=== aud_player ===
aud_player/zoom.png
Scale bar: 10 um. Window x 22 to 47, y 10 to 35 um. Cells in grey, sequential cells in the stronger grey; small squares are vias.
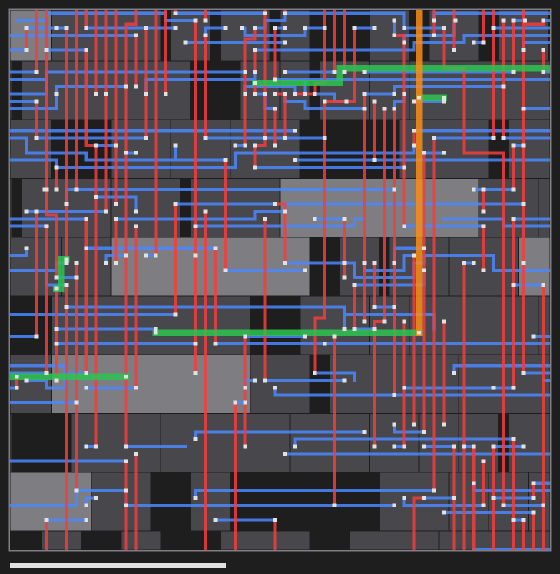
aud_player/final_congestion.png
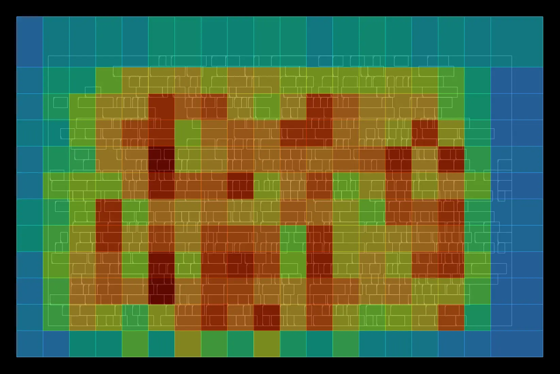
## src/rtl/aud_player.sv

```systemverilog
// aud_player: reads 16-bit PCM samples from SRAM and plays them mono (same word left and right) as I2S on the WM8731 DAC line.
// All state moves on falling BCLK. Define AUD_PLAYER_LOOP_EN to wrap to address 0 at i_end_addr instead of ending playback.
module aud_player #(
  parameter int ADDR_W = 20,
  parameter int DATA_W = 16
) (
  input  logic              i_clk,
  input  logic              i_rst_n,
  input  logic              i_lrc,
  input  logic              i_start,
  input  logic              i_pause,
  input  logic              i_stop,
  input  logic [ADDR_W-1:0] i_end_addr,
  input  logic [DATA_W-1:0] i_sram_data,
  output logic [ADDR_W-1:0] o_address,
  output logic              o_dacdat,
  output logic              o_done
);
  localparam int CNT_W = $clog2(DATA_W + 1);
  localparam logic [CNT_W-1:0] CNT_LAST = CNT_W'(DATA_W - 1);
  localparam logic [CNT_W-1:0] CNT_MAX  = CNT_W'(DATA_W);

  localparam logic [2:0] S_IDLE   = 3'd0;
  localparam logic [2:0] S_WAIT   = 3'd1;
  localparam logic [2:0] S_PLAY   = 3'd2;
`ifndef AUD_PLAYER_LOOP_EN
  localparam logic [2:0] S_DRAIN  = 3'd3;
`endif
  localparam logic [2:0] S_PAUSE  = 3'd4;
  localparam logic [2:0] S_FINISH = 3'd5;

  logic [2:0]        state;
  logic              lrc_d;
  logic [DATA_W-1:0] sample_r;
  logic [DATA_W-1:0] shift_r;
  logic [CNT_W-1:0]  cnt;
  logic              left_edge;
  logic              right_edge;
  logic              at_end;
  logic              ser_bit;

  assign left_edge  = lrc_d & ~i_lrc;
  assign right_edge = ~lrc_d & i_lrc;
  assign at_end     = (o_address == i_end_addr);
  // MSB went out on the channel edge; the next DATA_W-1 edges carry the rest, then silence
  assign ser_bit    = (cnt < CNT_LAST) ? shift_r[DATA_W-2] : 1'b0;

  always_ff @(negedge i_clk or posedge i_rst_n) begin
    if (i_rst_n) begin
      state     <= S_IDLE;
      lrc_d     <= 1'b0;
      sample_r  <= '0;
      shift_r   <= '0;
      cnt       <= '0;
      o_address <= '0;
      o_dacdat  <= 1'b0;
      o_done    <= 1'b0;
    end else begin
      lrc_d  <= i_lrc;
      o_done <= 1'b0;
      case (state)
        S_IDLE: begin
          o_dacdat <= 1'b0;
          if (i_start) begin
            o_address <= '0;
            state     <= S_WAIT;
          end
        end
        S_WAIT: begin
          o_dacdat <= 1'b0;
          if (i_stop) begin
            state <= S_FINISH;
          end else if (left_edge) begin
            state    <= S_PLAY;
            sample_r <= i_sram_data;
            shift_r  <= i_sram_data;
            cnt      <= '0;
            o_dacdat <= i_sram_data[DATA_W-1];
          end
        end
        S_PLAY: begin
          if (i_stop) begin
            state    <= S_FINISH;
            o_dacdat <= 1'b0;
          end else if (i_pause) begin
            state    <= S_PAUSE;
            o_dacdat <= 1'b0;
          end else if (left_edge) begin
            // address moved on the previous R edge, so SRAM data has long settled
            sample_r <= i_sram_data;
            shift_r  <= i_sram_data;
            cnt      <= '0;
            o_dacdat <= i_sram_data[DATA_W-1];
          end else if (right_edge) begin
            shift_r  <= sample_r;
            cnt      <= '0;
            o_dacdat <= sample_r[DATA_W-1];
            if (at_end) begin
`ifdef AUD_PLAYER_LOOP_EN
              o_address <= '0;
`else
              state <= S_DRAIN;
`endif
            end else begin
              o_address <= o_address + ADDR_W'(1);
            end
          end else begin
            o_dacdat <= ser_bit;
            shift_r  <= {shift_r[DATA_W-2:0], 1'b0};
            if (cnt != CNT_MAX) cnt <= cnt + CNT_W'(1);
          end
        end
`ifndef AUD_PLAYER_LOOP_EN
        S_DRAIN: begin
          if (i_stop || left_edge) begin
            state    <= S_FINISH;
            o_dacdat <= 1'b0;
          end else begin
            o_dacdat <= ser_bit;
            shift_r  <= {shift_r[DATA_W-2:0], 1'b0};
            if (cnt != CNT_MAX) cnt <= cnt + CNT_W'(1);
          end
        end
`endif
        S_PAUSE: begin
          o_dacdat <= 1'b0;
          if (i_stop) begin
            state <= S_FINISH;
          end else if (i_pause) begin
            state <= S_WAIT;
          end
        end
        S_FINISH: begin
          o_dacdat  <= 1'b0;
          o_done    <= 1'b1;
          o_address <= '0;
          state     <= S_IDLE;
        end
        default: begin
          o_dacdat <= 1'b0;
          state    <= S_IDLE;
        end
      endcase
    end
  end
endmodule

```

## config.mk

```make
export PLATFORM = sky130hd
export DESIGN_NAME = aud_player
export DESIGN_NICKNAME = d
export VERILOG_FILES = /design/src/rtl/aud_player.sv
export SDC_FILE = /design/constraint.sdc
export NUM_CORES = 1
export LEC_CHECK = 0
export CORE_ASPECT_RATIO = 0.6
export CORE_MARGIN = 8
export CORE_UTILIZATION = 44
export CTS_CLUSTER_SIZE = 40
export DETAILED_ROUTE_END_ITERATION = 8
export PLACE_DENSITY = 0.66
export REMOVE_ABC_BUFFERS = 1
export SLEW_MARGIN = 5
export SYNTH_ARGS = -nofsm -noshare
export SYNTH_HDL_FRONTEND = slang
export SYNTH_SLANG_ARGS = --single-unit
```

## constraint.sdc

```tcl
create_clock -name i_clk -period 2.9 [get_ports i_clk]
set_input_delay 0.58 -clock i_clk [delete_from_list [all_inputs] [get_ports i_clk]]
set_output_delay 0.58 -clock i_clk [all_outputs]
set_load 0.01 [all_outputs]
```

==> impl_metrics.yaml <==
# yosys + openroad results
status:
  status: "finished, violations left"
  violations: "setup timing"
timing:
  worst_pin_slew_ns: 1.06
  setup_viol: 78
  slew_viol_final: 0
  timing.final.ws_setup_ns: -0.472
worst_setup_path:
  critPathMostFrequentCell: "buf_6"
  critPathLaunchType: "input port"
  path_class: "input port to register"
  path_delay_family: "simple AND/OR/NAND/NOR gates"
  r2r-start: "o_address[12]$_DFFE_NP0P_"
  critPathCaptureType: "register"
  cp_num_buf_inv: 2
pwr:
  powerComb_mw: 1.52
  p_int_mw: 2.64
  p_comb_share_pct: 37.4
  seq_power_share_pct: 34.4
final_layout:
  drive_above_1_share_pct: 37.5
  finalNonFillerCells: 699
  sh_comb_area_pct: 42.7
  seq_share_pct: 26.2
clock_network:
  clk_pin_slew_worst_paths_ns: 0.04
  cts_buffers: 9
  clk_root_buffer_cell: "clkbuf_16"
  post_cts_buffers: 15
yosys:
  ys_warn_count: 0
  synth-async-reset-ratio_pct: 100
  topCellsByArea: "dfrtn_1 (40%), o21ai_0 (7.0%), xor2_1 (4.9%)"
  synthXorXnorAreaFrac_pct: 5.14
  yosys_most_used_dff: "dfrtn_1"
  ys_sh_aoi_pct: 26.6
routing:
  wl_per_cell_um: 19.5
  finalWirelength_um: 13600
global_route:
  antenna_found_initial: 0
  grt_max_degree: 47
die:
  fp_util_pct: 45.7
placed_design:
  portBuffers: 63
## Picture notes: aud_player/zoom.png
colour	layer
red	met2
blue	met1
green	met3
orange	met4
cells with their middle in the window	48
sequential cells in the window	3
most frequent	buf_4 (7), buf_2 (5), xor2_2 (4)
netlist names of flops here include	`o_address` (3)

## Picture notes: aud_player/final_congestion.png
met3 GRT Util: 5.27%
GRT Total Usage: 22.8%
most used routing layer: met2
GRT met2 Usage: 35.5%
met1 GRT Util: 30.8%


=== bpu_update_fifo ===
bpu_update_fifo/gate_families.png
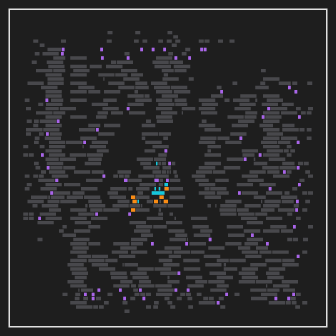
bpu_update_fifo/port_nets.png
Scale bar: 50 um.
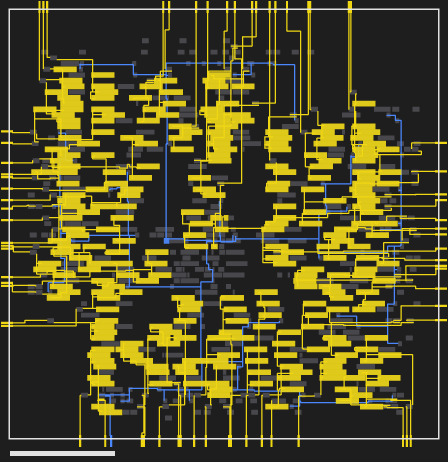
--- config.mk ---
export PLATFORM = sky130hd
export DESIGN_NAME = bpu_update_fifo
export DESIGN_NICKNAME = d
export VERILOG_FILES = /design/src/rtl/bpu_update_fifo.sv
export SDC_FILE = /design/constraint.sdc
export NUM_CORES = 1
export LEC_CHECK = 0
export ABC_AREA = 0
export CAP_MARGIN = 15
export CORE_MARGIN = 8
export CORE_UTILIZATION = 30
export CTS_BUF_LIST = sky130_fd_sc_hd__clkbuf_16
export CTS_CLUSTER_SIZE = 20
export DETAILED_ROUTE_END_ITERATION = 7
export PLACE_DENSITY = 0.49
export SYNTH_ARGS = -nofsm -noshare
export SYNTH_HDL_FRONTEND = slang
export SYNTH_SLANG_ARGS = --single-unit
--- constraint.sdc ---
create_clock -name clk -period 6.05 [get_ports clk]
set_input_delay 0.9075 -clock clk [delete_from_list [all_inputs] [get_ports clk]]
set_output_delay 0.9075 -clock clk [all_outputs]
set_load 0.02 [all_outputs]
--- src/rtl/bpu_update_fifo.sv ---
// Ordered buffer between the branch resolver and the BPU table-update port.
// Optional statistics counters are enabled with `define BPU_UPD_STAT_EN.
package bpu_pkg;
    typedef struct packed {
        logic        need_update;
        logic        miss;
        logic        taken;
        logic [31:0] target;
        logic [31:0] pc;
    } bpu_correct_t;
endpackage

module bpu_update_fifo
    import bpu_pkg::*;
#(
    parameter int unsigned DEPTH = 4,
    parameter int unsigned PTR_W = $clog2(DEPTH)
) (
    input  logic               clk,
    input  logic               rst,
    input  logic               valid_i,
    input  bpu_correct_t       correct_i,
    output logic               update_valid_o,
    output bpu_correct_t       update_o,
    input  logic               update_ready_i,
    output logic [PTR_W:0]     count_o,
`ifdef BPU_UPD_STAT_EN
    output logic [31:0]        stat_enq_o,
    output logic [31:0]        stat_miss_o,
    output logic [31:0]        stat_drop_o,
`endif
    output logic               drop_o
);

    localparam logic [PTR_W:0] FullCnt = (PTR_W + 1)'(DEPTH);

    bpu_correct_t     mem_q [DEPTH];
    logic [PTR_W-1:0] head_q, head_d;
    logic [PTR_W-1:0] tail_q, tail_d;
    logic [PTR_W:0]   count_q, count_d;
    logic [PTR_W-1:0] youngest;
    logic             enq, deq, push, ovw, drop;

    assign enq      = valid_i && correct_i.need_update;
    assign deq      = (count_q != '0) && update_ready_i;
    assign youngest = tail_q - PTR_W'(1);

    always_comb begin
        push    = 1'b0;
        ovw     = 1'b0;
        drop    = 1'b0;
        head_d  = head_q;
        tail_d  = tail_q;
        count_d = count_q;
        if (enq) begin
            // Free space is judged after this cycle's dequeue.
            if ((count_q != FullCnt) || deq) begin
                push = 1'b1;
            end else if (correct_i.miss && !mem_q[youngest].miss) begin
                ovw  = 1'b1;
                drop = 1'b1;
            end else begin
                drop = 1'b1;
            end
        end
        if (push) begin
            tail_d = tail_q + PTR_W'(1);
        end
        if (deq) begin
            head_d = head_q + PTR_W'(1);
        end
        if (push && !deq) begin
            count_d = count_q + (PTR_W + 1)'(1);
        end else if (deq && !push) begin
            count_d = count_q - (PTR_W + 1)'(1);
        end
    end

    always_ff @(posedge clk or posedge rst) begin
        if (rst) begin
            head_q  <= '0;
            tail_q  <= '0;
            count_q <= '0;
        end else begin
            head_q  <= head_d;
            tail_q  <= tail_d;
            count_q <= count_d;
        end
    end

    // Storage is not reset; the output mux masks it while empty.
    always_ff @(posedge clk) begin
        if (push) begin
            mem_q[tail_q] <= correct_i;
        end else if (ovw) begin
            mem_q[youngest] <= correct_i;
        end
    end

    assign update_valid_o = (count_q != '0);
    assign update_o       = update_valid_o ? mem_q[head_q] : '0;
    assign count_o        = count_q;
    assign drop_o         = drop;

`ifdef BPU_UPD_STAT_EN
    logic [31:0] stat_enq_q, stat_miss_q, stat_drop_q;

    always_ff @(posedge clk or posedge rst) begin
        if (rst) begin
            stat_enq_q  <= '0;
            stat_miss_q <= '0;
            stat_drop_q <= '0;
        end else begin
            if (push || ovw) begin
                stat_enq_q <= stat_enq_q + 32'd1;
            end
            if ((push || ovw) && correct_i.miss) begin
                stat_miss_q <= stat_miss_q + 32'd1;
            end
            if (drop) begin
                stat_drop_q <= stat_drop_q + 32'd1;
            end
        end
    end

    assign stat_enq_o  = stat_enq_q;
    assign stat_miss_o = stat_miss_q;
    assign stat_drop_o = stat_drop_q;
`endif

endmodule

==> impl_metrics.yaml <==
# yosys + openroad results
final_layout:
  seq_share_pct: 60.6
  comb_area_mm2: 0.00223
  nNonClkBuffers: 152
  mostFrequentLayoutCell: "edfxtp_1"
  seq_area_mm2: 0.00823
  clk_share_pct: 7.20
  area_growth_pct: 28.5
pwr:
  p_clk_share_pct: 26.4
  p_sw_mw: 2.07
  p_comb_share_pct: 35.3
global_route:
  grt_use_total_pct: 11.2
  use_met3_pct: 2.36
  grt.busiest_layer: "met2"
worst_setup_path:
  timing.critical_path.to: "update_o[28]"
  worstSetupStartpoint: "head_q[0]$_DFFE_PP0P_"
  worstPathCellList: "buf_4, mux4_2, and2_1, clkdlybuf4s50_1"
  path_class: "register to primary output"
  slowest_stage: "dfrtp_4"
  rrSetupSlack_ns: 3.14
timing:
  max_clock_freq_mhz: 239
  setup_viol: 0
  worst_pin_slew_ns: 1.09
  period_used_pct: 69.0
yosys:
  ys_warn_count: 0
  ys_sh_simple_pct: 5.21
  synth_cell_types: 28
  synth-async-reset-ratio_pct: 2.55
routing:
  route.antenna.remaining_nets: 0
  drt-initial-drc-count: 286
status:
  status: "finished clean"
placed_design:
  routabilityCongestion: 0.690
  hpwl_um: 14200
die:
  die_area_mm2: 0.0415
About bpu_update_fifo/gate_families.png:
colour	family	cells	where
orange	XOR/XNOR gates	7	centre
purple	AND and OR gates	71	all over the die
cyan	NOR gates	6	centre

About bpu_update_fifo/port_nets.png:
colour	port	bits	direction	edge	end cells	buffers	wire
yellow	`correct_i`	67	input	18 top, 18 bottom, 17 left, 14 right	275	67	5030 um
blue	`update_valid_o`	1	output	bottom	1	2	1230 um
PortBufs: 142
IO Count: 143


=== alu_driver_flat ===
alu_driver_flat/zoom.png
Scale bar: 10 um. Window x 15 to 40, y 15 to 40 um. Cells in grey, sequential cells in the stronger grey; small squares are vias.
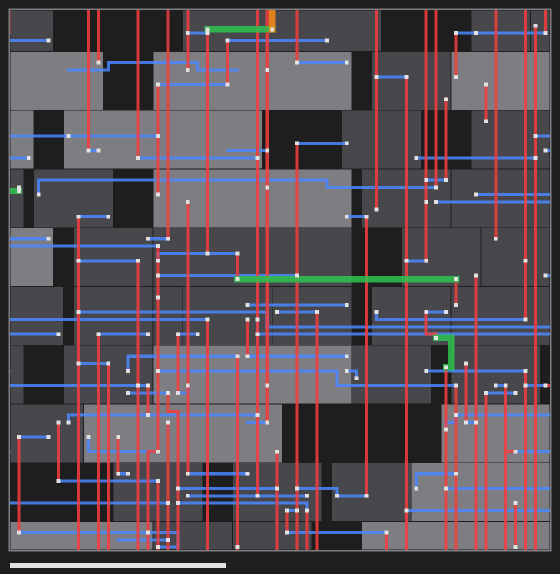
alu_driver_flat/final_congestion.png
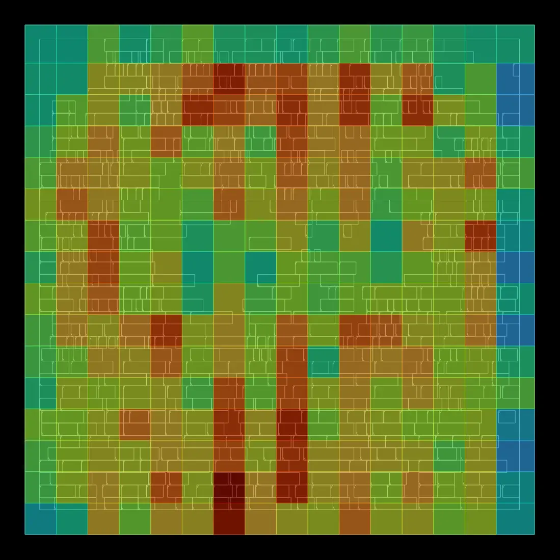
`src/rtl/alu_driver_pkg.sv`:
```
// rtl/alu_driver_pkg.sv - shared types and constants for the ALU driver
// Contents: FSM state enum, opcode constants, error codes, datapath widths,
// and the opcode legality helper used by the driver.
package alu_driver_pkg;

    localparam int OPND_W = 16;
    localparam int RES_W  = 32;

    typedef enum logic [2:0] {
        IDLE,
        LOAD,
        START,
        WAIT,
        RESP
    } state_e;

    localparam logic [3:0] OP_ADD = 4'd0;
    localparam logic [3:0] OP_1   = 4'd1;
    localparam logic [3:0] OP_2   = 4'd2;
    localparam logic [3:0] OP_3   = 4'd3;
    localparam logic [3:0] OP_4   = 4'd4;
    localparam logic [3:0] OP_5   = 4'd5;
    localparam logic [3:0] OP_6   = 4'd6;

    typedef enum logic [1:0] {
        ERR_OK      = 2'b00,
        ERR_ILLEGAL = 2'b01,
        ERR_TIMEOUT = 2'b10
    } err_e;

    function automatic logic op_is_legal(input logic [3:0] op, input int num_ops);
        return 32'(op) < num_ops;
    endfunction

endpackage

```
`src/rtl/alu_driver_if.sv`:
```
// rtl/alu_driver_if.sv - command, ALU and response signal bundle for the ALU driver
// Groups: cmd_* (command in, cmd_ready out), alu_* (ALU control out, results in),
// res_* (captured response out, res_ready in).
// Modports: master = the driver itself, slave = the command source / ALU / response sink.
interface alu_driver_if;
    import alu_driver_pkg::*;

    logic              cmd_valid;
    logic              cmd_ready;
    logic [3:0]        cmd_op;
    logic [OPND_W-1:0] cmd_a;
    logic [OPND_W-1:0] cmd_b;
    logic              cmd_sh;
    logic [3:0]        cmd_pos;

    logic              alu_clr;
    logic              alu_bgn;
    logic [3:0]        alu_control;
    logic [3:0]        alu_pos;
    logic              alu_sh;
    logic [OPND_W-1:0] alu_nr1;
    logic [OPND_W-1:0] alu_nr2;
    logic              alu_done;
    logic [RES_W-1:0]  alu_outbus;
    logic [RES_W-1:0]  alu_neg;
    logic              alu_carry;
    logic              alu_borrow;

    logic              res_valid;
    logic              res_ready;
    logic [RES_W-1:0]  res_data;
    logic [RES_W-1:0]  res_neg;
    logic [1:0]        res_flags;
    logic [1:0]        res_err;

    modport master (
        input  cmd_valid, cmd_op, cmd_a, cmd_b, cmd_sh, cmd_pos,
        output cmd_ready,
        output alu_clr, alu_bgn, alu_control, alu_pos, alu_sh, alu_nr1, alu_nr2,
        input  alu_done, alu_outbus, alu_neg, alu_carry, alu_borrow,
        output res_valid, res_data, res_neg, res_flags, res_err,
        input  res_ready
    );

    modport slave (
        output cmd_valid, cmd_op, cmd_a, cmd_b, cmd_sh, cmd_pos,
        input  cmd_ready,
        input  alu_clr, alu_bgn, alu_control, alu_pos, alu_sh, alu_nr1, alu_nr2,
        output alu_done, alu_outbus, alu_neg, alu_carry, alu_borrow,
        input  res_valid, res_data, res_neg, res_flags, res_err,
        output res_ready
    );

endinterface

```
`src/rtl/alu_drv_timer.sv`:
```
// rtl/alu_drv_timer.sv - busy-cycle watchdog counter for the ALU driver
// Ports: clk, rst (async active-low), clear_i (zero the count), enable_i (count
// this cycle), expired_o (high in the TIMEOUT-th enabled cycle since clear).
module alu_drv_timer #(
    parameter int TIMEOUT = 64
) (
    input  logic clk,
    input  logic rst,
    input  logic clear_i,
    input  logic enable_i,
    output logic expired_o
);

    localparam int CNT_W = $clog2(TIMEOUT + 1);

    logic [CNT_W-1:0] cnt_q;

    // The count holds the number of enabled cycles already completed, so the
    // TIMEOUT-th enabled cycle sees TIMEOUT-1 and reports expiry in that cycle.
    assign expired_o = enable_i && (cnt_q == CNT_W'(TIMEOUT - 1));

    always_ff @(posedge clk or negedge rst) begin
        if (!rst) begin
            cnt_q <= '0;
        end else if (clear_i) begin
            cnt_q <= '0;
        end else if (enable_i && !expired_o) begin
            cnt_q <= cnt_q + 1'b1;
        end
    end

endmodule

```
`src/rtl/alu_driver.sv`:
```
// rtl/alu_driver.sv - sequences one ALU operation per accepted command
// Ports: clk, rst (async active-low), bus (alu_driver_if.master: cmd_* command
// handshake, alu_* ALU control and results, res_* response handshake).
// Option: ALU_DRIVER_TIMEOUT_EN adds a busy-cycle watchdog (alu_drv_timer) that
// ends a stalled operation with res_err = ERR_TIMEOUT.
module alu_driver
    import alu_driver_pkg::*;
#(
    parameter int TIMEOUT = 64,
    parameter int NUM_OPS = 7
) (
    input  logic         clk,
    input  logic         rst,
    alu_driver_if.master bus
);

    state_e            state_q;
    logic              alu_clr_q;
    logic              alu_bgn_q;
    logic [3:0]        alu_control_q;
    logic [3:0]        alu_pos_q;
    logic              alu_sh_q;
    logic [OPND_W-1:0] alu_nr1_q;
    logic [OPND_W-1:0] alu_nr2_q;
    logic              res_valid_q;
    logic [RES_W-1:0]  res_data_q;
    logic [RES_W-1:0]  res_neg_q;
    logic [1:0]        res_flags_q;
    logic [1:0]        res_err_q;

`ifdef ALU_DRIVER_TIMEOUT_EN
    logic tmr_expired;

    // Clearing during START leaves the count at zero on the first WAIT cycle.
    alu_drv_timer #(
        .TIMEOUT (TIMEOUT)
    ) u_timer (
        .clk       (clk),
        .rst       (rst),
        .clear_i   (state_q == START),
        .enable_i  (state_q == WAIT),
        .expired_o (tmr_expired)
    );
`else
    wire unused_timeout_cfg = |TIMEOUT;
`endif

    // Reset is folded in so ready stays low while reset is held, yet rises in
    // the very first IDLE cycle after release rather than one cycle later.
    assign bus.cmd_ready   = rst && (state_q == IDLE);

    assign bus.alu_clr     = alu_clr_q;
    assign bus.alu_bgn     = alu_bgn_q;
    assign bus.alu_control = alu_control_q;
    assign bus.alu_pos     = alu_pos_q;
    assign bus.alu_sh      = alu_sh_q;
    assign bus.alu_nr1     = alu_nr1_q;
    assign bus.alu_nr2     = alu_nr2_q;
    assign bus.res_valid   = res_valid_q;
    assign bus.res_data    = res_data_q;
    assign bus.res_neg     = res_neg_q;
    assign bus.res_flags   = res_flags_q;
    assign bus.res_err     = res_err_q;

    always_ff @(posedge clk or negedge rst) begin
        if (!rst) begin
            state_q       <= IDLE;
            alu_clr_q     <= 1'b0;
            alu_bgn_q     <= 1'b0;
            alu_control_q <= '0;
            alu_pos_q     <= '0;
            alu_sh_q      <= 1'b0;
            alu_nr1_q     <= '0;
            alu_nr2_q     <= '0;
            res_valid_q   <= 1'b0;
            res_data_q    <= '0;
            res_neg_q     <= '0;
            res_flags_q   <= '0;
            res_err_q     <= ERR_OK;
        end else begin
            case (state_q)
                IDLE: begin
                    if (bus.cmd_valid) begin
                        // Operands are only rewritten here, which keeps them
                        // stable across LOAD, START and WAIT.
                        alu_control_q <= bus.cmd_op;
                        alu_pos_q     <= bus.cmd_pos;
                        alu_sh_q      <= bus.cmd_sh;
                        alu_nr1_q     <= bus.cmd_a;
                        alu_nr2_q     <= bus.cmd_b;
                        if (op_is_legal(bus.cmd_op, NUM_OPS)) begin
                            state_q   <= LOAD;
                            alu_clr_q <= 1'b1;
                            alu_bgn_q <= 1'b1;
                        end else begin
                            state_q     <= RESP;
                            res_valid_q <= 1'b1;
                            res_data_q  <= '0;
                            res_neg_q   <= '0;
                            res_flags_q <= '0;
                            res_err_q   <= ERR_ILLEGAL;
                        end
                    end
                end
                LOAD: begin
                    state_q   <= START;
                    alu_clr_q <= 1'b0;
                end
                START: begin
                    state_q   <= WAIT;
                    alu_bgn_q <= 1'b0;
                end
                WAIT: begin
                    // A result arriving on the expiry cycle still wins.
                    if (bus.alu_done) begin
                        state_q     <= RESP;
                        res_valid_q <= 1'b1;
                        res_data_q  <= bus.alu_outbus;
                        res_neg_q   <= bus.alu_neg;
                        res_flags_q <= {bus.alu_carry, bus.alu_borrow};
                        res_err_q   <= ERR_OK;
                    end
`ifdef ALU_DRIVER_TIMEOUT_EN
                    else if (tmr_expired) begin
                        state_q     <= RESP;
                        res_valid_q <= 1'b1;
                        res_data_q  <= '0;
                        res_neg_q   <= '0;
                        res_flags_q <= '0;
                        res_err_q   <= ERR_TIMEOUT;
                    end
`endif
                end
                RESP: begin
                    // Returning to IDLE first means a command offered together
                    // with res_ready waits one cycle before it is accepted.
                    if (bus.res_ready) begin
                        state_q     <= IDLE;
                        res_valid_q <= 1'b0;
                    end
                end
                default: begin
                    state_q <= IDLE;
                end
            endcase
        end
    end

endmodule

```
`src/flat_wrapper.sv`:
```
// flat-port wrapper written by rule: the top's interface ports become plain ports
module alu_driver_flat import alu_driver_pkg::*;
#(
    parameter int TIMEOUT = 64,
    parameter int NUM_OPS = 7
)
  (clk, rst, bus_cmd_valid, bus_cmd_op, bus_cmd_a, bus_cmd_b, bus_cmd_sh, bus_cmd_pos, bus_cmd_ready, bus_alu_clr, bus_alu_bgn, bus_alu_control, bus_alu_pos, bus_alu_sh, bus_alu_nr1, bus_alu_nr2, bus_alu_done, bus_alu_outbus, bus_alu_neg, bus_alu_carry, bus_alu_borrow, bus_res_valid, bus_res_data, bus_res_neg, bus_res_flags, bus_res_err, bus_res_ready);
  alu_driver_if bus_i ();
  input  logic clk;
  input  logic rst;
  input wire logic [$bits(bus_i.cmd_valid)-1:0] bus_cmd_valid;
  input wire logic [$bits(bus_i.cmd_op)-1:0] bus_cmd_op;
  input wire logic [$bits(bus_i.cmd_a)-1:0] bus_cmd_a;
  input wire logic [$bits(bus_i.cmd_b)-1:0] bus_cmd_b;
  input wire logic [$bits(bus_i.cmd_sh)-1:0] bus_cmd_sh;
  input wire logic [$bits(bus_i.cmd_pos)-1:0] bus_cmd_pos;
  output wire logic [$bits(bus_i.cmd_ready)-1:0] bus_cmd_ready;
  output wire logic [$bits(bus_i.alu_clr)-1:0] bus_alu_clr;
  output wire logic [$bits(bus_i.alu_bgn)-1:0] bus_alu_bgn;
  output wire logic [$bits(bus_i.alu_control)-1:0] bus_alu_control;
  output wire logic [$bits(bus_i.alu_pos)-1:0] bus_alu_pos;
  output wire logic [$bits(bus_i.alu_sh)-1:0] bus_alu_sh;
  output wire logic [$bits(bus_i.alu_nr1)-1:0] bus_alu_nr1;
  output wire logic [$bits(bus_i.alu_nr2)-1:0] bus_alu_nr2;
  input wire logic [$bits(bus_i.alu_done)-1:0] bus_alu_done;
  input wire logic [$bits(bus_i.alu_outbus)-1:0] bus_alu_outbus;
  input wire logic [$bits(bus_i.alu_neg)-1:0] bus_alu_neg;
  input wire logic [$bits(bus_i.alu_carry)-1:0] bus_alu_carry;
  input wire logic [$bits(bus_i.alu_borrow)-1:0] bus_alu_borrow;
  output wire logic [$bits(bus_i.res_valid)-1:0] bus_res_valid;
  output wire logic [$bits(bus_i.res_data)-1:0] bus_res_data;
  output wire logic [$bits(bus_i.res_neg)-1:0] bus_res_neg;
  output wire logic [$bits(bus_i.res_flags)-1:0] bus_res_flags;
  output wire logic [$bits(bus_i.res_err)-1:0] bus_res_err;
  input wire logic [$bits(bus_i.res_ready)-1:0] bus_res_ready;
  assign bus_i.cmd_valid = bus_cmd_valid;
  assign bus_i.cmd_op = bus_cmd_op;
  assign bus_i.cmd_a = bus_cmd_a;
  assign bus_i.cmd_b = bus_cmd_b;
  assign bus_i.cmd_sh = bus_cmd_sh;
  assign bus_i.cmd_pos = bus_cmd_pos;
  assign bus_cmd_ready = bus_i.cmd_ready;
  assign bus_alu_clr = bus_i.alu_clr;
  assign bus_alu_bgn = bus_i.alu_bgn;
  assign bus_alu_control = bus_i.alu_control;
  assign bus_alu_pos = bus_i.alu_pos;
  assign bus_alu_sh = bus_i.alu_sh;
  assign bus_alu_nr1 = bus_i.alu_nr1;
  assign bus_alu_nr2 = bus_i.alu_nr2;
  assign bus_i.alu_done = bus_alu_done;
  assign bus_i.alu_outbus = bus_alu_outbus;
  assign bus_i.alu_neg = bus_alu_neg;
  assign bus_i.alu_carry = bus_alu_carry;
  assign bus_i.alu_borrow = bus_alu_borrow;
  assign bus_res_valid = bus_i.res_valid;
  assign bus_res_data = bus_i.res_data;
  assign bus_res_neg = bus_i.res_neg;
  assign bus_res_flags = bus_i.res_flags;
  assign bus_res_err = bus_i.res_err;
  assign bus_i.res_ready = bus_res_ready;
  alu_driver #(.TIMEOUT(TIMEOUT), .NUM_OPS(NUM_OPS)) u_core (.clk(clk), .rst(rst), .bus(bus_i));
endmodule
```
`config.mk`:
```
export PLATFORM = sky130hd
export DESIGN_NAME = alu_driver_flat
export DESIGN_NICKNAME = d
export VERILOG_FILES = /design/src/rtl/alu_driver_pkg.sv /design/src/rtl/alu_driver_if.sv /design/src/rtl/alu_drv_timer.sv /design/src/rtl/alu_driver.sv /design/src/flat_wrapper.sv
export SDC_FILE = /design/constraint.sdc
export NUM_CORES = 1
export LEC_CHECK = 0
export CORE_MARGIN = 3
export CORE_UTILIZATION = 40
export CTS_BUF_LIST = sky130_fd_sc_hd__clkbuf_16
export DETAILED_ROUTE_END_ITERATION = 6
export HOLD_SLACK_MARGIN = 0.03
export PLACE_DENSITY = 0.8
export REMOVE_ABC_BUFFERS = 1
export SKIP_LAST_GASP = 1
export SLEW_MARGIN = 20
export SYNTH_ARGS = -nofsm -noshare
export SYNTH_HDL_FRONTEND = slang
export SYNTH_SLANG_ARGS = --single-unit
```
`constraint.sdc`:
```
create_clock -name clk -period 1.86 [get_ports clk]
set_input_delay 0.372 -clock clk [delete_from_list [all_inputs] [get_ports clk]]
set_output_delay 0.372 -clock clk [all_outputs]
set_load 0.01 [all_outputs]
```
==> impl_metrics.yaml <==
# yosys + openroad results
status:
  status: "finished clean"
timing:
  holdWs_ns: 0.0517
  setup_viol: 0
  worst_pin_slew_ns: 0.598
placed_design:
  portBuffers: 223
  hpwl_um: 9420
  postPlaceCellArea_mm2: 0.00691
  dp.cells: 757
clock_network:
  clkSinkCount: 114
  clock_latency_ns: 0.40
  clk_pin_slew_worst_paths_ns: 0.05
  holdBufCountCts: 0
  cts_resized: 2
final_layout:
  finalNonFillerCells: 789
  mostFrequentLayoutCell: "clkdlybuf4s50_1"
  finalNetCount: 748
  sh_comb_area_pct: 19.6
  area_growth_pct: 68.4
  nNonClkBuffers: 237
  seq_area_mm2: 0.00285
  final-nonclk-buf-share_pct: 32.0
  clkbuf_count: 17
  finalCoreUtilization_pct: 69.3
  design_area_mm2: 0.00755
worst_setup_path:
  path_delay_family: "flip-flops"
  rrSetupSlack_ns: 0.12
  arrival_ns: 1.39
yosys:
  yosys_most_used_dff: "dfrtp_1"
  logic_family: "simple AND/OR/NAND/NOR gates"
  ys_sh_simple_pct: 13.5
  synth-edff-count: 0
  synth-async-reset-ratio_pct: 100
  top_area_cell: "dfrtp_1"
routing:
  dr_wl_met3_um: 795
  wl_met1_um: 5210
  drc: 0
  drt-initial-drc-count: 246
  highest_layer: "met4"
  vias: 3847
die:
  taps: 140
  row_count: 38
pwr:
  powerDensity_mw_per_mm2: 1790
  total_power_mw: 13.5
  pg_seq_mw: 4.46
  powerComb_mw: 5.63
About alu_driver_flat/zoom.png:
colour	layer
blue	met1
red	met2
green	met3
orange	met4
cells with their middle in the window	32
sequential cells in the window	7
most frequent	clkdlybuf4s50_1 (12), mux2_2 (9), dfrtp_1 (7)
netlist names of flops here include	`u_core.bus.alu_nr1` (3), `u_core.bus.alu_nr2` (2), `u_core.bus.res_neg` (2)

About alu_driver_flat/final_congestion.png:
GRT Total Usage: 22.4%
met3 GRT Util: 6.90%
routed length per instance: 17.0 um
met1 GRT Util: 25.9%
most used routing layer: met2


=== kth_largest_tracker ===
<file path="config.mk">
export PLATFORM = sky130hd
export DESIGN_NAME = kth_largest_tracker
export DESIGN_NICKNAME = d
export VERILOG_FILES = /design/src/rtl/kth_largest_tracker.sv
export SDC_FILE = /design/constraint.sdc
export NUM_CORES = 1
export LEC_CHECK = 0
export ABC_AREA = 1
export CAP_MARGIN = 10
export CELL_PAD_IN_SITES_DETAIL_PLACEMENT = 1
export CELL_PAD_IN_SITES_GLOBAL_PLACEMENT = 2
export CORE_MARGIN = 2
export CORE_UTILIZATION = 36
export CTS_CLUSTER_DIAMETER = 150
export DETAILED_ROUTE_END_ITERATION = 7
export PLACE_DENSITY_LB_ADDON = 0.3
export SETUP_SLACK_MARGIN = 0.02
export SYNTH_ARGS = -nofsm -noshare
export SYNTH_HDL_FRONTEND = slang
export SYNTH_SLANG_ARGS = --single-unit
</file>
<file path="constraint.sdc">
create_clock -name clk -period 4.7 [get_ports clk]
set_input_delay 1.41 -clock clk [delete_from_list [all_inputs] [get_ports clk]]
set_output_delay 1.41 -clock clk [all_outputs]
set_load 0.02 [all_outputs]
</file>
<file path="src/rtl/kth_largest_tracker.sv">
// Streaming rank tracker: keeps the DEPTH largest samples in a sorted register array.
// Optional KTH_LARGEST_DEDUP_EN drops samples equal to a filled entry (distinct-value mode).
module kth_largest_tracker #(
  parameter int DATA_WIDTH = 32,
  parameter int DEPTH      = 4
) (
  input  logic                         clk,
  input  logic                         resetn,
  input  logic                         clear,
  input  logic                         din_valid,
  input  logic [DATA_WIDTH-1:0]        din,
  input  logic [$clog2(DEPTH)-1:0]     rank_sel,
  output logic [DATA_WIDTH-1:0]        dout,
  output logic                         dout_valid,
  output logic [$clog2(DEPTH+1)-1:0]   count
);

  localparam int RW = $clog2(DEPTH);
  localparam int CW = $clog2(DEPTH+1);

  logic [DATA_WIDTH-1:0] top [DEPTH];
  logic [DATA_WIDTH-1:0] nxt [DEPTH];
  logic [DEPTH-1:0]      gt;
  logic                  drop;
  logic                  accept;

  // Each slot either keeps, takes din, or takes its upper neighbour; equal
  // values compare as not-greater, so a new duplicate lands below the old one.
  genvar g;
  generate
    for (g = 0; g < DEPTH; g++) begin : g_slot
      assign gt[g] = din > top[g];
      if (g == 0) begin : g_head
        assign nxt[g] = gt[g] ? din : top[g];
      end else begin : g_body
        assign nxt[g] = !gt[g] ? top[g] : (gt[g-1] ? top[g-1] : din);
      end
    end
  endgenerate

`ifdef KTH_LARGEST_DEDUP_EN
  always_comb begin
    drop = 1'b0;
    for (int i = 0; i < DEPTH; i++) begin
      if ((CW'(i) < count) && (din == top[i])) drop = 1'b1;
    end
  end
`else
  assign drop = 1'b0;
`endif

  assign accept = din_valid && !drop;

  always_ff @(posedge clk) begin
    if (!resetn || clear) begin
      for (int i = 0; i < DEPTH; i++) top[i] <= '0;
      count <= '0;
    end else if (accept) begin
      for (int i = 0; i < DEPTH; i++) top[i] <= nxt[i];
      if (count != CW'(DEPTH)) count <= count + CW'(1);
    end
  end

  // Out-of-range ranks (non-power-of-two DEPTH) fall through to zero.
  always_comb begin
    dout = '0;
    for (int i = 0; i < DEPTH; i++) begin
      if (rank_sel == RW'(i)) dout = top[i];
    end
  end

  assign dout_valid = CW'(rank_sel) < count;

endmodule
</file>
==> impl_metrics.yaml <==
# yosys + openroad results
status:
  status: "finished clean"
timing:
  slew_viol_final: 0
  skew_ns: 0.0157
  worst_pin_slew_ns: 0.564
  timing.final.ws_setup_ns: 0.209
  slew_headroom_pct: 62.4
  hold_viol: 0
final_layout:
  ff_count: 131
  finalNonFillerCells: 1814
  nNonClkInverters: 200
  comb_area_mm2: 0.00535
  area_dominant_class: "multi-input combinational cells"
  sh_comb_area_pct: 43.6
  finalCoreUtilization_pct: 43.0
  area_growth_pct: 17.8
  seq_share_pct: 31.8
  finalNetCount: 1586
  mostFrequentLayoutCell: "nand2_1"
  regMostFlops: "top"
  diodes: 0
global_route:
  antenna_found_initial: 0
worst_setup_path:
  arrival_ns: 3.08
  slowest_stage: "clkdlybuf4s50_1"
  critPathCaptureType: "primary output"
pwr:
  pg_seq_mw: 1.43
  p_int_mw: 2.60
  clk-power_mw: 1.42
routing:
  drtPass1Iterations: 4
  highest_layer: "met4"
  wl_met1_um: 16100
  drc: 0
yosys:
  ys_seq_share_pct: 37.5
  synthXorXnorAreaFrac_pct: 0
  top_cell: "nand2_1"
  yosys_most_used_dff: "edfxtp_1"
  top_area_cell: "edfxtp_1"
  ys_sh_simple_pct: 21.2
min_path:
  hp-class: "register to register"
die:
  die-height_um: 174
  io_pins: 74
clock_network:
  htreeDepth: 4
  cts_resized: 32
  holdBufCountCts: 0
  cts_tree: "built"
placed_design:
  postPlaceCellArea_mm2: 0.0117
kth_largest_tracker/zoom.png
Scale bar: 10 um. Window x 31 to 56, y 31 to 56 um. Cells in grey, sequential cells in the stronger grey; small squares are vias.
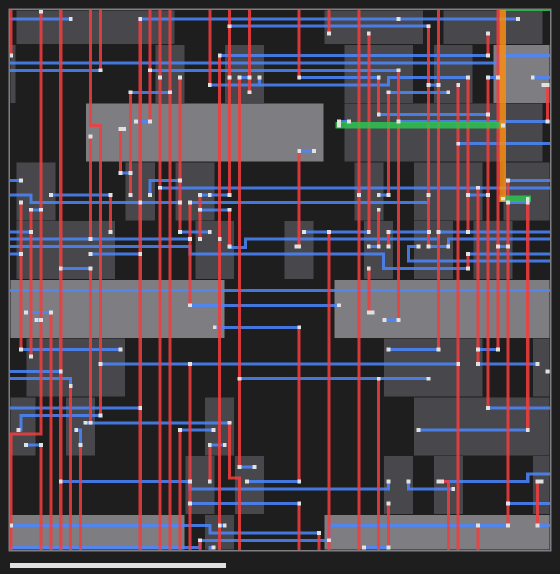
colour	layer
green	met3
red	met2
orange	met4
blue	met1
most frequent	inv_1 (8), ha_1 (5), edfxtp_1 (5)
cells with their middle in the window	37
sequential cells in the window	5
netlist names of flops here include	`top` (5)

kth_largest_tracker/gate_families.png
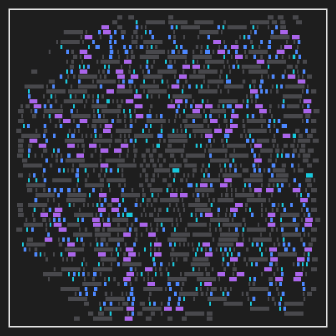
colour	family	cells	where
blue	inverting AOI/OAI gates	265	all over the die
purple	adder and majority cells	131	all over the die
cyan	NOR gates	178	all over the die


=== result_out_fifo ===
result_out_fifo/gate_families.png
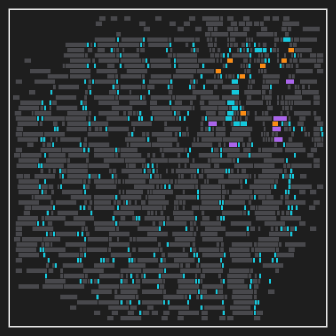
result_out_fifo/final_congestion.png
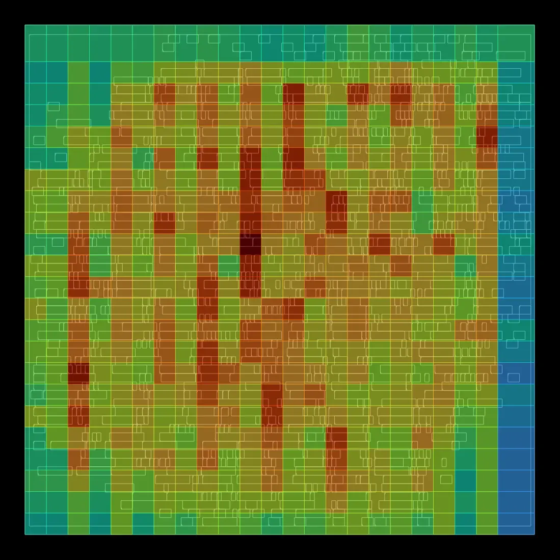
## config.mk

```make
export PLATFORM = sky130hd
export DESIGN_NAME = result_out_fifo
export DESIGN_NICKNAME = d
export VERILOG_FILES = /design/src/rtl/result_out_pkg.sv /design/src/rtl/result_fifo_mem.sv /design/src/rtl/result_out_fifo.sv
export SDC_FILE = /design/constraint.sdc
export NUM_CORES = 1
export LEC_CHECK = 0
export ABC_AREA = 1
export CORE_UTILIZATION = 45
export DETAILED_ROUTE_END_ITERATION = 8
export GPL_TIMING_DRIVEN = 0
export PLACE_DENSITY = 0.61
export SLEW_MARGIN = 0
export SYNTH_ARGS = -nofsm -noshare
export SYNTH_HDL_FRONTEND = slang
export SYNTH_SLANG_ARGS = --single-unit
```

## constraint.sdc

```tcl
create_clock -name clk -period 5.43 [get_ports clk]
set_clock_uncertainty 0.05 [all_clocks]
set_input_delay 1.086 -clock clk [delete_from_list [all_inputs] [get_ports clk]]
set_output_delay 1.086 -clock clk [all_outputs]
set_load 0.01 [all_outputs]
```

## src/rtl/result_out_pkg.sv

```systemverilog
// Shared defaults for the result output FIFO: bus widths, the a0 register index
// and the occupancy-counter width helper.
package result_out_pkg;

   localparam int DATA_WIDTH    = 32;
   localparam int ADDRESS_WIDTH = 5;

   localparam logic [4:0] REG_A0 = 5'd10;

   // Occupancy needs one more bit than the pointers so that "full" is representable.
   function automatic int lvl_w(input int depth);
      return $clog2(depth) + 1;
   endfunction

endpackage

```

## src/rtl/result_fifo_mem.sv

```systemverilog
// FIFO storage: synchronous write, combinational read at the read pointer.
// Contents are intentionally not reset.
module result_fifo_mem #(
   parameter int DATA_WIDTH = 32,
   parameter int DEPTH      = 8,
   parameter int PW         = $clog2(DEPTH)
) (
   input  logic                  clk,
   input  logic                  we_i,
   input  logic [PW-1:0]         waddr_i,
   input  logic [DATA_WIDTH-1:0] wdata_i,
   input  logic [PW-1:0]         raddr_i,
   output logic [DATA_WIDTH-1:0] rdata_o
);

   logic [DATA_WIDTH-1:0] mem_q [DEPTH];

   always_ff @(posedge clk) begin
      if (we_i) mem_q[waddr_i] <= wdata_i;
   end

   assign rdata_o = mem_q[raddr_i];

endmodule

```

## src/rtl/result_out_fifo.sv

```systemverilog
// Snoops register-file writes to TARGET_REG and buffers them for a valid/ready consumer.
// Optional RESULT_OUT_DEDUP_EN suppresses captures repeating the last captured value.
module result_out_fifo #(
   parameter int DATA_WIDTH    = result_out_pkg::DATA_WIDTH,
   parameter int ADDRESS_WIDTH = result_out_pkg::ADDRESS_WIDTH,
   parameter int DEPTH         = 8,
   parameter int TARGET_REG    = int'(result_out_pkg::REG_A0),
   parameter int CNT_WIDTH     = 16
) (
   input  logic                     clk,
   input  logic                     rst,
   input  logic                     reg_wen,
   input  logic [ADDRESS_WIDTH-1:0] reg_waddr,
   input  logic [DATA_WIDTH-1:0]    reg_wdata,
   input  logic                     clear,
   output logic                     out_valid,
   input  logic                     out_ready,
   output logic [DATA_WIDTH-1:0]    out_data,
   output logic [$clog2(DEPTH):0]   level,
   output logic                     overflow,
   output logic [CNT_WIDTH-1:0]     drop_count
);
   import result_out_pkg::*;

   localparam int PW = $clog2(DEPTH);
   localparam int LW = lvl_w(DEPTH);
   localparam logic [ADDRESS_WIDTH-1:0] TGT    = ADDRESS_WIDTH'(TARGET_REG);
   localparam logic [LW-1:0]            LVL_FULL = LW'(DEPTH);

   logic [PW-1:0]        rd_ptr_q, rd_ptr_d, wr_ptr_q, wr_ptr_d;
   logic [LW-1:0]        level_q, level_d;
   logic                 ovf_q, ovf_d;
   logic [CNT_WIDTH-1:0] drop_q, drop_d;
   logic [DATA_WIDTH-1:0] rdata;
   logic                 cap, cap_eff, pop, full, push, drop;

   // x0 is hardwired zero, so a TARGET_REG of 0 never captures anything.
   assign cap  = reg_wen && (reg_waddr == TGT) && (TARGET_REG != 0);
   assign pop  = out_valid && out_ready;
   assign full = (level_q == LVL_FULL);
   assign push = cap_eff && (!full || pop);
   assign drop = cap_eff && full && !pop;

`ifdef RESULT_OUT_DEDUP_EN
   logic [DATA_WIDTH-1:0] last_q;
   logic                  has_last_q;

   assign cap_eff = cap && !(has_last_q && (reg_wdata == last_q));

   // Dropped captures still count as "seen", so a repeat after a drop stays suppressed.
   always_ff @(posedge clk or negedge rst) begin
      if (!rst) begin
         last_q     <= '0;
         has_last_q <= 1'b0;
      end else if (clear) begin
         last_q     <= '0;
         has_last_q <= 1'b0;
      end else if (cap_eff) begin
         last_q     <= reg_wdata;
         has_last_q <= 1'b1;
      end
   end
`else
   assign cap_eff = cap;
`endif

   always_comb begin
      rd_ptr_d = rd_ptr_q;
      wr_ptr_d = wr_ptr_q;
      level_d  = level_q;
      ovf_d    = ovf_q;
      drop_d   = drop_q;
      if (clear) begin
         rd_ptr_d = '0;
         wr_ptr_d = '0;
         level_d  = '0;
         ovf_d    = 1'b0;
         drop_d   = '0;
      end else begin
         if (push) wr_ptr_d = wr_ptr_q + PW'(1);
         if (pop)  rd_ptr_d = rd_ptr_q + PW'(1);
         case ({push, pop})
            2'b10:   level_d = level_q + LW'(1);
            2'b01:   level_d = level_q - LW'(1);
            default: level_d = level_q;
         endcase
         if (drop) begin
            ovf_d = 1'b1;
            if (drop_q != '1) drop_d = drop_q + CNT_WIDTH'(1);
         end
      end
   end

   always_ff @(posedge clk or negedge rst) begin
      if (!rst) begin
         rd_ptr_q <= '0;
         wr_ptr_q <= '0;
         level_q  <= '0;
         ovf_q    <= 1'b0;
         drop_q   <= '0;
      end else begin
         rd_ptr_q <= rd_ptr_d;
         wr_ptr_q <= wr_ptr_d;
         level_q  <= level_d;
         ovf_q    <= ovf_d;
         drop_q   <= drop_d;
      end
   end

   result_fifo_mem #(
      .DATA_WIDTH(DATA_WIDTH),
      .DEPTH     (DEPTH),
      .PW        (PW)
   ) u_mem (
      .clk    (clk),
      .we_i   (push && !clear),
      .waddr_i(wr_ptr_q),
      .wdata_i(reg_wdata),
      .raddr_i(rd_ptr_q),
      .rdata_o(rdata)
   );

   assign out_valid  = (level_q != '0);
   assign out_data   = out_valid ? rdata : '0;
   assign level      = level_q;
   assign overflow   = ovf_q;
   assign drop_count = drop_q;

endmodule
```

==> impl_metrics.yaml <==
# yosys + openroad results
routing:
  vias_per_cell: 5.44
  dr_wl_met3_um: 1830
worst_setup_path:
  max_stage_delay_ns: 0.58
  r2r_cells: 9
  required_ns: 4.29
  arrival_ns: 2.96
  rrSetupSlack_ns: 2.57
  path_depth: 7
clock_network:
  clock_latency_ns: 0.55
  post_cts_buffers: 0
pwr:
  powerDensity_mw_per_mm2: 303
  p_leak_nw: 4.87
  powerComb_mw: 0.162
run:
  warnings: 26
timing:
  holdWs_ns: 0.471
yosys:
  top_area_share_pct: 65.4
  synthXorXnorAreaFrac_pct: 0.597
  logic_family: "simple AND/OR/NAND/NOR gates"
  ys_warn_count: 0
  yosysChipArea_mm2: 0.0117
die:
  io_pins: 96
global_route:
  overflow: 0
  grt_pass1_wl_um: 44300
final_layout:
  finalNonFillerCells: 1494
  seq_area_mm2: 0.00836
  finalNetCount: 1190
  design_area_mm2: 0.0143
  seq_share_pct: 58.7
status:
  status: "finished clean"
## Picture notes: result_out_fifo/gate_families.png
colour	family	cells
purple	adder and majority cells	6
cyan	NOR gates	264
orange	XOR/XNOR gates	8

## Picture notes: result_out_fifo/final_congestion.png
GRT Total Usage: 22.0%
GRT met2 Usage: 35.4%
fin util: 56.1%
most used routing layer: met2
met3 GRT Util: 2.82%


=== sfp_ctrl_flat ===
--- src/rtl/sfp_ctrl_if.sv ---
// Handshake/bus bundle between the softmax sequencer, psum memory, sfp_row and the peer core.
interface sfp_ctrl_if #(parameter int aw = 4);
  logic          start;
  logic [aw-1:0] base_addr;
  logic          busy;
  logic          done;
  logic          mem_rd;
  logic [aw-1:0] mem_rd_addr;
  logic          mem_wr;
  logic [aw-1:0] mem_wr_addr;
  logic          acc;
  logic          div;
  logic          fifo_ext_rd;
  logic          sync_out;
  logic          sync_in;

  modport master (
    output start, base_addr, sync_in,
    input  busy, done, mem_rd, mem_rd_addr, mem_wr, mem_wr_addr,
           acc, div, fifo_ext_rd, sync_out
  );

  modport slave (
    input  start, base_addr, sync_in,
    output busy, done, mem_rd, mem_rd_addr, mem_wr, mem_wr_addr,
           acc, div, fifo_ext_rd, sync_out
  );
endinterface

--- src/rtl/sfp_ctrl.sv ---
// Two-pass softmax sequencer: accumulate abs-sums, sync with peer core, then divide and write back.
module sfp_ctrl #(
  parameter int len    = 8,
  parameter int aw     = 4,
  parameter int rd_lat = 1
) (
  input logic       clk,
  input logic       reset,
  sfp_ctrl_if.slave bus
);
  localparam int CW = $clog2(len + rd_lat + 2);

  typedef enum logic [2:0] {IDLE, ACC_RD, ACC_DRAIN, SYNC, DIV_RD, DIV_DRAIN} state_t;

  state_t                   r_state;
  logic [CW-1:0]            r_cnt;
  logic [aw-1:0]            r_base;
  logic [aw-1:0]            r_rd_addr;
  logic                     r_busy, r_done, r_mem_rd, r_fifo_rd, r_sync_out, r_mem_wr;
  logic [rd_lat-1:0]        r_acc_pipe;
  logic [rd_lat-1:0]        r_div_pipe;
  logic [rd_lat:0][aw-1:0]  r_wa_pipe;

  always_ff @(posedge clk) begin
    if (reset) begin
      r_state    <= IDLE;
      r_cnt      <= '0;
      r_base     <= '0;
      r_rd_addr  <= '0;
      r_busy     <= 1'b0;
      r_done     <= 1'b0;
      r_mem_rd   <= 1'b0;
      r_fifo_rd  <= 1'b0;
      r_sync_out <= 1'b0;
      r_mem_wr   <= 1'b0;
      r_acc_pipe <= '0;
      r_div_pipe <= '0;
      r_wa_pipe  <= '0;
    end else begin
      r_done <= 1'b0;
      // Read issues travel down the pipes; pass 2 issues are marked by fifo_ext_rd.
      r_acc_pipe[0] <= r_mem_rd & ~r_fifo_rd;
      r_div_pipe[0] <= r_fifo_rd;
      for (int k = 1; k < rd_lat; k++) begin
        r_acc_pipe[k] <= r_acc_pipe[k-1];
        r_div_pipe[k] <= r_div_pipe[k-1];
      end
      r_mem_wr     <= r_div_pipe[rd_lat-1];
      r_wa_pipe[0] <= r_rd_addr;
      for (int k = 1; k <= rd_lat; k++) r_wa_pipe[k] <= r_wa_pipe[k-1];

      case (r_state)
        IDLE: begin
          // r_done high means this is the done cycle, where start must be ignored.
          if (bus.start && !r_done) begin
            r_base    <= bus.base_addr;
            r_rd_addr <= bus.base_addr;
            r_busy    <= 1'b1;
            r_mem_rd  <= 1'b1;
            r_cnt     <= '0;
            r_state   <= ACC_RD;
          end
        end
        ACC_RD: begin
          if (r_cnt == CW'(len - 1)) begin
            r_mem_rd <= 1'b0;
            r_cnt    <= '0;
            r_state  <= ACC_DRAIN;
          end else begin
            r_cnt     <= r_cnt + CW'(1);
            r_rd_addr <= r_rd_addr + aw'(1);
          end
        end
        ACC_DRAIN: begin
          // Covers the read latency plus two cycles for the sfp_row FIFO write.
          if (r_cnt == CW'(rd_lat + 1)) begin
            r_sync_out <= 1'b1;
            r_state    <= SYNC;
          end else begin
            r_cnt <= r_cnt + CW'(1);
          end
        end
        SYNC: begin
          if (bus.sync_in) begin
            r_sync_out <= 1'b0;
            r_mem_rd   <= 1'b1;
            r_fifo_rd  <= 1'b1;
            r_rd_addr  <= r_base;
            r_cnt      <= '0;
            r_state    <= DIV_RD;
          end
        end
        DIV_RD: begin
          if (r_cnt == CW'(len - 1)) begin
            r_mem_rd  <= 1'b0;
            r_fifo_rd <= 1'b0;
            r_cnt     <= '0;
            r_state   <= DIV_DRAIN;
          end else begin
            r_cnt     <= r_cnt + CW'(1);
            r_rd_addr <= r_rd_addr + aw'(1);
          end
        end
        DIV_DRAIN: begin
          if (r_cnt == CW'(rd_lat)) begin
            r_done  <= 1'b1;
            r_busy  <= 1'b0;
            r_state <= IDLE;
          end else begin
            r_cnt <= r_cnt + CW'(1);
          end
        end
        default: r_state <= IDLE;
      endcase
    end
  end

  assign bus.busy        = r_busy;
  assign bus.done        = r_done;
  assign bus.mem_rd      = r_mem_rd;
  assign bus.mem_rd_addr = r_rd_addr;
  assign bus.mem_wr      = r_mem_wr;
  assign bus.mem_wr_addr = r_wa_pipe[rd_lat];
  assign bus.acc         = r_acc_pipe[rd_lat-1];
  assign bus.div         = r_div_pipe[rd_lat-1];
  assign bus.fifo_ext_rd = r_fifo_rd;
  assign bus.sync_out    = r_sync_out;
endmodule

--- src/flat_wrapper.sv ---
// flat-port wrapper written by rule: the top's interface ports become plain ports
module sfp_ctrl_flat 
#(
  parameter int len    = 8,
  parameter int aw     = 4,
  parameter int rd_lat = 1
)
  (clk, reset, bus_start, bus_base_addr, bus_sync_in, bus_busy, bus_done, bus_mem_rd, bus_mem_rd_addr, bus_mem_wr, bus_mem_wr_addr, bus_acc, bus_div, bus_fifo_ext_rd, bus_sync_out);
  sfp_ctrl_if #(.aw(aw)) bus_i ();
  input logic clk;
  input logic reset;
  input wire logic [$bits(bus_i.start)-1:0] bus_start;
  input wire logic [$bits(bus_i.base_addr)-1:0] bus_base_addr;
  input wire logic [$bits(bus_i.sync_in)-1:0] bus_sync_in;
  output wire logic [$bits(bus_i.busy)-1:0] bus_busy;
  output wire logic [$bits(bus_i.done)-1:0] bus_done;
  output wire logic [$bits(bus_i.mem_rd)-1:0] bus_mem_rd;
  output wire logic [$bits(bus_i.mem_rd_addr)-1:0] bus_mem_rd_addr;
  output wire logic [$bits(bus_i.mem_wr)-1:0] bus_mem_wr;
  output wire logic [$bits(bus_i.mem_wr_addr)-1:0] bus_mem_wr_addr;
  output wire logic [$bits(bus_i.acc)-1:0] bus_acc;
  output wire logic [$bits(bus_i.div)-1:0] bus_div;
  output wire logic [$bits(bus_i.fifo_ext_rd)-1:0] bus_fifo_ext_rd;
  output wire logic [$bits(bus_i.sync_out)-1:0] bus_sync_out;
  assign bus_i.start = bus_start;
  assign bus_i.base_addr = bus_base_addr;
  assign bus_i.sync_in = bus_sync_in;
  assign bus_busy = bus_i.busy;
  assign bus_done = bus_i.done;
  assign bus_mem_rd = bus_i.mem_rd;
  assign bus_mem_rd_addr = bus_i.mem_rd_addr;
  assign bus_mem_wr = bus_i.mem_wr;
  assign bus_mem_wr_addr = bus_i.mem_wr_addr;
  assign bus_acc = bus_i.acc;
  assign bus_div = bus_i.div;
  assign bus_fifo_ext_rd = bus_i.fifo_ext_rd;
  assign bus_sync_out = bus_i.sync_out;
  sfp_ctrl #(.len(len), .aw(aw), .rd_lat(rd_lat)) u_core (.clk(clk), .reset(reset), .bus(bus_i));
endmodule
--- config.mk ---
export PLATFORM = sky130hd
export DESIGN_NAME = sfp_ctrl_flat
export DESIGN_NICKNAME = d
export VERILOG_FILES = /design/src/rtl/sfp_ctrl_if.sv /design/src/rtl/sfp_ctrl.sv /design/src/flat_wrapper.sv
export SDC_FILE = /design/constraint.sdc
export NUM_CORES = 1
export LEC_CHECK = 0
export ABC_AREA = 1
export CAP_MARGIN = 0
export CORE_MARGIN = 2
export CORE_UTILIZATION = 40
export DETAILED_ROUTE_END_ITERATION = 8
export GPL_ROUTABILITY_DRIVEN = 0
export GPL_TIMING_DRIVEN = 0
export PLACE_DENSITY_LB_ADDON = 0.3
export SYNTH_ARGS = -nofsm -noshare
export SYNTH_HDL_FRONTEND = slang
export SYNTH_SLANG_ARGS = --single-unit
--- constraint.sdc ---
create_clock -name clk -period 1.3 [get_ports clk]
set_input_delay 0.325 -clock clk [delete_from_list [all_inputs] [get_ports clk]]
set_output_delay 0.325 -clock clk [all_outputs]
set_load 0.01 [all_outputs]
sfp_ctrl_flat/gate_families.png
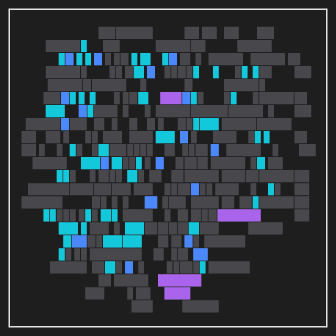
colour	family	cells
blue	inverting AOI/OAI gates	18
purple	adder and majority cells	4
cyan	NOR gates	51
Post-Layout Cell Count: 313
Top cell excl fill/tap: nand2_1
combinational share of cell area: 40.3%

sfp_ctrl_flat/met3.png
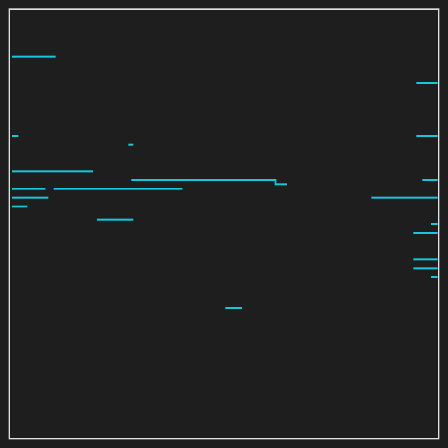
nets with wire on the layer	17
main direction	horizontal
wire length on this layer	113 um
met3 GRT Util: 4.26%
via count: 1423

==> impl_metrics.yaml <==
# yosys + openroad results
yosys:
  yosys_most_used_dff: "dfxtp_1"
  syn_avg_cell_area_um2: 6.86
  mux_share_pct: 0
  top_cell: "nand2_1"
  syn_inst: 224
  ys_warn_count: 0
worst_setup_path:
  r2r-start: "u_core.r_cnt[1]$_SDFFE_PP0P_"
  worstSetupStartpoint: "u_core.r_cnt[1]$_SDFFE_PP0P_"
  slowest_stage: "dfxtp_4"
  arrival_ns: 1.47
min_path:
  hp-class: "register to register"
clock_network:
  clk_pin_slew_worst_paths_ns: 0.07
  clkSinkCount: 31
  post_cts_buffers: 9
  cts_resized: 54
routing:
  dr_wl_met2_um: 1560
  highest_layer: "met4"
  dr_wl_met3_um: 112
  wl_met1_um: 1560
  vias_per_cell: 4.55
timing:
  period_used_pct: 99.9
  fin_setup_tns_ns: 0
  min_period_ns: 1.30
  setup_viol: 0
  holdWs_ns: 0.404
global_route:
  grt.busiest_layer: "met2"
pwr:
  p_clk_share_pct: 20.9
  ir_drop_uv: 1330
  seq_power_share_pct: 31.8
  p_comb_share_pct: 47.3
  swShare_pct: 39.5
status:
  status: "finished clean"
run:
  cap_violations: 0
sfp_ctrl_flat/zoom.png
Scale bar: 10 um. Window x 4 to 29, y 4 to 29 um. Cells in grey, sequential cells in the stronger grey; small squares are vias.
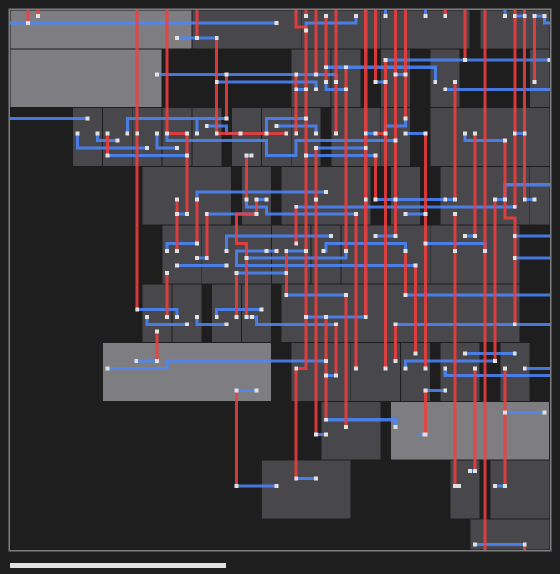
colour	layer
blue	met1
red	met2
most frequent	nand2_1 (9), nor2_1 (6)
netlist names of flops here include	`u_core.r_state` (3), `u_core.bus.sync_out` (1)
sequential cells in the window	4
cells with their middle in the window	49


=== bankgroup_cmd_sequencer ===
File: src/rtl/bg_pkg.sv
// Shared types for the bank-group command sequencer.
// Command encoding, sequencer state and default burst sizing.
package bg_pkg;

    typedef enum logic [2:0] {
        NOP  = 3'd0,
        ACT  = 3'd1,
        RD   = 3'd2,
        WR   = 3'd3,
        PRE  = 3'd4,
        PREA = 3'd5
    } cmd_e;

    typedef enum logic [1:0] {
        IDLE     = 2'd0,
        BURST_RD = 2'd1,
        BURST_WR = 2'd2
    } seq_state_e;

    localparam int BL_DEFAULT = 8;
    localparam int BURST_BITS = $clog2(BL_DEFAULT);

endpackage

File: src/rtl/bank_row_tracker.sv
// Per-bank open flag and open-row register.
// A close request (auto-precharge) behaves like a precharge.
module bank_row_tracker #(
    parameter int ADDRWIDTH = 17
) (
    input  logic                 clk,
    input  logic                 reset_n,
    input  logic                 act,
    input  logic                 pre,
    input  logic                 close,
    input  logic [ADDRWIDTH-1:0] row_in,
    output logic                 is_open,
    output logic [ADDRWIDTH-1:0] row_o
);

    logic                 open_q, open_d;
    logic [ADDRWIDTH-1:0] row_q, row_d;

    always_comb begin
        open_d = open_q;
        row_d  = row_q;
        if (act) begin
            open_d = 1'b1;
            row_d  = row_in;
        end
        if (pre || close) begin
            open_d = 1'b0;
        end
    end

    always_ff @(posedge clk or negedge reset_n) begin
        if (!reset_n) begin
            open_q <= 1'b0;
            row_q  <= '0;
        end else begin
            open_q <= open_d;
            row_q  <= row_d;
        end
    end

    assign is_open = open_q;
    assign row_o   = row_q;

endmodule

File: src/rtl/bankgroup_cmd_sequencer.sv
// Bank-group command sequencer: row tracking and BL-beat burst expansion.
// Optional auto-precharge on RD/WR via BGSEQ_AUTOPRE_EN.
module bankgroup_cmd_sequencer
    import bg_pkg::*;
#(
    parameter int BAWIDTH      = 2,
    parameter int ADDRWIDTH    = 17,
    parameter int COLWIDTH     = 10,
    parameter int DEVICE_WIDTH = 4,
    parameter int BL           = BL_DEFAULT
) (
    input  logic                                   clk,
    input  logic                                   reset_n,
    input  logic                                   cmd_valid,
    output logic                                   cmd_ready,
    input  logic [2:0]                             cmd,
    input  logic [BAWIDTH-1:0]                     cmd_ba,
    input  logic [ADDRWIDTH-1:0]                   cmd_addr,
    input  logic [DEVICE_WIDTH-1:0]                wdata,
    output logic [DEVICE_WIDTH-1:0]                rdata,
    output logic                                   rvalid,
    output logic                                   cmd_err,
    output logic [2**BAWIDTH-1:0]                  open_mask,
    output logic [2**BAWIDTH-1:0]                  rd_o_wr,
    output logic [2**BAWIDTH*DEVICE_WIDTH-1:0]     dqin,
    input  logic [2**BAWIDTH*DEVICE_WIDTH-1:0]     dqout,
    output logic [2**BAWIDTH*ADDRWIDTH-1:0]        row,
    output logic [2**BAWIDTH*COLWIDTH-1:0]         column
);

    localparam int BANKS = 2**BAWIDTH;
    localparam int DW    = DEVICE_WIDTH;
    localparam int CW    = COLWIDTH;
    localparam int AW    = ADDRWIDTH;
    localparam int BB    = (BL == BL_DEFAULT) ? BURST_BITS : $clog2(BL);

`ifdef BGSEQ_AUTOPRE_EN
    if (ADDRWIDTH <= COLWIDTH) begin : g_bad_cfg
        $error("auto-precharge needs ADDRWIDTH > COLWIDTH");
    end
`endif

    seq_state_e           state_q, state_d;
    logic [BAWIDTH-1:0]   bsel_q, bsel_d;
    logic [BB-1:0]        cnt_q, cnt_d;
    logic [CW-1:0]        col_q [BANKS];
    logic [CW-1:0]        col_d [BANKS];
    logic                 ap_q, ap_d;
    logic                 err_q, err_d;
    logic                 rvalid_q, rvalid_d;
    logic [DW-1:0]        rdata_q, rdata_d;
    logic [BANKS-1:0]     act_v, pre_v, close_v, open_v;
    logic [AW-1:0]        row_v [BANKS];
    logic                 last;

    assign last = (cnt_q == BB'(BL - 1));

    for (genvar i = 0; i < BANKS; i++) begin : g_bank
        bank_row_tracker #(.ADDRWIDTH(AW)) u_trk (
            .clk     (clk),
            .reset_n (reset_n),
            .act     (act_v[i]),
            .pre     (pre_v[i]),
            .close   (close_v[i]),
            .row_in  (cmd_addr),
            .is_open (open_v[i]),
            .row_o   (row_v[i])
        );
        assign row[i*AW +: AW]    = row_v[i];
        assign column[i*CW +: CW] = col_q[i];
    end

    always_ff @(posedge clk or negedge reset_n) begin
        if (!reset_n) begin
            state_q  <= IDLE;
            bsel_q   <= '0;
            cnt_q    <= '0;
            ap_q     <= 1'b0;
            err_q    <= 1'b0;
            rvalid_q <= 1'b0;
            rdata_q  <= '0;
            for (int i = 0; i < BANKS; i++) col_q[i] <= '0;
        end else begin
            state_q  <= state_d;
            bsel_q   <= bsel_d;
            cnt_q    <= cnt_d;
            ap_q     <= ap_d;
            err_q    <= err_d;
            rvalid_q <= rvalid_d;
            rdata_q  <= rdata_d;
            col_q    <= col_d;
        end
    end

    always_comb begin
        state_d  = state_q;
        bsel_d   = bsel_q;
        cnt_d    = cnt_q;
        col_d    = col_q;
        ap_d     = ap_q;
        err_d    = 1'b0;
        rvalid_d = 1'b0;
        rdata_d  = rdata_q;
        act_v    = '0;
        pre_v    = '0;
        close_v  = '0;
        unique case (state_q)
            IDLE: begin
                if (cmd_valid) begin
                    case (cmd)
                        NOP: ;
                        ACT: begin
                            if (open_v[cmd_ba]) err_d = 1'b1;
                            else act_v[cmd_ba] = 1'b1;
                        end
                        RD, WR: begin
                            if (!open_v[cmd_ba]) begin
                                err_d = 1'b1;
                            end else begin
                                state_d        = (cmd == RD) ? BURST_RD : BURST_WR;
                                bsel_d         = cmd_ba;
                                cnt_d          = '0;
                                col_d[cmd_ba]  = cmd_addr[CW-1:0];
`ifdef BGSEQ_AUTOPRE_EN
                                ap_d           = cmd_addr[CW];
`else
                                ap_d           = 1'b0;
`endif
                            end
                        end
                        PRE:     pre_v[cmd_ba] = 1'b1;
                        PREA:    pre_v = '1;
                        default: err_d = 1'b1;
                    endcase
                end
            end
            BURST_RD, BURST_WR: begin
                cnt_d = cnt_q + BB'(1);
                if (state_q == BURST_RD) begin
                    rvalid_d = 1'b1;
                    rdata_d  = dqout[bsel_q*DW +: DW];
                end
                // wrap inside the BL-aligned block; upper column bits never carry
                if (last) begin
                    state_d         = IDLE;
                    close_v[bsel_q] = ap_q;
                end else begin
                    col_d[bsel_q][BB-1:0] = col_q[bsel_q][BB-1:0] + BB'(1);
                end
            end
            default: state_d = IDLE;
        endcase
    end

    always_comb begin
        cmd_ready = (state_q == IDLE);
        rd_o_wr   = '0;
        dqin      = '0;
        if (state_q == BURST_WR) begin
            rd_o_wr[bsel_q]         = 1'b1;
            dqin[bsel_q*DW +: DW]   = wdata;
        end
    end

    assign open_mask = open_v;
    assign cmd_err   = err_q;
    assign rvalid    = rvalid_q;
    assign rdata     = rdata_q;

endmodule
File: config.mk
export PLATFORM = sky130hd
export DESIGN_NAME = bankgroup_cmd_sequencer
export DESIGN_NICKNAME = d
export VERILOG_FILES = /design/src/rtl/bg_pkg.sv /design/src/rtl/bank_row_tracker.sv /design/src/rtl/bankgroup_cmd_sequencer.sv
export SDC_FILE = /design/constraint.sdc
export NUM_CORES = 1
export LEC_CHECK = 0
export CAP_MARGIN = 20
export CORE_MARGIN = 2
export CORE_UTILIZATION = 48
export CTS_BUF_LIST = sky130_fd_sc_hd__clkbuf_4
export CTS_CLUSTER_SIZE = 28
export DETAILED_ROUTE_END_ITERATION = 8
export PLACE_DENSITY = 0.85
export SYNTH_ARGS = -nofsm -noshare
export SYNTH_HDL_FRONTEND = slang
export SYNTH_SLANG_ARGS = --single-unit
File: constraint.sdc
create_clock -name clk -period 3.8 [get_ports clk]
set_clock_uncertainty 0.2 [all_clocks]
set_input_delay 1.14 -clock clk [delete_from_list [all_inputs] [get_ports clk]]
set_output_delay 1.14 -clock clk [all_outputs]
set_load 0.005 [all_outputs]
bankgroup_cmd_sequencer/port_nets.png
Scale bar: 20 um.
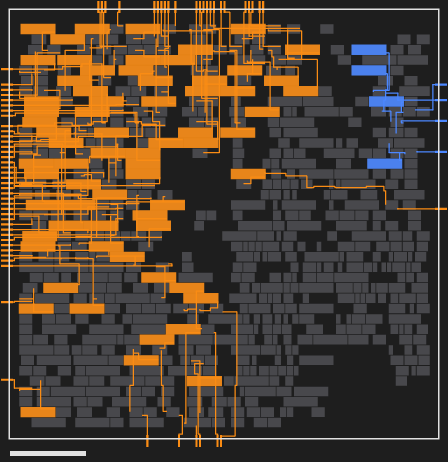
colour	port	bits	direction	edge	end cells	buffers	wire
blue	`rdata`	4	output	right	4	4	93.2 um
orange	`row`	68	output	38 left, 23 top, 6 bottom, 1 right	68	68	2500 um

bankgroup_cmd_sequencer/gate_families.png
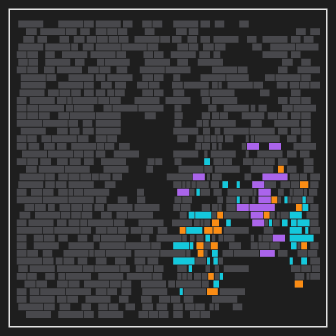
colour	family	cells
purple	adder and majority cells	14
orange	AND and OR gates	17
cyan	NOR gates	34

==> impl_metrics.yaml <==
# yosys + openroad results
routing:
  wl_met1_um: 5760
  dr_wl_met3_um: 1710
  finalWirelength_um: 15500
timing:
  fin_setup_tns_ns: 0
  min_period_ns: 3.69
  hold_viol: 0
status:
  status: "finished clean"
final_layout:
  design_area_mm2: 0.00798
  area_growth_pct: 41.3
  finalNetCount: 663
  clk_share_pct: 2.92
  ff_count: 125
yosys:
  synth-async-reset-ratio_pct: 100
  syn_avg_cell_area_um2: 13.9
  top_area_cell: "dfrtp_1"
  yosys_most_used_dff: "dfrtp_1"
  ys_sh_adder_pct: 3.10
run:
  warnings: 36
clock_network:
  clk_pin_slew_worst_paths_ns: 0.12
  clock_latency_ns: 0.52
global_route:
  grt_pass1_wl_um: 24700
pwr:
  p_leak_nw: 3.64

=== paddle_move_sched ===
==> src/rtl/paddle_move_sched.sv <==
// paddle_move_sched: two-paddle movement scheduler.
// Raw buttons are synchronized and debounced. A per-paddle FSM tracks which
// direction is held. One step pulse is issued per unpaused frameTick.
// Optional acceleration (second pulse per frame after a long hold) is
// compiled in only when macro PADDLE_ACCEL_EN is defined.
//
// state      | meaning
// -----------+------------------------------------------------
// ST_IDLE    | no button held, or both held (conflict)
// ST_MOVE_UP | only the up button is held (debounced)
// ST_MOVE_DN | only the down button is held (debounced)
module paddle_move_sched #(
   parameter int DEBOUNCE_CYCLES = 1000000,
   parameter int ACCEL_FRAMES    = 30
) (
   input  logic       CLK_100MHz,
   input  logic       Reset,
   input  logic [1:0] btnUp,
   input  logic [1:0] btnDown,
   input  logic       frameTick,
   input  logic       pause,
   output logic [1:0] moveUp,
   output logic [1:0] moveDown
);

   localparam int CW = (DEBOUNCE_CYCLES > 1) ? $clog2(DEBOUNCE_CYCLES) : 1;
   localparam logic [CW-1:0] DB_LAST = CW'(DEBOUNCE_CYCLES - 1);

   typedef enum logic [1:0] {
      ST_IDLE    = 2'd0,
      ST_MOVE_UP = 2'd1,
      ST_MOVE_DN = 2'd2
   } t_state;

   if (DEBOUNCE_CYCLES < 1 || ACCEL_FRAMES < 1) begin : g_param_check
      $error("paddle_move_sched: DEBOUNCE_CYCLES and ACCEL_FRAMES must be >= 1");
   end

   // bit order for the button vectors: [1:0] up buttons, [3:2] down buttons
   logic [3:0]    w_raw;
   logic [3:0]    r_sync1;
   logic [3:0]    r_sync2;
   logic [3:0]    r_deb;
   logic [CW-1:0] r_db_cnt [4];

   t_state        r_state     [2];
   t_state        w_state_nxt [2];
   logic [1:0]    w_keep;
   logic [1:0]    w_up_nxt;
   logic [1:0]    w_dn_nxt;

   assign w_raw = {btnDown, btnUp};

   // two-flop synchronizer on every raw button bit
   always_ff @(posedge CLK_100MHz) begin
      if (Reset) begin
         r_sync1 <= '0;
         r_sync2 <= '0;
      end else begin
         r_sync1 <= w_raw;
         r_sync2 <= r_sync1;
      end
   end

   // per-bit debounce: accept a new value after DEBOUNCE_CYCLES consecutive differing cycles
   always_ff @(posedge CLK_100MHz) begin
      if (Reset) begin
         r_deb <= '0;
         for (int k = 0; k < 4; k++) r_db_cnt[k] <= '0;
      end else begin
         for (int k = 0; k < 4; k++) begin
            if (r_sync2[k] == r_deb[k]) begin
               r_db_cnt[k] <= '0;
            end else if (r_db_cnt[k] == DB_LAST) begin
               r_deb[k]    <= r_sync2[k];
               r_db_cnt[k] <= '0;
            end else begin
               r_db_cnt[k] <= r_db_cnt[k] + CW'(1);
            end
         end
      end
   end

   // FSM state register, one per paddle
   always_ff @(posedge CLK_100MHz) begin
      if (Reset) begin
         for (int p = 0; p < 2; p++) r_state[p] <= ST_IDLE;
      end else begin
         for (int p = 0; p < 2; p++) r_state[p] <= w_state_nxt[p];
      end
   end

   // FSM next state straight from the debounced buttons; both held is a conflict
   always_comb begin
      for (int p = 0; p < 2; p++) begin
         w_state_nxt[p] = ST_IDLE;
         case ({r_deb[p], r_deb[2+p]})
            2'b10:   w_state_nxt[p] = ST_MOVE_UP;
            2'b01:   w_state_nxt[p] = ST_MOVE_DN;
            default: w_state_nxt[p] = ST_IDLE;
         endcase
      end
   end

`ifdef PADDLE_ACCEL_EN
   localparam int HW = $clog2(ACCEL_FRAMES + 1);
   localparam logic [HW-1:0] HOLD_MAX = HW'(ACCEL_FRAMES);

   logic [HW-1:0] r_hold [2];
   // 2 = armed on the tick, 1 = fire the second pulse this cycle, 0 = none
   logic [1:0]    r_pend [2];

   // hold counter and second-pulse scheduling; any state change, pause or new tick cancels
   always_ff @(posedge CLK_100MHz) begin
      if (Reset) begin
         for (int p = 0; p < 2; p++) begin
            r_hold[p] <= '0;
            r_pend[p] <= '0;
         end
      end else begin
         for (int p = 0; p < 2; p++) begin
            if (!w_keep[p]) begin
               r_hold[p] <= '0;
               r_pend[p] <= '0;
            end else if (frameTick && !pause) begin
               r_pend[p] <= '0;
               if (r_state[p] != ST_IDLE) begin
                  if (r_hold[p] == HOLD_MAX) r_pend[p] <= 2'd2;
                  else                       r_hold[p] <= r_hold[p] + HW'(1);
               end
            end else if (frameTick || pause) begin
               r_pend[p] <= '0;
            end else if (r_pend[p] != 2'd0) begin
               r_pend[p] <= r_pend[p] - 2'd1;
            end
         end
      end
   end
`endif

   // output decision: pulse only if the state registered on the tick cycle is kept
   always_comb begin
      w_keep   = '0;
      w_up_nxt = '0;
      w_dn_nxt = '0;
      for (int p = 0; p < 2; p++) begin
         w_keep[p] = (w_state_nxt[p] == r_state[p]);
         if (frameTick && !pause && w_keep[p]) begin
            w_up_nxt[p] = (r_state[p] == ST_MOVE_UP);
            w_dn_nxt[p] = (r_state[p] == ST_MOVE_DN);
         end
`ifdef PADDLE_ACCEL_EN
         if (r_pend[p] == 2'd1 && !frameTick && !pause && w_keep[p]) begin
            w_up_nxt[p] = (r_state[p] == ST_MOVE_UP);
            w_dn_nxt[p] = (r_state[p] == ST_MOVE_DN);
         end
`endif
      end
   end

   // registered step pulses
   always_ff @(posedge CLK_100MHz) begin
      if (Reset) begin
         moveUp   <= '0;
         moveDown <= '0;
      end else begin
         moveUp   <= w_up_nxt;
         moveDown <= w_dn_nxt;
      end
   end

endmodule

==> config.mk <==
export PLATFORM = sky130hd
export DESIGN_NAME = paddle_move_sched
export DESIGN_NICKNAME = d
export VERILOG_FILES = /design/src/rtl/paddle_move_sched.sv
export SDC_FILE = /design/constraint.sdc
export NUM_CORES = 1
export LEC_CHECK = 0
export CAP_MARGIN = 0
export CORE_MARGIN = 2
export CORE_UTILIZATION = 33
export CTS_CLUSTER_SIZE = 8
export DETAILED_ROUTE_END_ITERATION = 7
export PLACE_DENSITY = 0.5
export SYNTH_ARGS = -nofsm -noshare
export SYNTH_HDL_FRONTEND = slang
export SYNTH_SLANG_ARGS = --single-unit
export TNS_END_PERCENT = 20
==> constraint.sdc <==
create_clock -name CLK_100MHz -period 2.05 [get_ports CLK_100MHz]
set_input_delay 0.41 -clock CLK_100MHz [delete_from_list [all_inputs] [get_ports CLK_100MHz]]
set_output_delay 0.41 -clock CLK_100MHz [all_outputs]
set_load 0.1 [all_outputs]
==> impl_metrics.yaml <==
# yosys + openroad results
global_route:
  grt_pass1_wl_um: 17500
  met1_usage_pct: 18.3
  overflow: 0
clock_network:
  post_cts_buffers: 0
  cts_resized: 1
  clkSinkCount: 100
  holdBufCountCts: 0
yosys:
  top_area_share_pct: 47.0
  syn_avg_cell_area_um2: 10.5
  ys_ff: 100
  ys_sh_aoi_pct: 7.56
min_path:
  hp-start: "r_state[0][2]$_SDFF_PP0_"
worst_setup_path:
  path_depth: 5
  slowest_stage: "or4_4"
  arrival_ns: 2.26
placed_design:
  dp.cells: 794
pwr:
  power.group.top: "registers"
  p_int_mw: 3.47
  swShare_pct: 21.2
  powerComb_mw: 0.231
routing:
  drt-initial-drc-count: 190
  finalWirelength_um: 9930
die:
  row_count: 45
timing:
  hold_viol: 0
  timing.final.ws_setup_ns: -0.120
  setup_viol: 21
  holdWs_ns: 0.433
final_layout:
  clk_share_pct: 4.97
  finalCoreUtilization_pct: 42.4
  nNonClkInverters: 18
  design_area_mm2: 0.00641
  clkbuf_count: 12
  finalNetCount: 629
status:
  violations: "setup timing"
  status: "finished, violations left"
paddle_move_sched/final_congestion.png
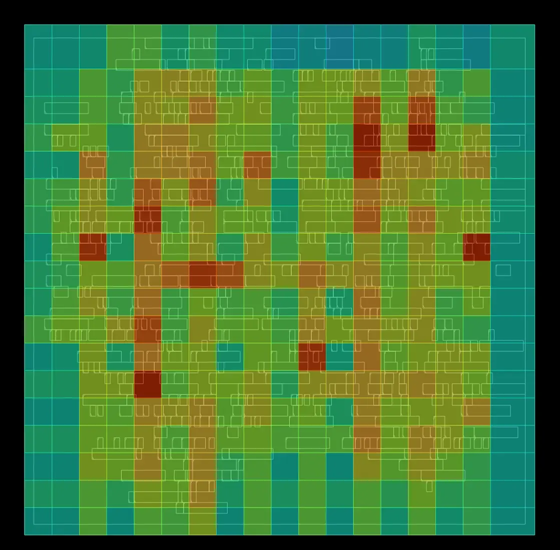
routed length per instance: 12.3 um
GRT met2 Usage: 20.0%

paddle_move_sched/gate_families.png
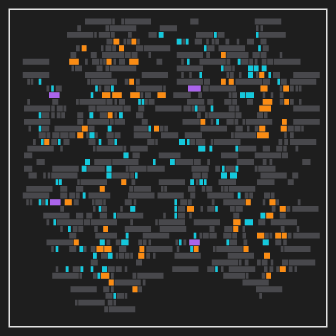
colour	family	cells
cyan	NOR gates	96
purple	adder and majority cells	4
orange	AND and OR gates	58


=== clkdiv_ctrl ===
clkdiv_ctrl/registers.png
Scale bar: 20 um. Other sequential cells in the stronger grey, the rest of the logic in the fainter grey.
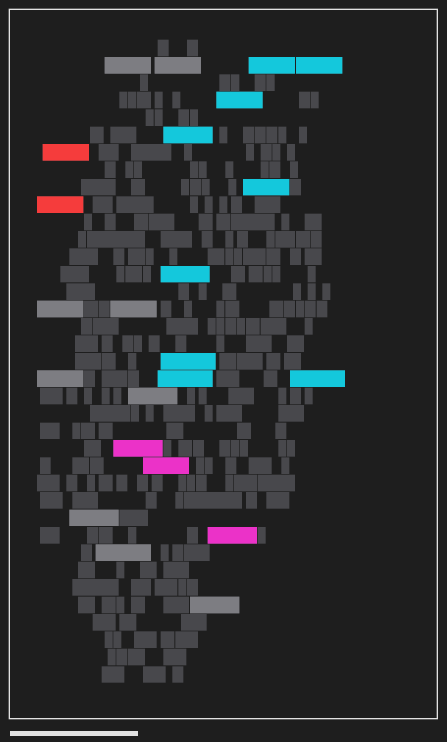
clkdiv_ctrl/port_nets.png
Scale bar: 20 um.
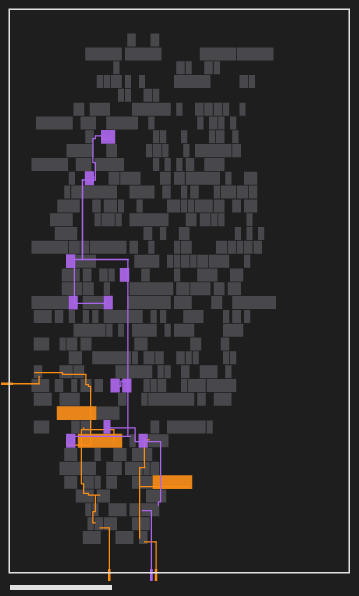
clkdiv_ctrl/gate_families.png
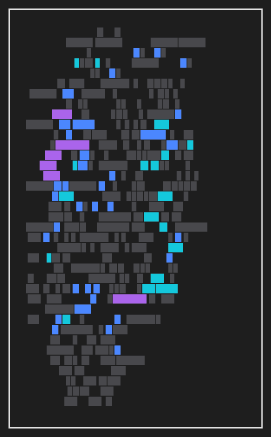
## src/rtl/clkdiv_ctrl.sv

```systemverilog
// clkdiv_ctrl: two-requester arbiter and sequencer for a programmable clock
// divider (output = clk / 2^div). A granted request is written to the divider
// with a one-cycle wr strobe, the controller waits 2^div cycles for the new
// divider setting to settle, then pulses ack for the served requester.
// Requests for the value already programmed skip the write and settle phases.
//
// Ports:
//   clk       - single clock, rising edge
//   rst_n     - synchronous active-low reset
//   req       - per-requester change request (bit i = requester i)
//   div_req0  - divide select from requester 0, stable while req[0]=1
//   div_req1  - divide select from requester 1, stable while req[1]=1
//   ack       - one-cycle completion pulse per requester
//   busy      - high whenever a transaction is in progress
//   wr        - one-cycle write strobe to the divider
//   div_out   - committed divide select driving the divider
//   grant     - index of the requester being served (valid while busy)
module clkdiv_ctrl #(
  parameter int unsigned CLK_DIV_SIZE = 3
) (
  input  logic                    clk,
  input  logic                    rst_n,
  input  logic [1:0]              req,
  input  logic [CLK_DIV_SIZE-1:0] div_req0,
  input  logic [CLK_DIV_SIZE-1:0] div_req1,
  output logic [1:0]              ack,
  output logic                    busy,
  output logic                    wr,
  output logic [CLK_DIV_SIZE-1:0] div_out,
  output logic                    grant
);

  // Wide enough to hold 2^(2^CLK_DIV_SIZE - 1) without wrapping.
  localparam int unsigned CntW = 2**CLK_DIV_SIZE + 1;

  typedef enum logic [1:0] {StIdle, StWrite, StSettle, StAck} state_e;

  state_e                  state_q;
  logic [CntW-1:0]         cnt_q;
  logic [CLK_DIV_SIZE-1:0] pending_q;
  logic                    last_q;     // requester served most recently

  logic                    sel;
  logic [CLK_DIV_SIZE-1:0] sel_div;
  logic [CntW-1:0]         settle_len;

  always_comb begin
    // Round-robin: on contention the requester not served last wins.
    sel        = (req == 2'b11) ? ~last_q : req[1];
    sel_div    = sel ? div_req1 : div_req0;
    settle_len = CntW'(1) << pending_q;
  end

  always_ff @(posedge clk) begin
    if (!rst_n) begin
      state_q   <= StIdle;
      cnt_q     <= '0;
      pending_q <= '0;
      last_q    <= 1'b1;  // makes requester 0 the first winner
      ack       <= 2'b00;
      busy      <= 1'b0;
      wr        <= 1'b0;
      div_out   <= '0;
      grant     <= 1'b0;
    end else begin
      case (state_q)
        StIdle: begin
          if (|req) begin
            grant     <= sel;
            last_q    <= sel;
            pending_q <= sel_div;
            busy      <= 1'b1;
            if (sel_div == div_out) begin
              // Divider already runs at this ratio: acknowledge straight away.
              state_q <= StAck;
              ack     <= sel ? 2'b10 : 2'b01;
            end else begin
              state_q <= StWrite;
              wr      <= 1'b1;
              div_out <= sel_div;
            end
          end
        end
        StWrite: begin
          wr      <= 1'b0;
          cnt_q   <= '0;
          state_q <= StSettle;
        end
        StSettle: begin
          cnt_q <= cnt_q + 1'b1;
          if ((cnt_q + 1'b1) == settle_len) begin
            state_q <= StAck;
            ack     <= {grant, ~grant};
          end
        end
        StAck: begin
          ack     <= 2'b00;
          busy    <= 1'b0;
          state_q <= StIdle;
        end
        default: begin
          state_q <= StIdle;
        end
      endcase
    end
  end

endmodule

```

## config.mk

```make
export PLATFORM = sky130hd
export DESIGN_NAME = clkdiv_ctrl
export DESIGN_NICKNAME = d
export VERILOG_FILES = /design/src/rtl/clkdiv_ctrl.sv
export SDC_FILE = /design/constraint.sdc
export NUM_CORES = 1
export LEC_CHECK = 0
export ABC_AREA = 1
export CORE_ASPECT_RATIO = 1.75
export CORE_MARGIN = 4
export CORE_UTILIZATION = 25
export CTS_CLUSTER_DIAMETER = 100
export DETAILED_ROUTE_END_ITERATION = 10
export GPL_TIMING_DRIVEN = 0
export PLACE_DENSITY = 0.5
export SETUP_SLACK_MARGIN = 0.02
export SLEW_MARGIN = 30
export SYNTH_ARGS = -nofsm -noshare
export SYNTH_HDL_FRONTEND = slang
export SYNTH_SLANG_ARGS = --single-unit
```

## constraint.sdc

```tcl
create_clock -name clk -period 1.5 [get_ports clk]
set_input_delay 0.3 -clock clk [delete_from_list [all_inputs] [get_ports clk]]
set_output_delay 0.3 -clock clk [all_outputs]
set_load 0.1 [all_outputs]
```

==> impl_metrics.yaml <==
# yosys + openroad results
placed_design:
  dp_slack_ns: -0.758
  hpwl_um: 3280
global_route:
  grt_max_degree: 13
  grt_pass1_vias: 1751
  met1_usage_pct: 12.8
status:
  status: "finished, violations left"
  violations: "setup timing"
final_layout:
  finalCoreUtilization_pct: 36.9
  design_area_mm2: 0.00217
  area_growth_pct: 44.1
  drive_above_1_share_pct: 36.7
  regMostFlops: "cnt_q"
  nNonClkBuffers: 30
pwr:
  ir_drop_uv: 1140
  swShare_pct: 54.7
  p_int_mw: 1.68
  p_leak_nw: 0.954
timing:
  skew_ns: 0.00466
  min_period_ns: 1.68
  timing.final.ws_setup_ns: -0.179
  grt_setup_unrepaired: "true"
  setup_viol: 4
worst_setup_path:
  critPathCaptureType: "register"
  worstPathMaxFanout: 5
clock_network:
  post_cts_buffers: 8
routing:
  route.antenna.remaining_nets: 0
yosys:
  ys_sh_adder_pct: 4.99
  topCellsByArea: "dfxtp_1 (31%), nand2_1 (18%), nand3_1 (9.0%)"
  synth_cell_types: 25
die:
  die_area_mm2: 0.00738
run:
  warnings: 33
About clkdiv_ctrl/registers.png:
colour	signal	sequential cells
cyan	`cnt_q`	9
red	`state_q`	2
magenta	`pending_q`	3
sequential power: 0.937 mW
Seq area share: 22.3%

About clkdiv_ctrl/port_nets.png:
colour	port	bits	direction	edge	end cells	buffers	wire
orange	`div_out`	3	output	2 bottom, 1 left	3	3	119 um
purple	`rst_n`	1	input	bottom	12	2	148 um

About clkdiv_ctrl/gate_families.png:
colour	family	cells
blue	inverting AOI/OAI gates	35
purple	adder and majority cells	6
cyan	NOR gates	18
Top cell excl fill/tap: nand2_1
combinational share of cell area: 53.3%


=== microwave_timer ===
<file path="src/rtl/microwave_timer.sv">
// microwave_timer: BCD M:SS cook-time register and countdown driven by the magnetron-on level.
// Optional done beep is built only when `TIMER_BEEP_EN is defined; otherwise beep is tied low.
module microwave_timer #(
  parameter int CLK_PER_SEC = 1000,
  parameter int BEEP_CYCLES = 500
) (
  input  logic       clk,
  input  logic       clearn,
  input  logic       load,
  input  logic [3:0] digit,
  input  logic       mag_on,
  output logic [3:0] min_ones,
  output logic [3:0] sec_tens,
  output logic [3:0] sec_ones,
  output logic       timer_done,
  output logic       beep
);

  localparam int              PS_W   = $clog2(CLK_PER_SEC);
  localparam logic [PS_W-1:0] PS_MAX = PS_W'(CLK_PER_SEC - 1);

  if (CLK_PER_SEC < 2) begin : g_cps_check
    $error("microwave_timer: CLK_PER_SEC must be >= 2");
  end
  if (BEEP_CYCLES < 1) begin : g_beep_check
    $error("microwave_timer: BEEP_CYCLES must be >= 1");
  end

  typedef enum logic [1:0] {
    IDLE  = 2'd0,
    COUNT = 2'd1,
    DONE  = 2'd2
  } state_t;

  state_t          state, state_nxt;
  logic [11:0]     tm, tm_nxt, tm_dec;
  logic [PS_W-1:0] ps, ps_nxt;
  logic            digit_ok;
  logic            tm_zero;

  // One-second BCD decrement; sec_tens entered as 6..9 simply counts down from there.
  function automatic logic [11:0] bcd_dec(input logic [11:0] t);
    logic [3:0] m;
    logic [3:0] st;
    logic [3:0] so;
    m  = t[11:8];
    st = t[7:4];
    so = t[3:0];
    if (so == 4'd0) begin
      so = 4'd9;
      if (st == 4'd0) begin
        st = 4'd5;
        m  = m - 4'd1;
      end else begin
        st = st - 4'd1;
      end
    end else begin
      so = so - 4'd1;
    end
    return {m, st, so};
  endfunction

  assign digit_ok = (digit <= 4'd9);
  assign tm_zero  = (tm == 12'h000);
  assign tm_dec   = bcd_dec(tm);

  always_comb begin
    state_nxt = state;
    tm_nxt    = tm;
    ps_nxt    = ps;
    case (state)
      IDLE: begin
        // Start request wins over a simultaneous keypad strobe.
        if (mag_on) begin
          ps_nxt    = '0;
          state_nxt = tm_zero ? DONE : COUNT;
        end else if (load && digit_ok) begin
          tm_nxt = {tm[7:0], digit};
        end
      end
      COUNT: begin
        if (mag_on) begin
          if (ps == PS_MAX) begin
            ps_nxt = '0;
            tm_nxt = tm_dec;
            if (tm_dec == 12'h000) begin
              state_nxt = DONE;
            end
          end else begin
            ps_nxt = ps + PS_W'(1);
          end
        end
      end
      DONE: begin
        if (load && digit_ok) begin
          tm_nxt    = {tm[7:0], digit};
          state_nxt = IDLE;
        end
      end
      default: begin
        state_nxt = IDLE;
        tm_nxt    = '0;
        ps_nxt    = '0;
      end
    endcase
  end

  always_ff @(posedge clk or negedge clearn) begin
    if (!clearn) begin
      state <= IDLE;
      tm    <= '0;
      ps    <= '0;
    end else begin
      state <= state_nxt;
      tm    <= tm_nxt;
      ps    <= ps_nxt;
    end
  end

  assign min_ones   = tm[11:8];
  assign sec_tens   = tm[7:4];
  assign sec_ones   = tm[3:0];
  assign timer_done = (state == DONE);

`ifdef TIMER_BEEP_EN
  localparam int BC_W = $clog2(BEEP_CYCLES + 1);

  logic            beep_q;
  logic [BC_W-1:0] bcnt;
  logic            done_entry;

  assign done_entry = (state != DONE) && (state_nxt == DONE);

  // bcnt holds the number of beep cycles still owed after the current one.
  always_ff @(posedge clk or negedge clearn) begin
    if (!clearn) begin
      beep_q <= 1'b0;
      bcnt   <= '0;
    end else if (done_entry) begin
      beep_q <= 1'b1;
      bcnt   <= BC_W'(BEEP_CYCLES - 1);
    end else if (state_nxt != DONE) begin
      beep_q <= 1'b0;
      bcnt   <= '0;
    end else if (beep_q) begin
      if (bcnt == '0) begin
        beep_q <= 1'b0;
      end else begin
        bcnt <= bcnt - BC_W'(1);
      end
    end
  end

  assign beep = beep_q;
`else
  assign beep = 1'b0;
`endif

endmodule

</file>
<file path="config.mk">
export PLATFORM = sky130hd
export DESIGN_NAME = microwave_timer
export DESIGN_NICKNAME = d
export VERILOG_FILES = /design/src/rtl/microwave_timer.sv
export SDC_FILE = /design/constraint.sdc
export NUM_CORES = 1
export LEC_CHECK = 0
export ABC_CLOCK_PERIOD_IN_PS = 3260
export CAP_MARGIN = 25
export CORE_ASPECT_RATIO = 2
export CORE_MARGIN = 8
export CORE_UTILIZATION = 45
export DETAILED_ROUTE_END_ITERATION = 16
export GPL_TIMING_DRIVEN = 0
export PLACE_DENSITY = 0.67
export SYNTH_ARGS = -nofsm -noshare
export SYNTH_HDL_FRONTEND = slang
export SYNTH_SLANG_ARGS = --single-unit
export TNS_END_PERCENT = 100
</file>
<file path="constraint.sdc">
create_clock -name clk -period 3.26 [get_ports clk]
set_clock_uncertainty 0.15 [all_clocks]
set_input_delay 0.489 -clock clk [delete_from_list [all_inputs] [get_ports clk]]
set_output_delay 0.489 -clock clk [all_outputs]
set_load 0.02 [all_outputs]
</file>
microwave_timer/gate_families.png
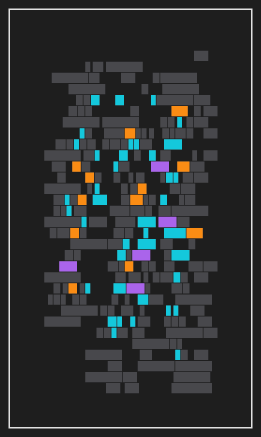
colour	family	cells
orange	AND and OR gates	12
purple	adder and majority cells	5
cyan	NOR gates	39

==> impl_metrics.yaml <==
# yosys + openroad results
clock_network:
  clkSinkCount: 24
  cts_resized: 0
  post_cts_buffers: 0
global_route:
  grt_pass1_vias: 1686
  grt_pass1_wl_um: 7730
  use_met2_pct: 31.0
yosys:
  ys_sh_simple_pct: 26.2
  yosys_cells: 198
final_layout:
  area_dominant_class: "multi-input combinational cells"
  seq_area_um2: 601
  finalCoreUtilization_pct: 55.7
  biggestRegsByFlops: "tm x12, ps x10, state x2"
worst_setup_path:
  r2r_cells: 8
  worstPathMaxFanout: 9
status:
  status: "finished clean"
min_path:
  hp-class: "register to register"
placed_design:
  routabilityCongestion: 0.900
run:
  cap_violations: 0
routing:
  wl_per_cell_um: 16.9
  wl_met1_um: 1660
microwave_timer/zoom.png
Scale bar: 10 um. Window x 2 to 27, y 13 to 38 um. Cells in grey, sequential cells in the stronger grey; small squares are vias.
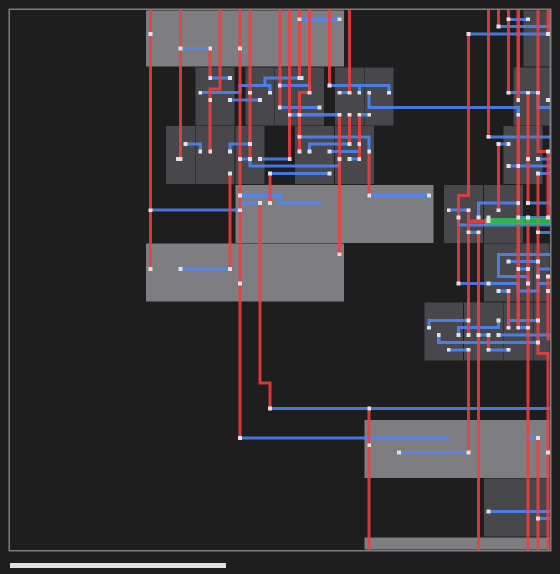
colour	layer
red	met2
green	met3
orange	met4
blue	met1
cells with their middle in the window	24
sequential cells in the window	4
netlist names of flops here include	`ps` (3), `tm` (1)
most frequent	o21ai_0 (8), dfrtp_1 (4)


=== sar_ctrl ===
sar_ctrl/port_nets.png
Scale bar: 20 um.
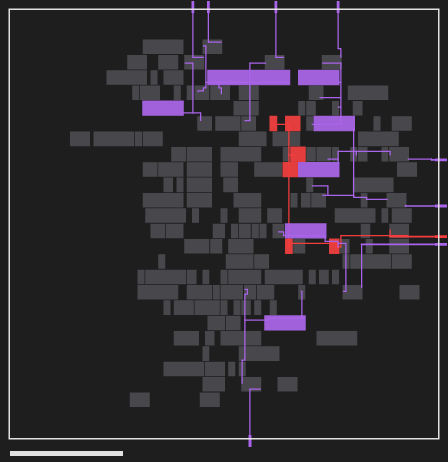
sar_ctrl/gate_families.png
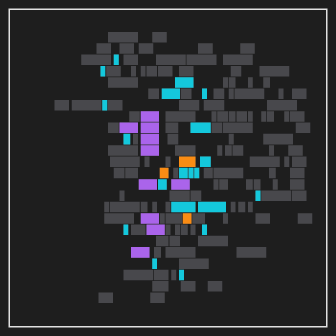
<file path="config.mk">
export PLATFORM = sky130hd
export DESIGN_NAME = sar_ctrl
export DESIGN_NICKNAME = d
export VERILOG_FILES = /design/src/rtl/sar_pkg.sv /design/src/rtl/sar_settle_cnt.sv /design/src/rtl/sar_ctrl.sv
export SDC_FILE = /design/constraint.sdc
export NUM_CORES = 1
export LEC_CHECK = 0
export ABC_CLOCK_PERIOD_IN_PS = 3390
export CAP_MARGIN = 25
export CORE_MARGIN = 3
export CORE_UTILIZATION = 25
export CTS_CLUSTER_DIAMETER = 30
export CTS_CLUSTER_SIZE = 20
export DETAILED_ROUTE_END_ITERATION = 12
export GPL_TIMING_DRIVEN = 0
export SYNTH_ARGS = -nofsm -noshare
export SYNTH_HDL_FRONTEND = slang
export SYNTH_SLANG_ARGS = --single-unit
export TNS_END_PERCENT = 20
</file>
<file path="constraint.sdc">
create_clock -name clock -period 3.39 [get_ports clock]
set_clock_uncertainty 0.15 [all_clocks]
set_input_delay 1.017 -clock clock [delete_from_list [all_inputs] [get_ports clock]]
set_output_delay 1.017 -clock clock [all_outputs]
set_load 0.01 [all_outputs]
</file>
<file path="src/rtl/sar_pkg.sv">
// Shared types and sizing helpers for the SAR conversion controller.
package sar_pkg;

    // Controller phases of one conversion.
    typedef enum logic [1:0] {
        IDLE   = 2'd0,
        SAMPLE = 2'd1,
        TRIAL  = 2'd2,
        DONE   = 2'd3
    } sar_state_e;

    // Bits needed to hold values 0..max_val; never less than one bit so a
    // zero-valued count still gets a real register.
    function automatic int sar_cnt_w(input int max_val);
        return (max_val < 1) ? 1 : $clog2(max_val + 1);
    endfunction

endpackage

</file>
<file path="src/rtl/sar_settle_cnt.sv">
// Per-bit DAC settle timer: reloaded when a new trial bit starts, flags the
// cycle on which the comparator output is trusted.
module sar_settle_cnt
    import sar_pkg::*;
#(
    parameter int SETTLE = 0
) (
    input  logic clock,
    input  logic rst,
    input  logic load_i,
    output logic last_o
);

    localparam int CW = sar_cnt_w(SETTLE);
    localparam logic [CW-1:0] SETTLE_C = CW'(SETTLE);

    logic [CW-1:0] cnt_q;
    logic [CW-1:0] cnt_d;

    // Reload on bit entry, then count down and park at zero.
    always_comb begin
        cnt_d = cnt_q;
        if (load_i) begin
            cnt_d = SETTLE_C;
        end else if (cnt_q != '0) begin
            cnt_d = cnt_q - 1'b1;
        end
    end

    // Counter register with synchronous active-low reset.
    always_ff @(posedge clock) begin
        if (!rst) begin
            cnt_q <= '0;
        end else begin
            cnt_q <= cnt_d;
        end
    end

    // With SETTLE=0 the counter stays at zero, so every trial cycle is final.
    assign last_o = (cnt_q == '0);

endmodule

</file>
<file path="src/rtl/sar_ctrl.sv">
// Successive-approximation ADC controller: sample, resolve WIDTH bits MSB
// first against an external comparator, then publish the code with a pulse.
module sar_ctrl
    import sar_pkg::*;
#(
    parameter int WIDTH  = 8,
    parameter int SETTLE = 0
) (
    input  logic             clock,
    input  logic             rst,
    input  logic             start,
    input  logic             cmp,
    output logic             sample,
    output logic [WIDTH-1:0] dac,
    output logic             busy,
    output logic [WIDTH-1:0] result,
    output logic             valid
);

    localparam int BW = sar_cnt_w(WIDTH - 1);
    localparam logic [WIDTH-1:0] MSB_ONLY = {1'b1, {(WIDTH-1){1'b0}}};
    localparam logic [WIDTH-1:0] LSB_ONLY = {{(WIDTH-1){1'b0}}, 1'b1};

    sar_state_e       state_q;
    logic [BW-1:0]    bit_q;
    logic [WIDTH-1:0] dac_q;
    logic [WIDTH-1:0] result_q;
    logic             sample_q;
    logic             busy_q;
    logic             valid_q;

    logic             settle_last;
    logic             settle_load;
    logic [WIDTH-1:0] bit_mask;
    logic [WIDTH-1:0] decided;
    logic [WIDTH-1:0] next_trial;

    // The trial code is the decided upper bits plus the bit under test, so the
    // decision only has to keep or drop that one bit; the next trial then adds
    // the bit one position lower.
    always_comb begin
        bit_mask    = LSB_ONLY << bit_q;
        decided     = cmp ? dac_q : (dac_q & ~bit_mask);
        next_trial  = decided | (bit_mask >> 1);
        settle_load = (state_q == SAMPLE) || ((state_q == TRIAL) && settle_last);
    end

    sar_settle_cnt #(
        .SETTLE (SETTLE)
    ) u_settle (
        .clock  (clock),
        .rst    (rst),
        .load_i (settle_load),
        .last_o (settle_last)
    );

    // Conversion sequencer; every output is a register updated alongside state.
    always_ff @(posedge clock) begin
        if (!rst) begin
            state_q  <= IDLE;
            bit_q    <= '0;
            dac_q    <= '0;
            result_q <= '0;
            sample_q <= 1'b0;
            busy_q   <= 1'b0;
            valid_q  <= 1'b0;
        end else begin
            sample_q <= 1'b0;
            valid_q  <= 1'b0;
            case (state_q)
                IDLE: begin
                    dac_q <= '0;
                    if (start) begin
                        state_q  <= SAMPLE;
                        sample_q <= 1'b1;
                        busy_q   <= 1'b1;
                    end else begin
                        busy_q <= 1'b0;
                    end
                end
                SAMPLE: begin
                    state_q <= TRIAL;
                    bit_q   <= BW'(WIDTH - 1);
                    dac_q   <= MSB_ONLY;
                end
                TRIAL: begin
                    if (settle_last) begin
                        if (bit_q == '0) begin
                            state_q  <= DONE;
                            result_q <= decided;
                            valid_q  <= 1'b1;
                            dac_q    <= '0;
                        end else begin
                            bit_q <= bit_q - 1'b1;
                            dac_q <= next_trial;
                        end
                    end
                end
                DONE: begin
                    dac_q <= '0;
                    if (start) begin
                        state_q  <= SAMPLE;
                        sample_q <= 1'b1;
                    end else begin
                        state_q <= IDLE;
                        busy_q  <= 1'b0;
                    end
                end
                default: begin
                    state_q <= IDLE;
                    busy_q  <= 1'b0;
                    dac_q   <= '0;
                end
            endcase
        end
    end

    assign sample = sample_q;
    assign dac    = dac_q;
    assign busy   = busy_q;
    assign result = result_q;
    assign valid  = valid_q;

endmodule

</file>
==> impl_metrics.yaml <==
# yosys + openroad results
status:
  status: "finished clean"
timing:
  min_period_ns: 2.49
  max_clock_freq_mhz: 402
  timing.final.ws_setup_ns: 0.904
  holdWs_ns: 0.306
  setup_viol: 0
pwr:
  powerComb_mw: 0.417
  ir_drop_uv: 205
  seq_power_share_pct: 38.7
  p_leak_nw: 0.597
worst_setup_path:
  max_stage_delay_ns: 0.61
  path_delay_family: "simple AND/OR/NAND/NOR gates"
  critPathLaunchType: "input port"
  r2r_cells: 6
  worstSetupStartpoint: "rst"
  worstPathMaxFanout: 7
yosys:
  synth-edff-count: 0
  yosys-top-cells-count: "dfxtp_1 (25), nand2_1 (20), nor2_1 (11)"
  postSynthNetCount: 145
  yosys_most_used_dff: "dfxtp_1"
  yosysChipArea_mm2: 0.00122
  synth_cell_types: 36
  top_area_share_pct: 41.0
  ys_ff: 25
global_route:
  met1_usage_pct: 13.0
  grt_max_degree: 15
final_layout:
  num-fill-cells: 477
  seq_share_pct: 31.9
  seq_area_um2: 500
  nNonClkInverters: 9
  comb_cells: 93
  area_growth_pct: 28.5
  drive_above_1_share_pct: 8.92
  finalCoreUtilization_pct: 34.6
  final-nonclk-buf-share_pct: 15.7
placed_design:
  routabilityCongestion: 0.794
routing:
  wl_met1_um: 1260
  drc: 0
  vias: 970
min_path:
  hold_end: "result[5]$_SDFFE_PN0P_"
  hold-path-cell-count: 2
  hp-class: "register to register"
clock_network:
  clk_root_buffer_cell: "clkbuf_8"
  clkSinkCount: 25
die:
  core_mm2: 0.00453
## Picture notes: sar_ctrl/port_nets.png
colour	port	bits	direction	edge	end cells	buffers	wire
red	`cmp`	1	input	right	6	1	59.7 um
purple	`dac`	8	output	4 top, 3 right, 1 bottom	8	8	258 um
IO Count: 23
PortBufs: 22

## Picture notes: sar_ctrl/gate_families.png
colour	family	cells
purple	adder and majority cells	10
orange	AND and OR gates	3
cyan	NOR gates	20


=== dram_req_queue ===
dram_req_queue/final_congestion.png
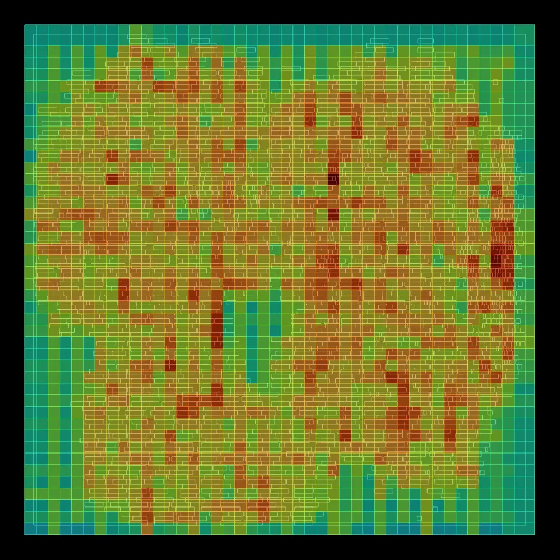
dram_req_queue/registers.png
Scale bar: 100 um. Other sequential cells in the stronger grey, the rest of the logic in the fainter grey.
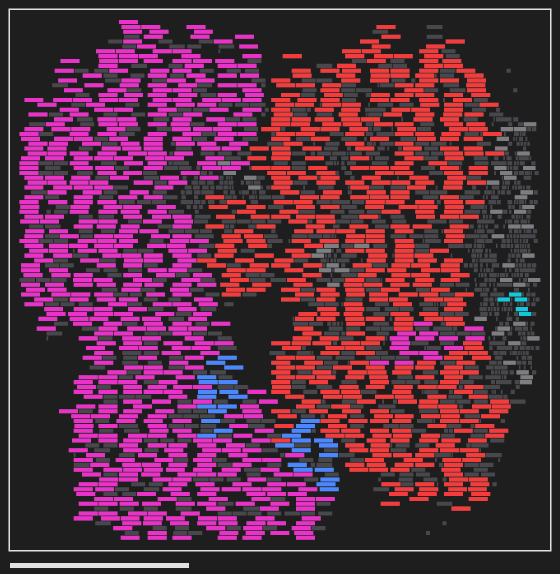
File: src/rtl/dram_req_queue.sv
// In-order DRAM request queue: circular FIFO whose head issues once the cycle counter reaches its timestamp.
// Define DRAM_REQ_QUEUE_TIME_SKIP_EN to let an idle queue jump the cycle counter to the first request's time.
module dram_req_queue #(
    parameter int DEPTH  = 16,
    parameter int ADDR_W = 36,
    parameter int TIME_W = 32
) (
    input  logic                     clock,
    input  logic                     reset,
    input  logic                     in_valid,
    output logic                     in_ready,
    input  logic [TIME_W-1:0]        in_time,
    input  logic [1:0]               in_op,
    input  logic [ADDR_W-1:0]        in_addr,
    input  logic                     in_done,
    output logic                     out_valid,
    input  logic                     out_ready,
    output logic [TIME_W-1:0]        out_time,
    output logic [1:0]               out_op,
    output logic [ADDR_W-1:0]        out_addr,
    output logic                     full,
    output logic                     empty,
    output logic [$clog2(DEPTH):0]   count,
    output logic [TIME_W-1:0]        cycle,
    output logic                     err_op,
    output logic                     drained
);

    localparam int PTR_W = $clog2(DEPTH);
    localparam int CNT_W = PTR_W + 1;
    localparam logic [CNT_W-1:0]  FULL_CNT   = CNT_W'(DEPTH);
    localparam logic [1:0]        OP_ILLEGAL = 2'd3;
    localparam logic [TIME_W-1:0] TIME_MAX   = '1;

    logic [TIME_W-1:0] r_memTime [DEPTH];
    logic [1:0]        r_memOp   [DEPTH];
    logic [ADDR_W-1:0] r_memAddr [DEPTH];

    logic [PTR_W-1:0]  r_wrPtr;
    logic [PTR_W-1:0]  r_rdPtr;
    logic [CNT_W-1:0]  r_count;
    logic [TIME_W-1:0] r_cycle;
    logic              r_errOp;
    logic              r_drained;

    logic              w_full;
    logic              w_empty;
    logic              w_accept;
    logic              w_push;
    logic              w_drop;
    logic              w_valid;
    logic              w_pop;
    logic [TIME_W-1:0] w_headTime;

    // Status flags come only from registered occupancy, so in_ready never depends on out_ready.
    assign w_full     = (r_count == FULL_CNT);
    assign w_empty    = (r_count == '0);
    assign w_accept   = in_valid && !w_full;
    assign w_push     = w_accept && (in_op != OP_ILLEGAL);
    assign w_drop     = w_accept && (in_op == OP_ILLEGAL);
    assign w_headTime = r_memTime[r_rdPtr];
    assign w_valid    = !w_empty && (r_cycle >= w_headTime);
    assign w_pop      = w_valid && out_ready;

    assign in_ready  = !w_full;
    assign out_valid = w_valid;
    assign out_time  = w_headTime;
    assign out_op    = r_memOp[r_rdPtr];
    assign out_addr  = r_memAddr[r_rdPtr];
    assign full      = w_full;
    assign empty     = w_empty;
    assign count     = r_count;
    assign cycle     = r_cycle;
    assign err_op    = r_errOp;
    assign drained   = r_drained;

    // Entry storage is never cleared; reset only forgets it through the pointers and count.
    always_ff @(posedge clock) begin
        if (w_push && !reset) begin
            r_memTime[r_wrPtr] <= in_time;
            r_memOp[r_wrPtr]   <= in_op;
            r_memAddr[r_wrPtr] <= in_addr;
        end
    end

    always_ff @(posedge clock) begin
        if (reset) begin
            r_wrPtr <= '0;
            r_rdPtr <= '0;
            r_count <= '0;
        end else begin
            if (w_push) begin
                r_wrPtr <= r_wrPtr + PTR_W'(1);
            end
            if (w_pop) begin
                r_rdPtr <= r_rdPtr + PTR_W'(1);
            end
            case ({w_push, w_pop})
                2'b10:   r_count <= r_count + CNT_W'(1);
                2'b01:   r_count <= r_count - CNT_W'(1);
                default: r_count <= r_count;
            endcase
        end
    end

    always_ff @(posedge clock) begin
        if (reset) begin
            r_cycle <= '0;
`ifdef DRAM_REQ_QUEUE_TIME_SKIP_EN
        end else if (w_empty && w_push && (in_time > r_cycle)) begin
            r_cycle <= in_time;
`endif
        end else if (r_cycle != TIME_MAX) begin
            r_cycle <= r_cycle + TIME_W'(1);
        end
    end

    always_ff @(posedge clock) begin
        if (reset) begin
            r_errOp   <= 1'b0;
            r_drained <= 1'b0;
        end else begin
            r_errOp   <= w_drop;
            r_drained <= in_done && w_empty && !in_valid;
        end
    end

    // Structural invariants of the circular buffer.
    assert property (@(posedge clock) disable iff (reset) r_count <= FULL_CNT);
    assert property (@(posedge clock) disable iff (reset) w_full |-> !w_push);
    assert property (@(posedge clock) disable iff (reset)
                     PTR_W'(r_wrPtr - r_rdPtr) == r_count[PTR_W-1:0]);

endmodule

File: config.mk
export PLATFORM = sky130hd
export DESIGN_NAME = dram_req_queue
export DESIGN_NICKNAME = d
export VERILOG_FILES = /design/src/rtl/dram_req_queue.sv
export SDC_FILE = /design/constraint.sdc
export NUM_CORES = 1
export LEC_CHECK = 0
export CORE_MARGIN = 5
export CORE_UTILIZATION = 53
export CTS_CLUSTER_SIZE = 10
export DETAILED_ROUTE_END_ITERATION = 10
export DONT_BUFFER_PORTS = 1
export GPL_ROUTABILITY_DRIVEN = 1
export PLACE_DENSITY = 0.71
export SYNTH_ARGS = -nofsm -noshare
export SYNTH_HDL_FRONTEND = slang
export SYNTH_SLANG_ARGS = --single-unit
File: constraint.sdc
create_clock -name clock -period 5.1 [get_ports clock]
set_input_delay 0.765 -clock clock [delete_from_list [all_inputs] [get_ports clock]]
set_output_delay 0.765 -clock clock [all_outputs]
set_load 0.1 [all_outputs]
==> impl_metrics.yaml <==
# yosys + openroad results
final_layout:
  comb_cells: 658
  diodes: 0
  nNonClkInverters: 49
  design_area_mm2: 0.0521
  drive_above_1_share_pct: 32.9
die:
  taps: 1144
  die_area_mm2: 0.0911
yosys:
  top_cell: "edfxtp_1"
  ys_seq_share_pct: 76.7
  ys_ff: 1171
  mux_share_pct: 17.5
  ys_sh_aoi_pct: 0.806
  ys_sh_adder_pct: 1.21
  synth-edff-count: 1120
routing:
  drc: 0
  wl_met1_um: 39900
  dr_wl_met2_um: 51300
  finalWirelength_um: 103000
worst_setup_path:
  rrSetupSlack_ns: 0.23
  arrival_ns: 4.30
  timing.critical_path.to: "out_valid"
clock_network:
  ctsLongestPathBuffers: 3
  cts_tree: "built"
pwr:
  p_int_mw: 15.7
  p_leak_nw: 16.2
global_route:
  overflow: 0
  antenna_found_initial: 0
  grt_use_total_pct: 22.8
timing:
  fin_setup_tns_ns: 0
status:
  status: "finished clean"
## Picture notes: dram_req_queue/final_congestion.png
fin util: 61.4%
routed length per instance: 30.4 um
met1 GRT Util: 31.5%
met3 GRT Util: 5.96%

## Picture notes: dram_req_queue/registers.png
colour	signal	sequential cells
red	`r_memTime`	512
cyan	`count`	5
magenta	`r_memAddr`	576
blue	`r_memOp`	32
not coloured	46
Seq area share: 66.6%
register area: 0.0347 mm^2


=== pwm_cfg_arb ===
==> src/rtl/pwm_cfg_arb.sv <==
// Round-robin arbiter writing requester duty values into a PWM bank over a shared
// uptime bus, timing each channel strobe away from the PWM period reload edge.
module pwm_cfg_arb #(
  parameter int NREQ = 4,
  parameter int NCH  = 4,
  parameter int CHW  = 2,
  parameter int DW   = 3
) (
  input  logic                clkin,
  input  logic                reset,
  input  logic [NREQ-1:0]     req,
  input  logic [NREQ*CHW-1:0] req_ch,
  input  logic [NREQ*DW-1:0]  req_duty,
  output logic [NREQ-1:0]     ack,
  output logic                err,
  output logic [DW-1:0]       pwm_uptime,
  output logic [NCH-1:0]      pwm_cs,
  output logic                busy
);

  localparam int PW = (NREQ > 1) ? $clog2(NREQ) : 1;

  typedef enum logic [1:0] {IDLE, SETUP, STROBE, DONE} state_e;

  state_e          state_q, state_d;
  logic [DW-1:0]   phase_q, phase_d;
  logic [PW-1:0]   ptr_q, ptr_d;
  logic [PW-1:0]   win_q, win_d;
  logic [CHW-1:0]  ch_q, ch_d;
  logic [DW-1:0]   uptime_q, uptime_d;
  logic [NCH-1:0]  cs_q, cs_d;
  logic [NREQ-1:0] ack_q, ack_d;
  logic            err_q, err_d;
  logic            busy_q, busy_d;

  logic [PW-1:0]   sel;
  logic [PW-1:0]   cand;
  logic            found;
  logic            phase_last;
  logic            ch_valid;

  assign phase_last = (phase_q == '1);
  assign ch_valid   = (32'(ch_q) < NCH);

  // First requesting index at or after ptr, scanning cyclically.
  always_comb begin
    found = 1'b0;
    sel   = '0;
    cand  = '0;
    for (int unsigned i = 0; i < NREQ; i++) begin
      cand = PW'((32'(ptr_q) + i) % NREQ);
      if (!found && req[cand]) begin
        found = 1'b1;
        sel   = cand;
      end
    end
  end

  always_ff @(posedge clkin) begin
    if (reset) begin
      state_q  <= IDLE;
      phase_q  <= '0;
      ptr_q    <= '0;
      win_q    <= '0;
      ch_q     <= '0;
      uptime_q <= '0;
      cs_q     <= '0;
      ack_q    <= '0;
      err_q    <= 1'b0;
      busy_q   <= 1'b0;
    end else begin
      state_q  <= state_d;
      phase_q  <= phase_d;
      ptr_q    <= ptr_d;
      win_q    <= win_d;
      ch_q     <= ch_d;
      uptime_q <= uptime_d;
      cs_q     <= cs_d;
      ack_q    <= ack_d;
      err_q    <= err_d;
      busy_q   <= busy_d;
    end
  end

  always_comb begin
    state_d = state_q;
    ptr_d   = ptr_q;
    win_d   = win_q;
    ch_d    = ch_q;
    phase_d = phase_q + 1'b1;
    case (state_q)
      IDLE: begin
        if (found) begin
          state_d = SETUP;
          win_d   = sel;
          ch_d    = req_ch[sel*CHW +: CHW];
        end
      end
      // Holding SETUP through the last phase keeps the strobe off the reload edge.
      SETUP:   if (!phase_last) state_d = STROBE;
      STROBE:  state_d = DONE;
      DONE: begin
        state_d = IDLE;
        ptr_d   = (win_q == PW'(NREQ - 1)) ? '0 : win_q + 1'b1;
      end
      default: state_d = IDLE;
    endcase
  end

  always_comb begin
    uptime_d = uptime_q;
    cs_d     = '0;
    ack_d    = '0;
    err_d    = 1'b0;
    busy_d   = (state_d != IDLE);
    case (state_q)
      IDLE: if (found) uptime_d = req_duty[sel*DW +: DW];
      SETUP: begin
        if (!phase_last) begin
          for (int unsigned c = 0; c < NCH; c++) cs_d[c] = (32'(ch_q) == c);
        end
      end
      STROBE: begin
        for (int unsigned r = 0; r < NREQ; r++) ack_d[r] = (32'(win_q) == r);
        err_d = !ch_valid;
      end
      default: ;
    endcase
  end

  assign ack        = ack_q;
  assign err        = err_q;
  assign pwm_uptime = uptime_q;
  assign pwm_cs     = cs_q;
  assign busy       = busy_q;

endmodule

==> config.mk <==
export PLATFORM = sky130hd
export DESIGN_NAME = pwm_cfg_arb
export DESIGN_NICKNAME = d
export VERILOG_FILES = /design/src/rtl/pwm_cfg_arb.sv
export SDC_FILE = /design/constraint.sdc
export NUM_CORES = 1
export LEC_CHECK = 0
export ABC_AREA = 1
export ABC_CLOCK_PERIOD_IN_PS = 4100
export CORE_ASPECT_RATIO = 1.2
export CORE_MARGIN = 2
export CORE_UTILIZATION = 50
export CTS_CLUSTER_DIAMETER = 40
export DETAILED_ROUTE_END_ITERATION = 7
export GPL_ROUTABILITY_DRIVEN = 0
export PLACE_DENSITY = 0.9
export SLEW_MARGIN = 20
export SYNTH_ARGS = -nofsm -noshare
export SYNTH_HDL_FRONTEND = slang
export SYNTH_SLANG_ARGS = --single-unit
==> constraint.sdc <==
create_clock -name clkin -period 4.1 [get_ports clkin]
set_input_delay 0.82 -clock clkin [delete_from_list [all_inputs] [get_ports clkin]]
set_output_delay 0.82 -clock clkin [all_outputs]
set_load 0.05 [all_outputs]
pwm_cfg_arb/port_nets.png
Scale bar: 20 um.
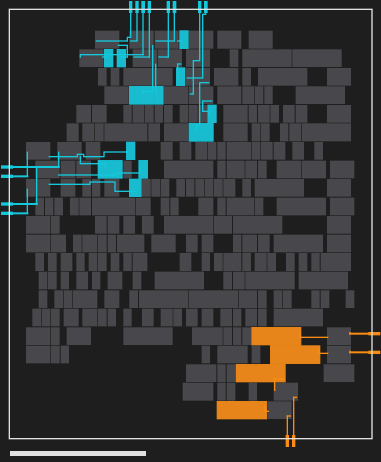
colour	port	bits	direction	edge	end cells	buffers	wire
cyan	`req_duty`	12	input	8 top, 4 left	12	12	189 um
orange	`ack`	4	output	2 bottom, 2 right	4	4	26.3 um

pwm_cfg_arb/registers.png
Scale bar: 20 um. Other sequential cells in the stronger grey, the rest of the logic in the fainter grey.
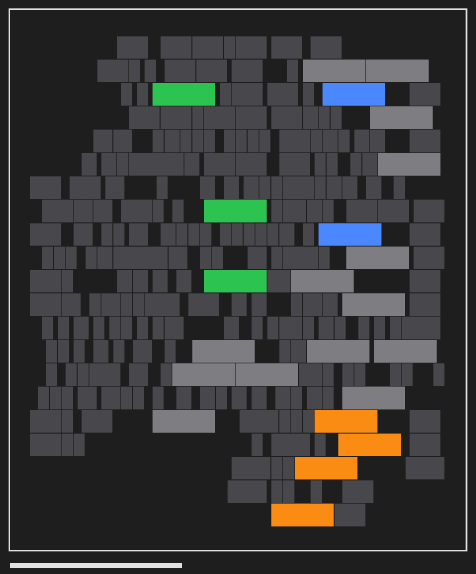
colour	signal	sequential cells
green	`pwm_uptime`	3
blue	`ch_q`	2
orange	`ack`	4
fin util: 66.7%
register area: 460 um^2
sequential power: 0.285 mW
Seq area share: 25.0%

pwm_cfg_arb/zoom.png
Scale bar: 10 um. Window x 1 to 26, y 3 to 28 um. Cells in grey, sequential cells in the stronger grey; small squares are vias.
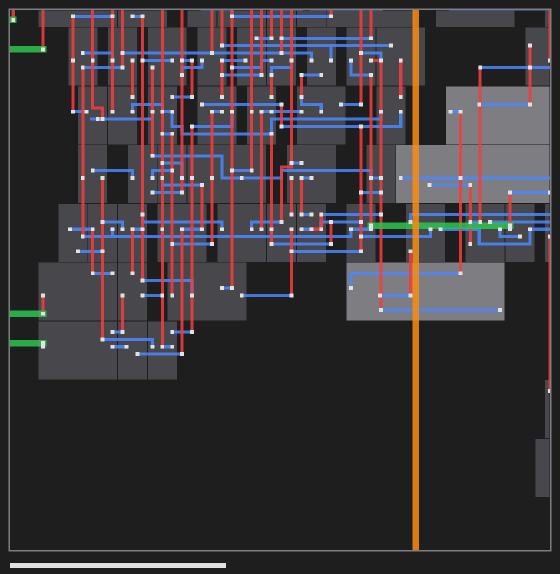
colour	layer
green	met3
red	met2
orange	met4
blue	met1
cells with their middle in the window	43
netlist names of flops here include	`ptr_q` (2), `win_q` (1)
most frequent	nand2_1 (20), nand2_2 (5), inv_1 (4)
sequential cells in the window	3

==> impl_metrics.yaml <==
# yosys + openroad results
yosys:
  yosysChipArea_mm2: 0.00144
  top_area_cell: "dfxtp_1"
  ys_sh_aoi_pct: 5.38
  ys_ff: 23
  topCellsByArea: "dfxtp_1 (32%), nand2_1 (14%), inv_1 (8.6%)"
  syn_avg_cell_area_um2: 6.80
final_layout:
  sh_comb_area_pct: 43.6
  layout_top_cells: "nand2_1 (54), clkdlybuf4s50_1 (37), inv_1 (33), dfxtp_1 (23)"
  nNonClkInverters: 36
  drive_above_1_share_pct: 13.7
  design_area_mm2: 0.00184
placed_design:
  dp.cells: 278
  hpwl_um: 2370
  portBuffers: 37
pwr:
  ir_drop_uv: 253
  p_leak_nw: 0.891
  swShare_pct: 43.4
  p_int_mw: 0.428
  seq_power_share_pct: 37.7
  p_clk_share_pct: 13.6
clock_network:
  ctsLongestPathBuffers: 2
  clkSinkCount: 23
routing:
  vias_per_cell: 4.90
  vias: 1382
  wl_per_cell_um: 10.3
  finalWirelength_um: 2910
worst_setup_path:
  worstPathCellList: "clkdlybuf4s50_1, inv_1, nand2_1, nand3_1, nand2_1, inv_1, nand3_4, nand2_4, inv_4, nand3_1, nor2_1, nor3_2"
  worstPathMaxFanout: 12
  critPathLaunchType: "input port"
  arrival_ns: 2.53
  critPathCaptureType: "register"
  slowest_stage: "clkdlybuf4s50_1"
  path_delay_family: "simple AND/OR/NAND/NOR gates"
die:
  taps: 34
  fp_util_pct: 52.3
timing:
  min_period_ns: 2.32
  hold_viol: 0
status:
  status: "finished clean"
global_route:
  antenna_found_initial: 0
  grt.busiest_layer: "met2"
min_path:
  hold-path-cell-count: 1
  hp-class: "register to register"
  hold_end: "pwm_cs[2]$_SDFF_PP0_"


## Gallery

A small window of the routed layout.
shot_01.png
Scale bar: 10 um. Window x 6 to 31, y 6 to 31 um. Cells in grey, sequential cells in the stronger grey; small squares are vias.
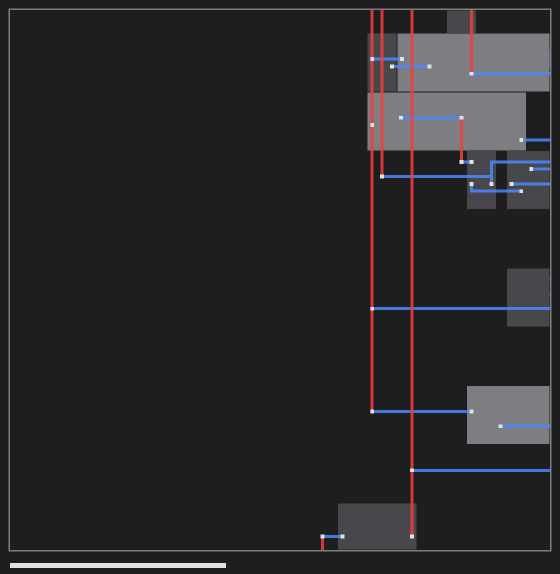
shot_02.png
Scale bar: 10 um. Window x 16 to 41, y 16 to 41 um. Cells in grey, sequential cells in the stronger grey; small squares are vias.
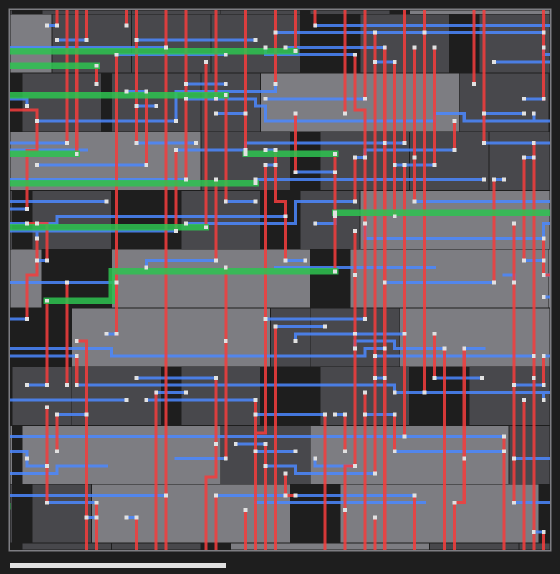
shot_03.png
Scale bar: 10 um. Window x 38 to 63, y 38 to 63 um. Cells in grey, sequential cells in the stronger grey; small squares are vias.
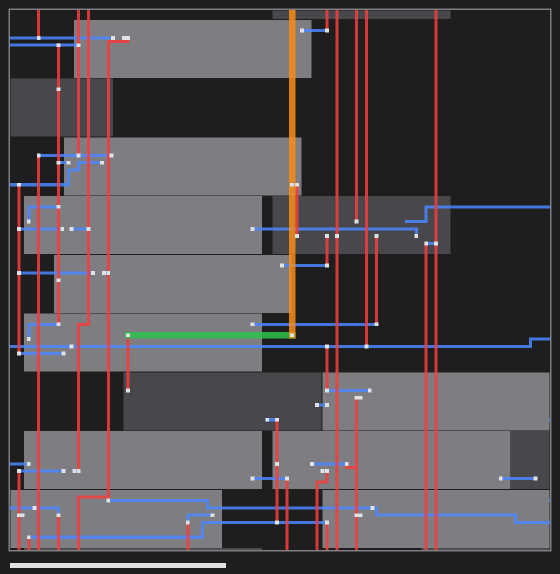
shot_04.png
Scale bar: 10 um. Window x 20 to 45, y 20 to 45 um. Cells in grey, sequential cells in the stronger grey; small squares are vias.
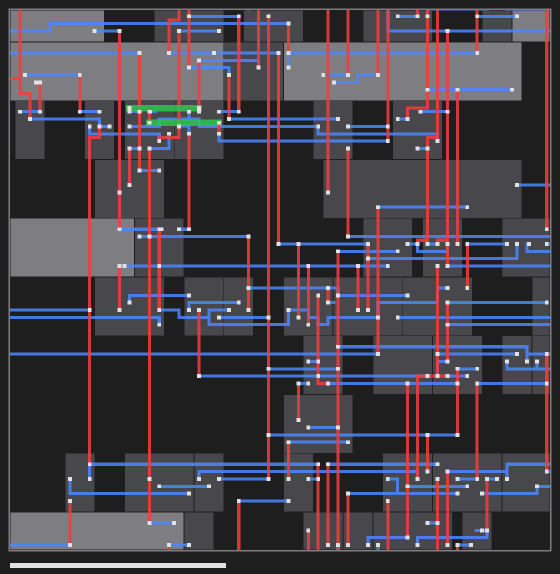
shot_05.png
Scale bar: 10 um. Window x 28 to 53, y 28 to 53 um. Cells in grey, sequential cells in the stronger grey; small squares are vias.
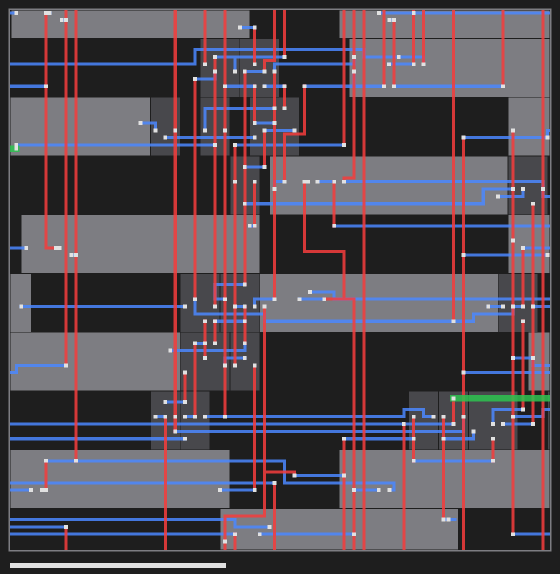
shot_06.png
Scale bar: 10 um. Window x 63 to 88, y 63 to 88 um. Cells in grey, sequential cells in the stronger grey; small squares are vias.
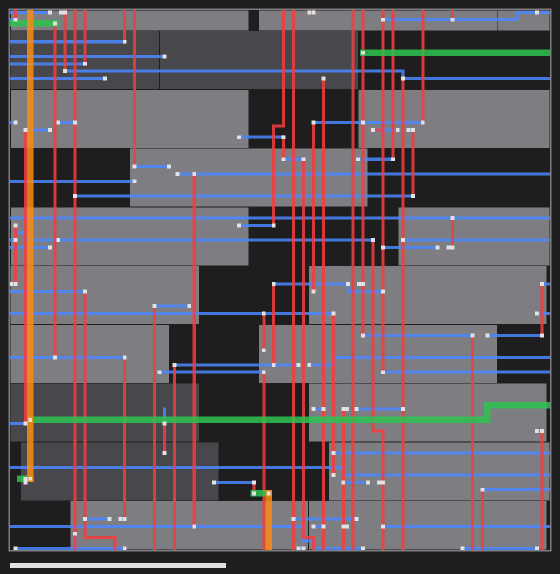
shot_03.png is bpu_update_fifo.
shot_04.png is paddle_move_sched.
shot_02.png is bankgroup_cmd_sequencer.
shot_05.png is result_out_fifo.
shot_01.png is sar_ctrl.
shot_06.png is dram_req_queue.

Key to shot_03.png:
colour	layer
orange	met4
blue	met1
red	met2
green	met3
netlist names of flops here include	`mem_q` (10)
cells with their middle in the window	13
sequential cells in the window	10
most frequent	edfxtp_1 (10), clkbuf_16 (2), mux4_2 (1)


==> layout pictures side by side <==
Congestion heat map.
panel A
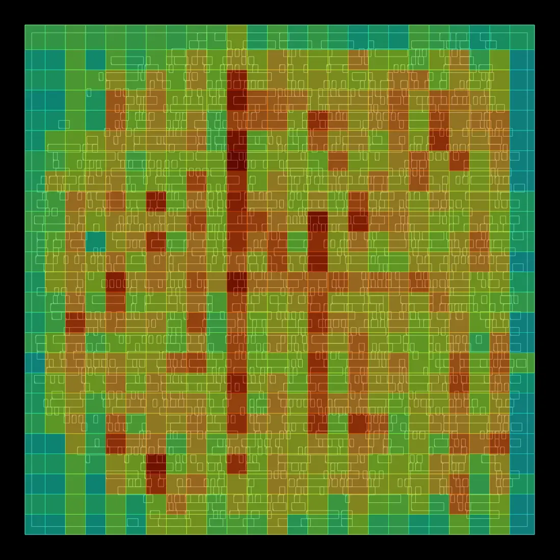
panel B
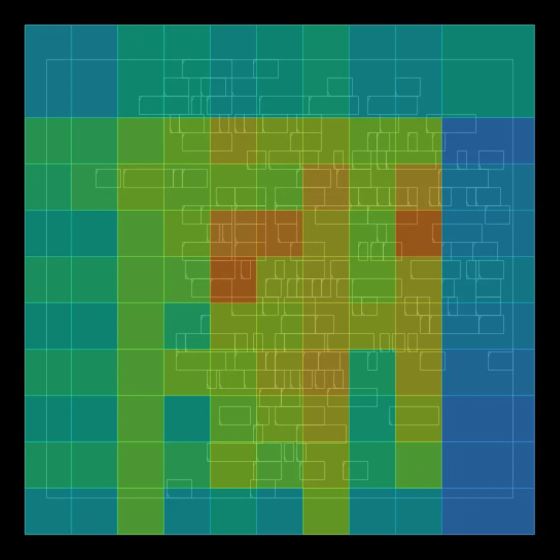
panel C
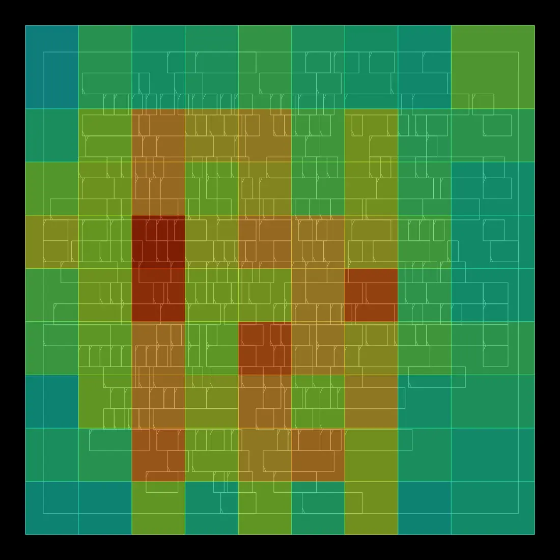
panel D
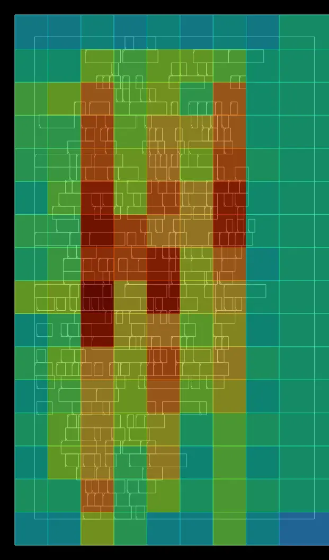
panel E
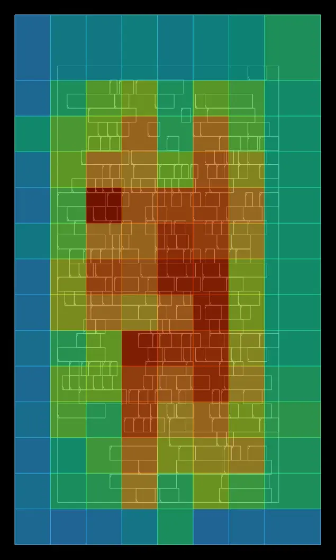
panel D: clkdiv_ctrl
panel E: microwave_timer
panel C: sfp_ctrl_flat
panel A: kth_largest_tracker
panel B: sar_ctrl

Power is estimated from default activity; no workload was simulated.
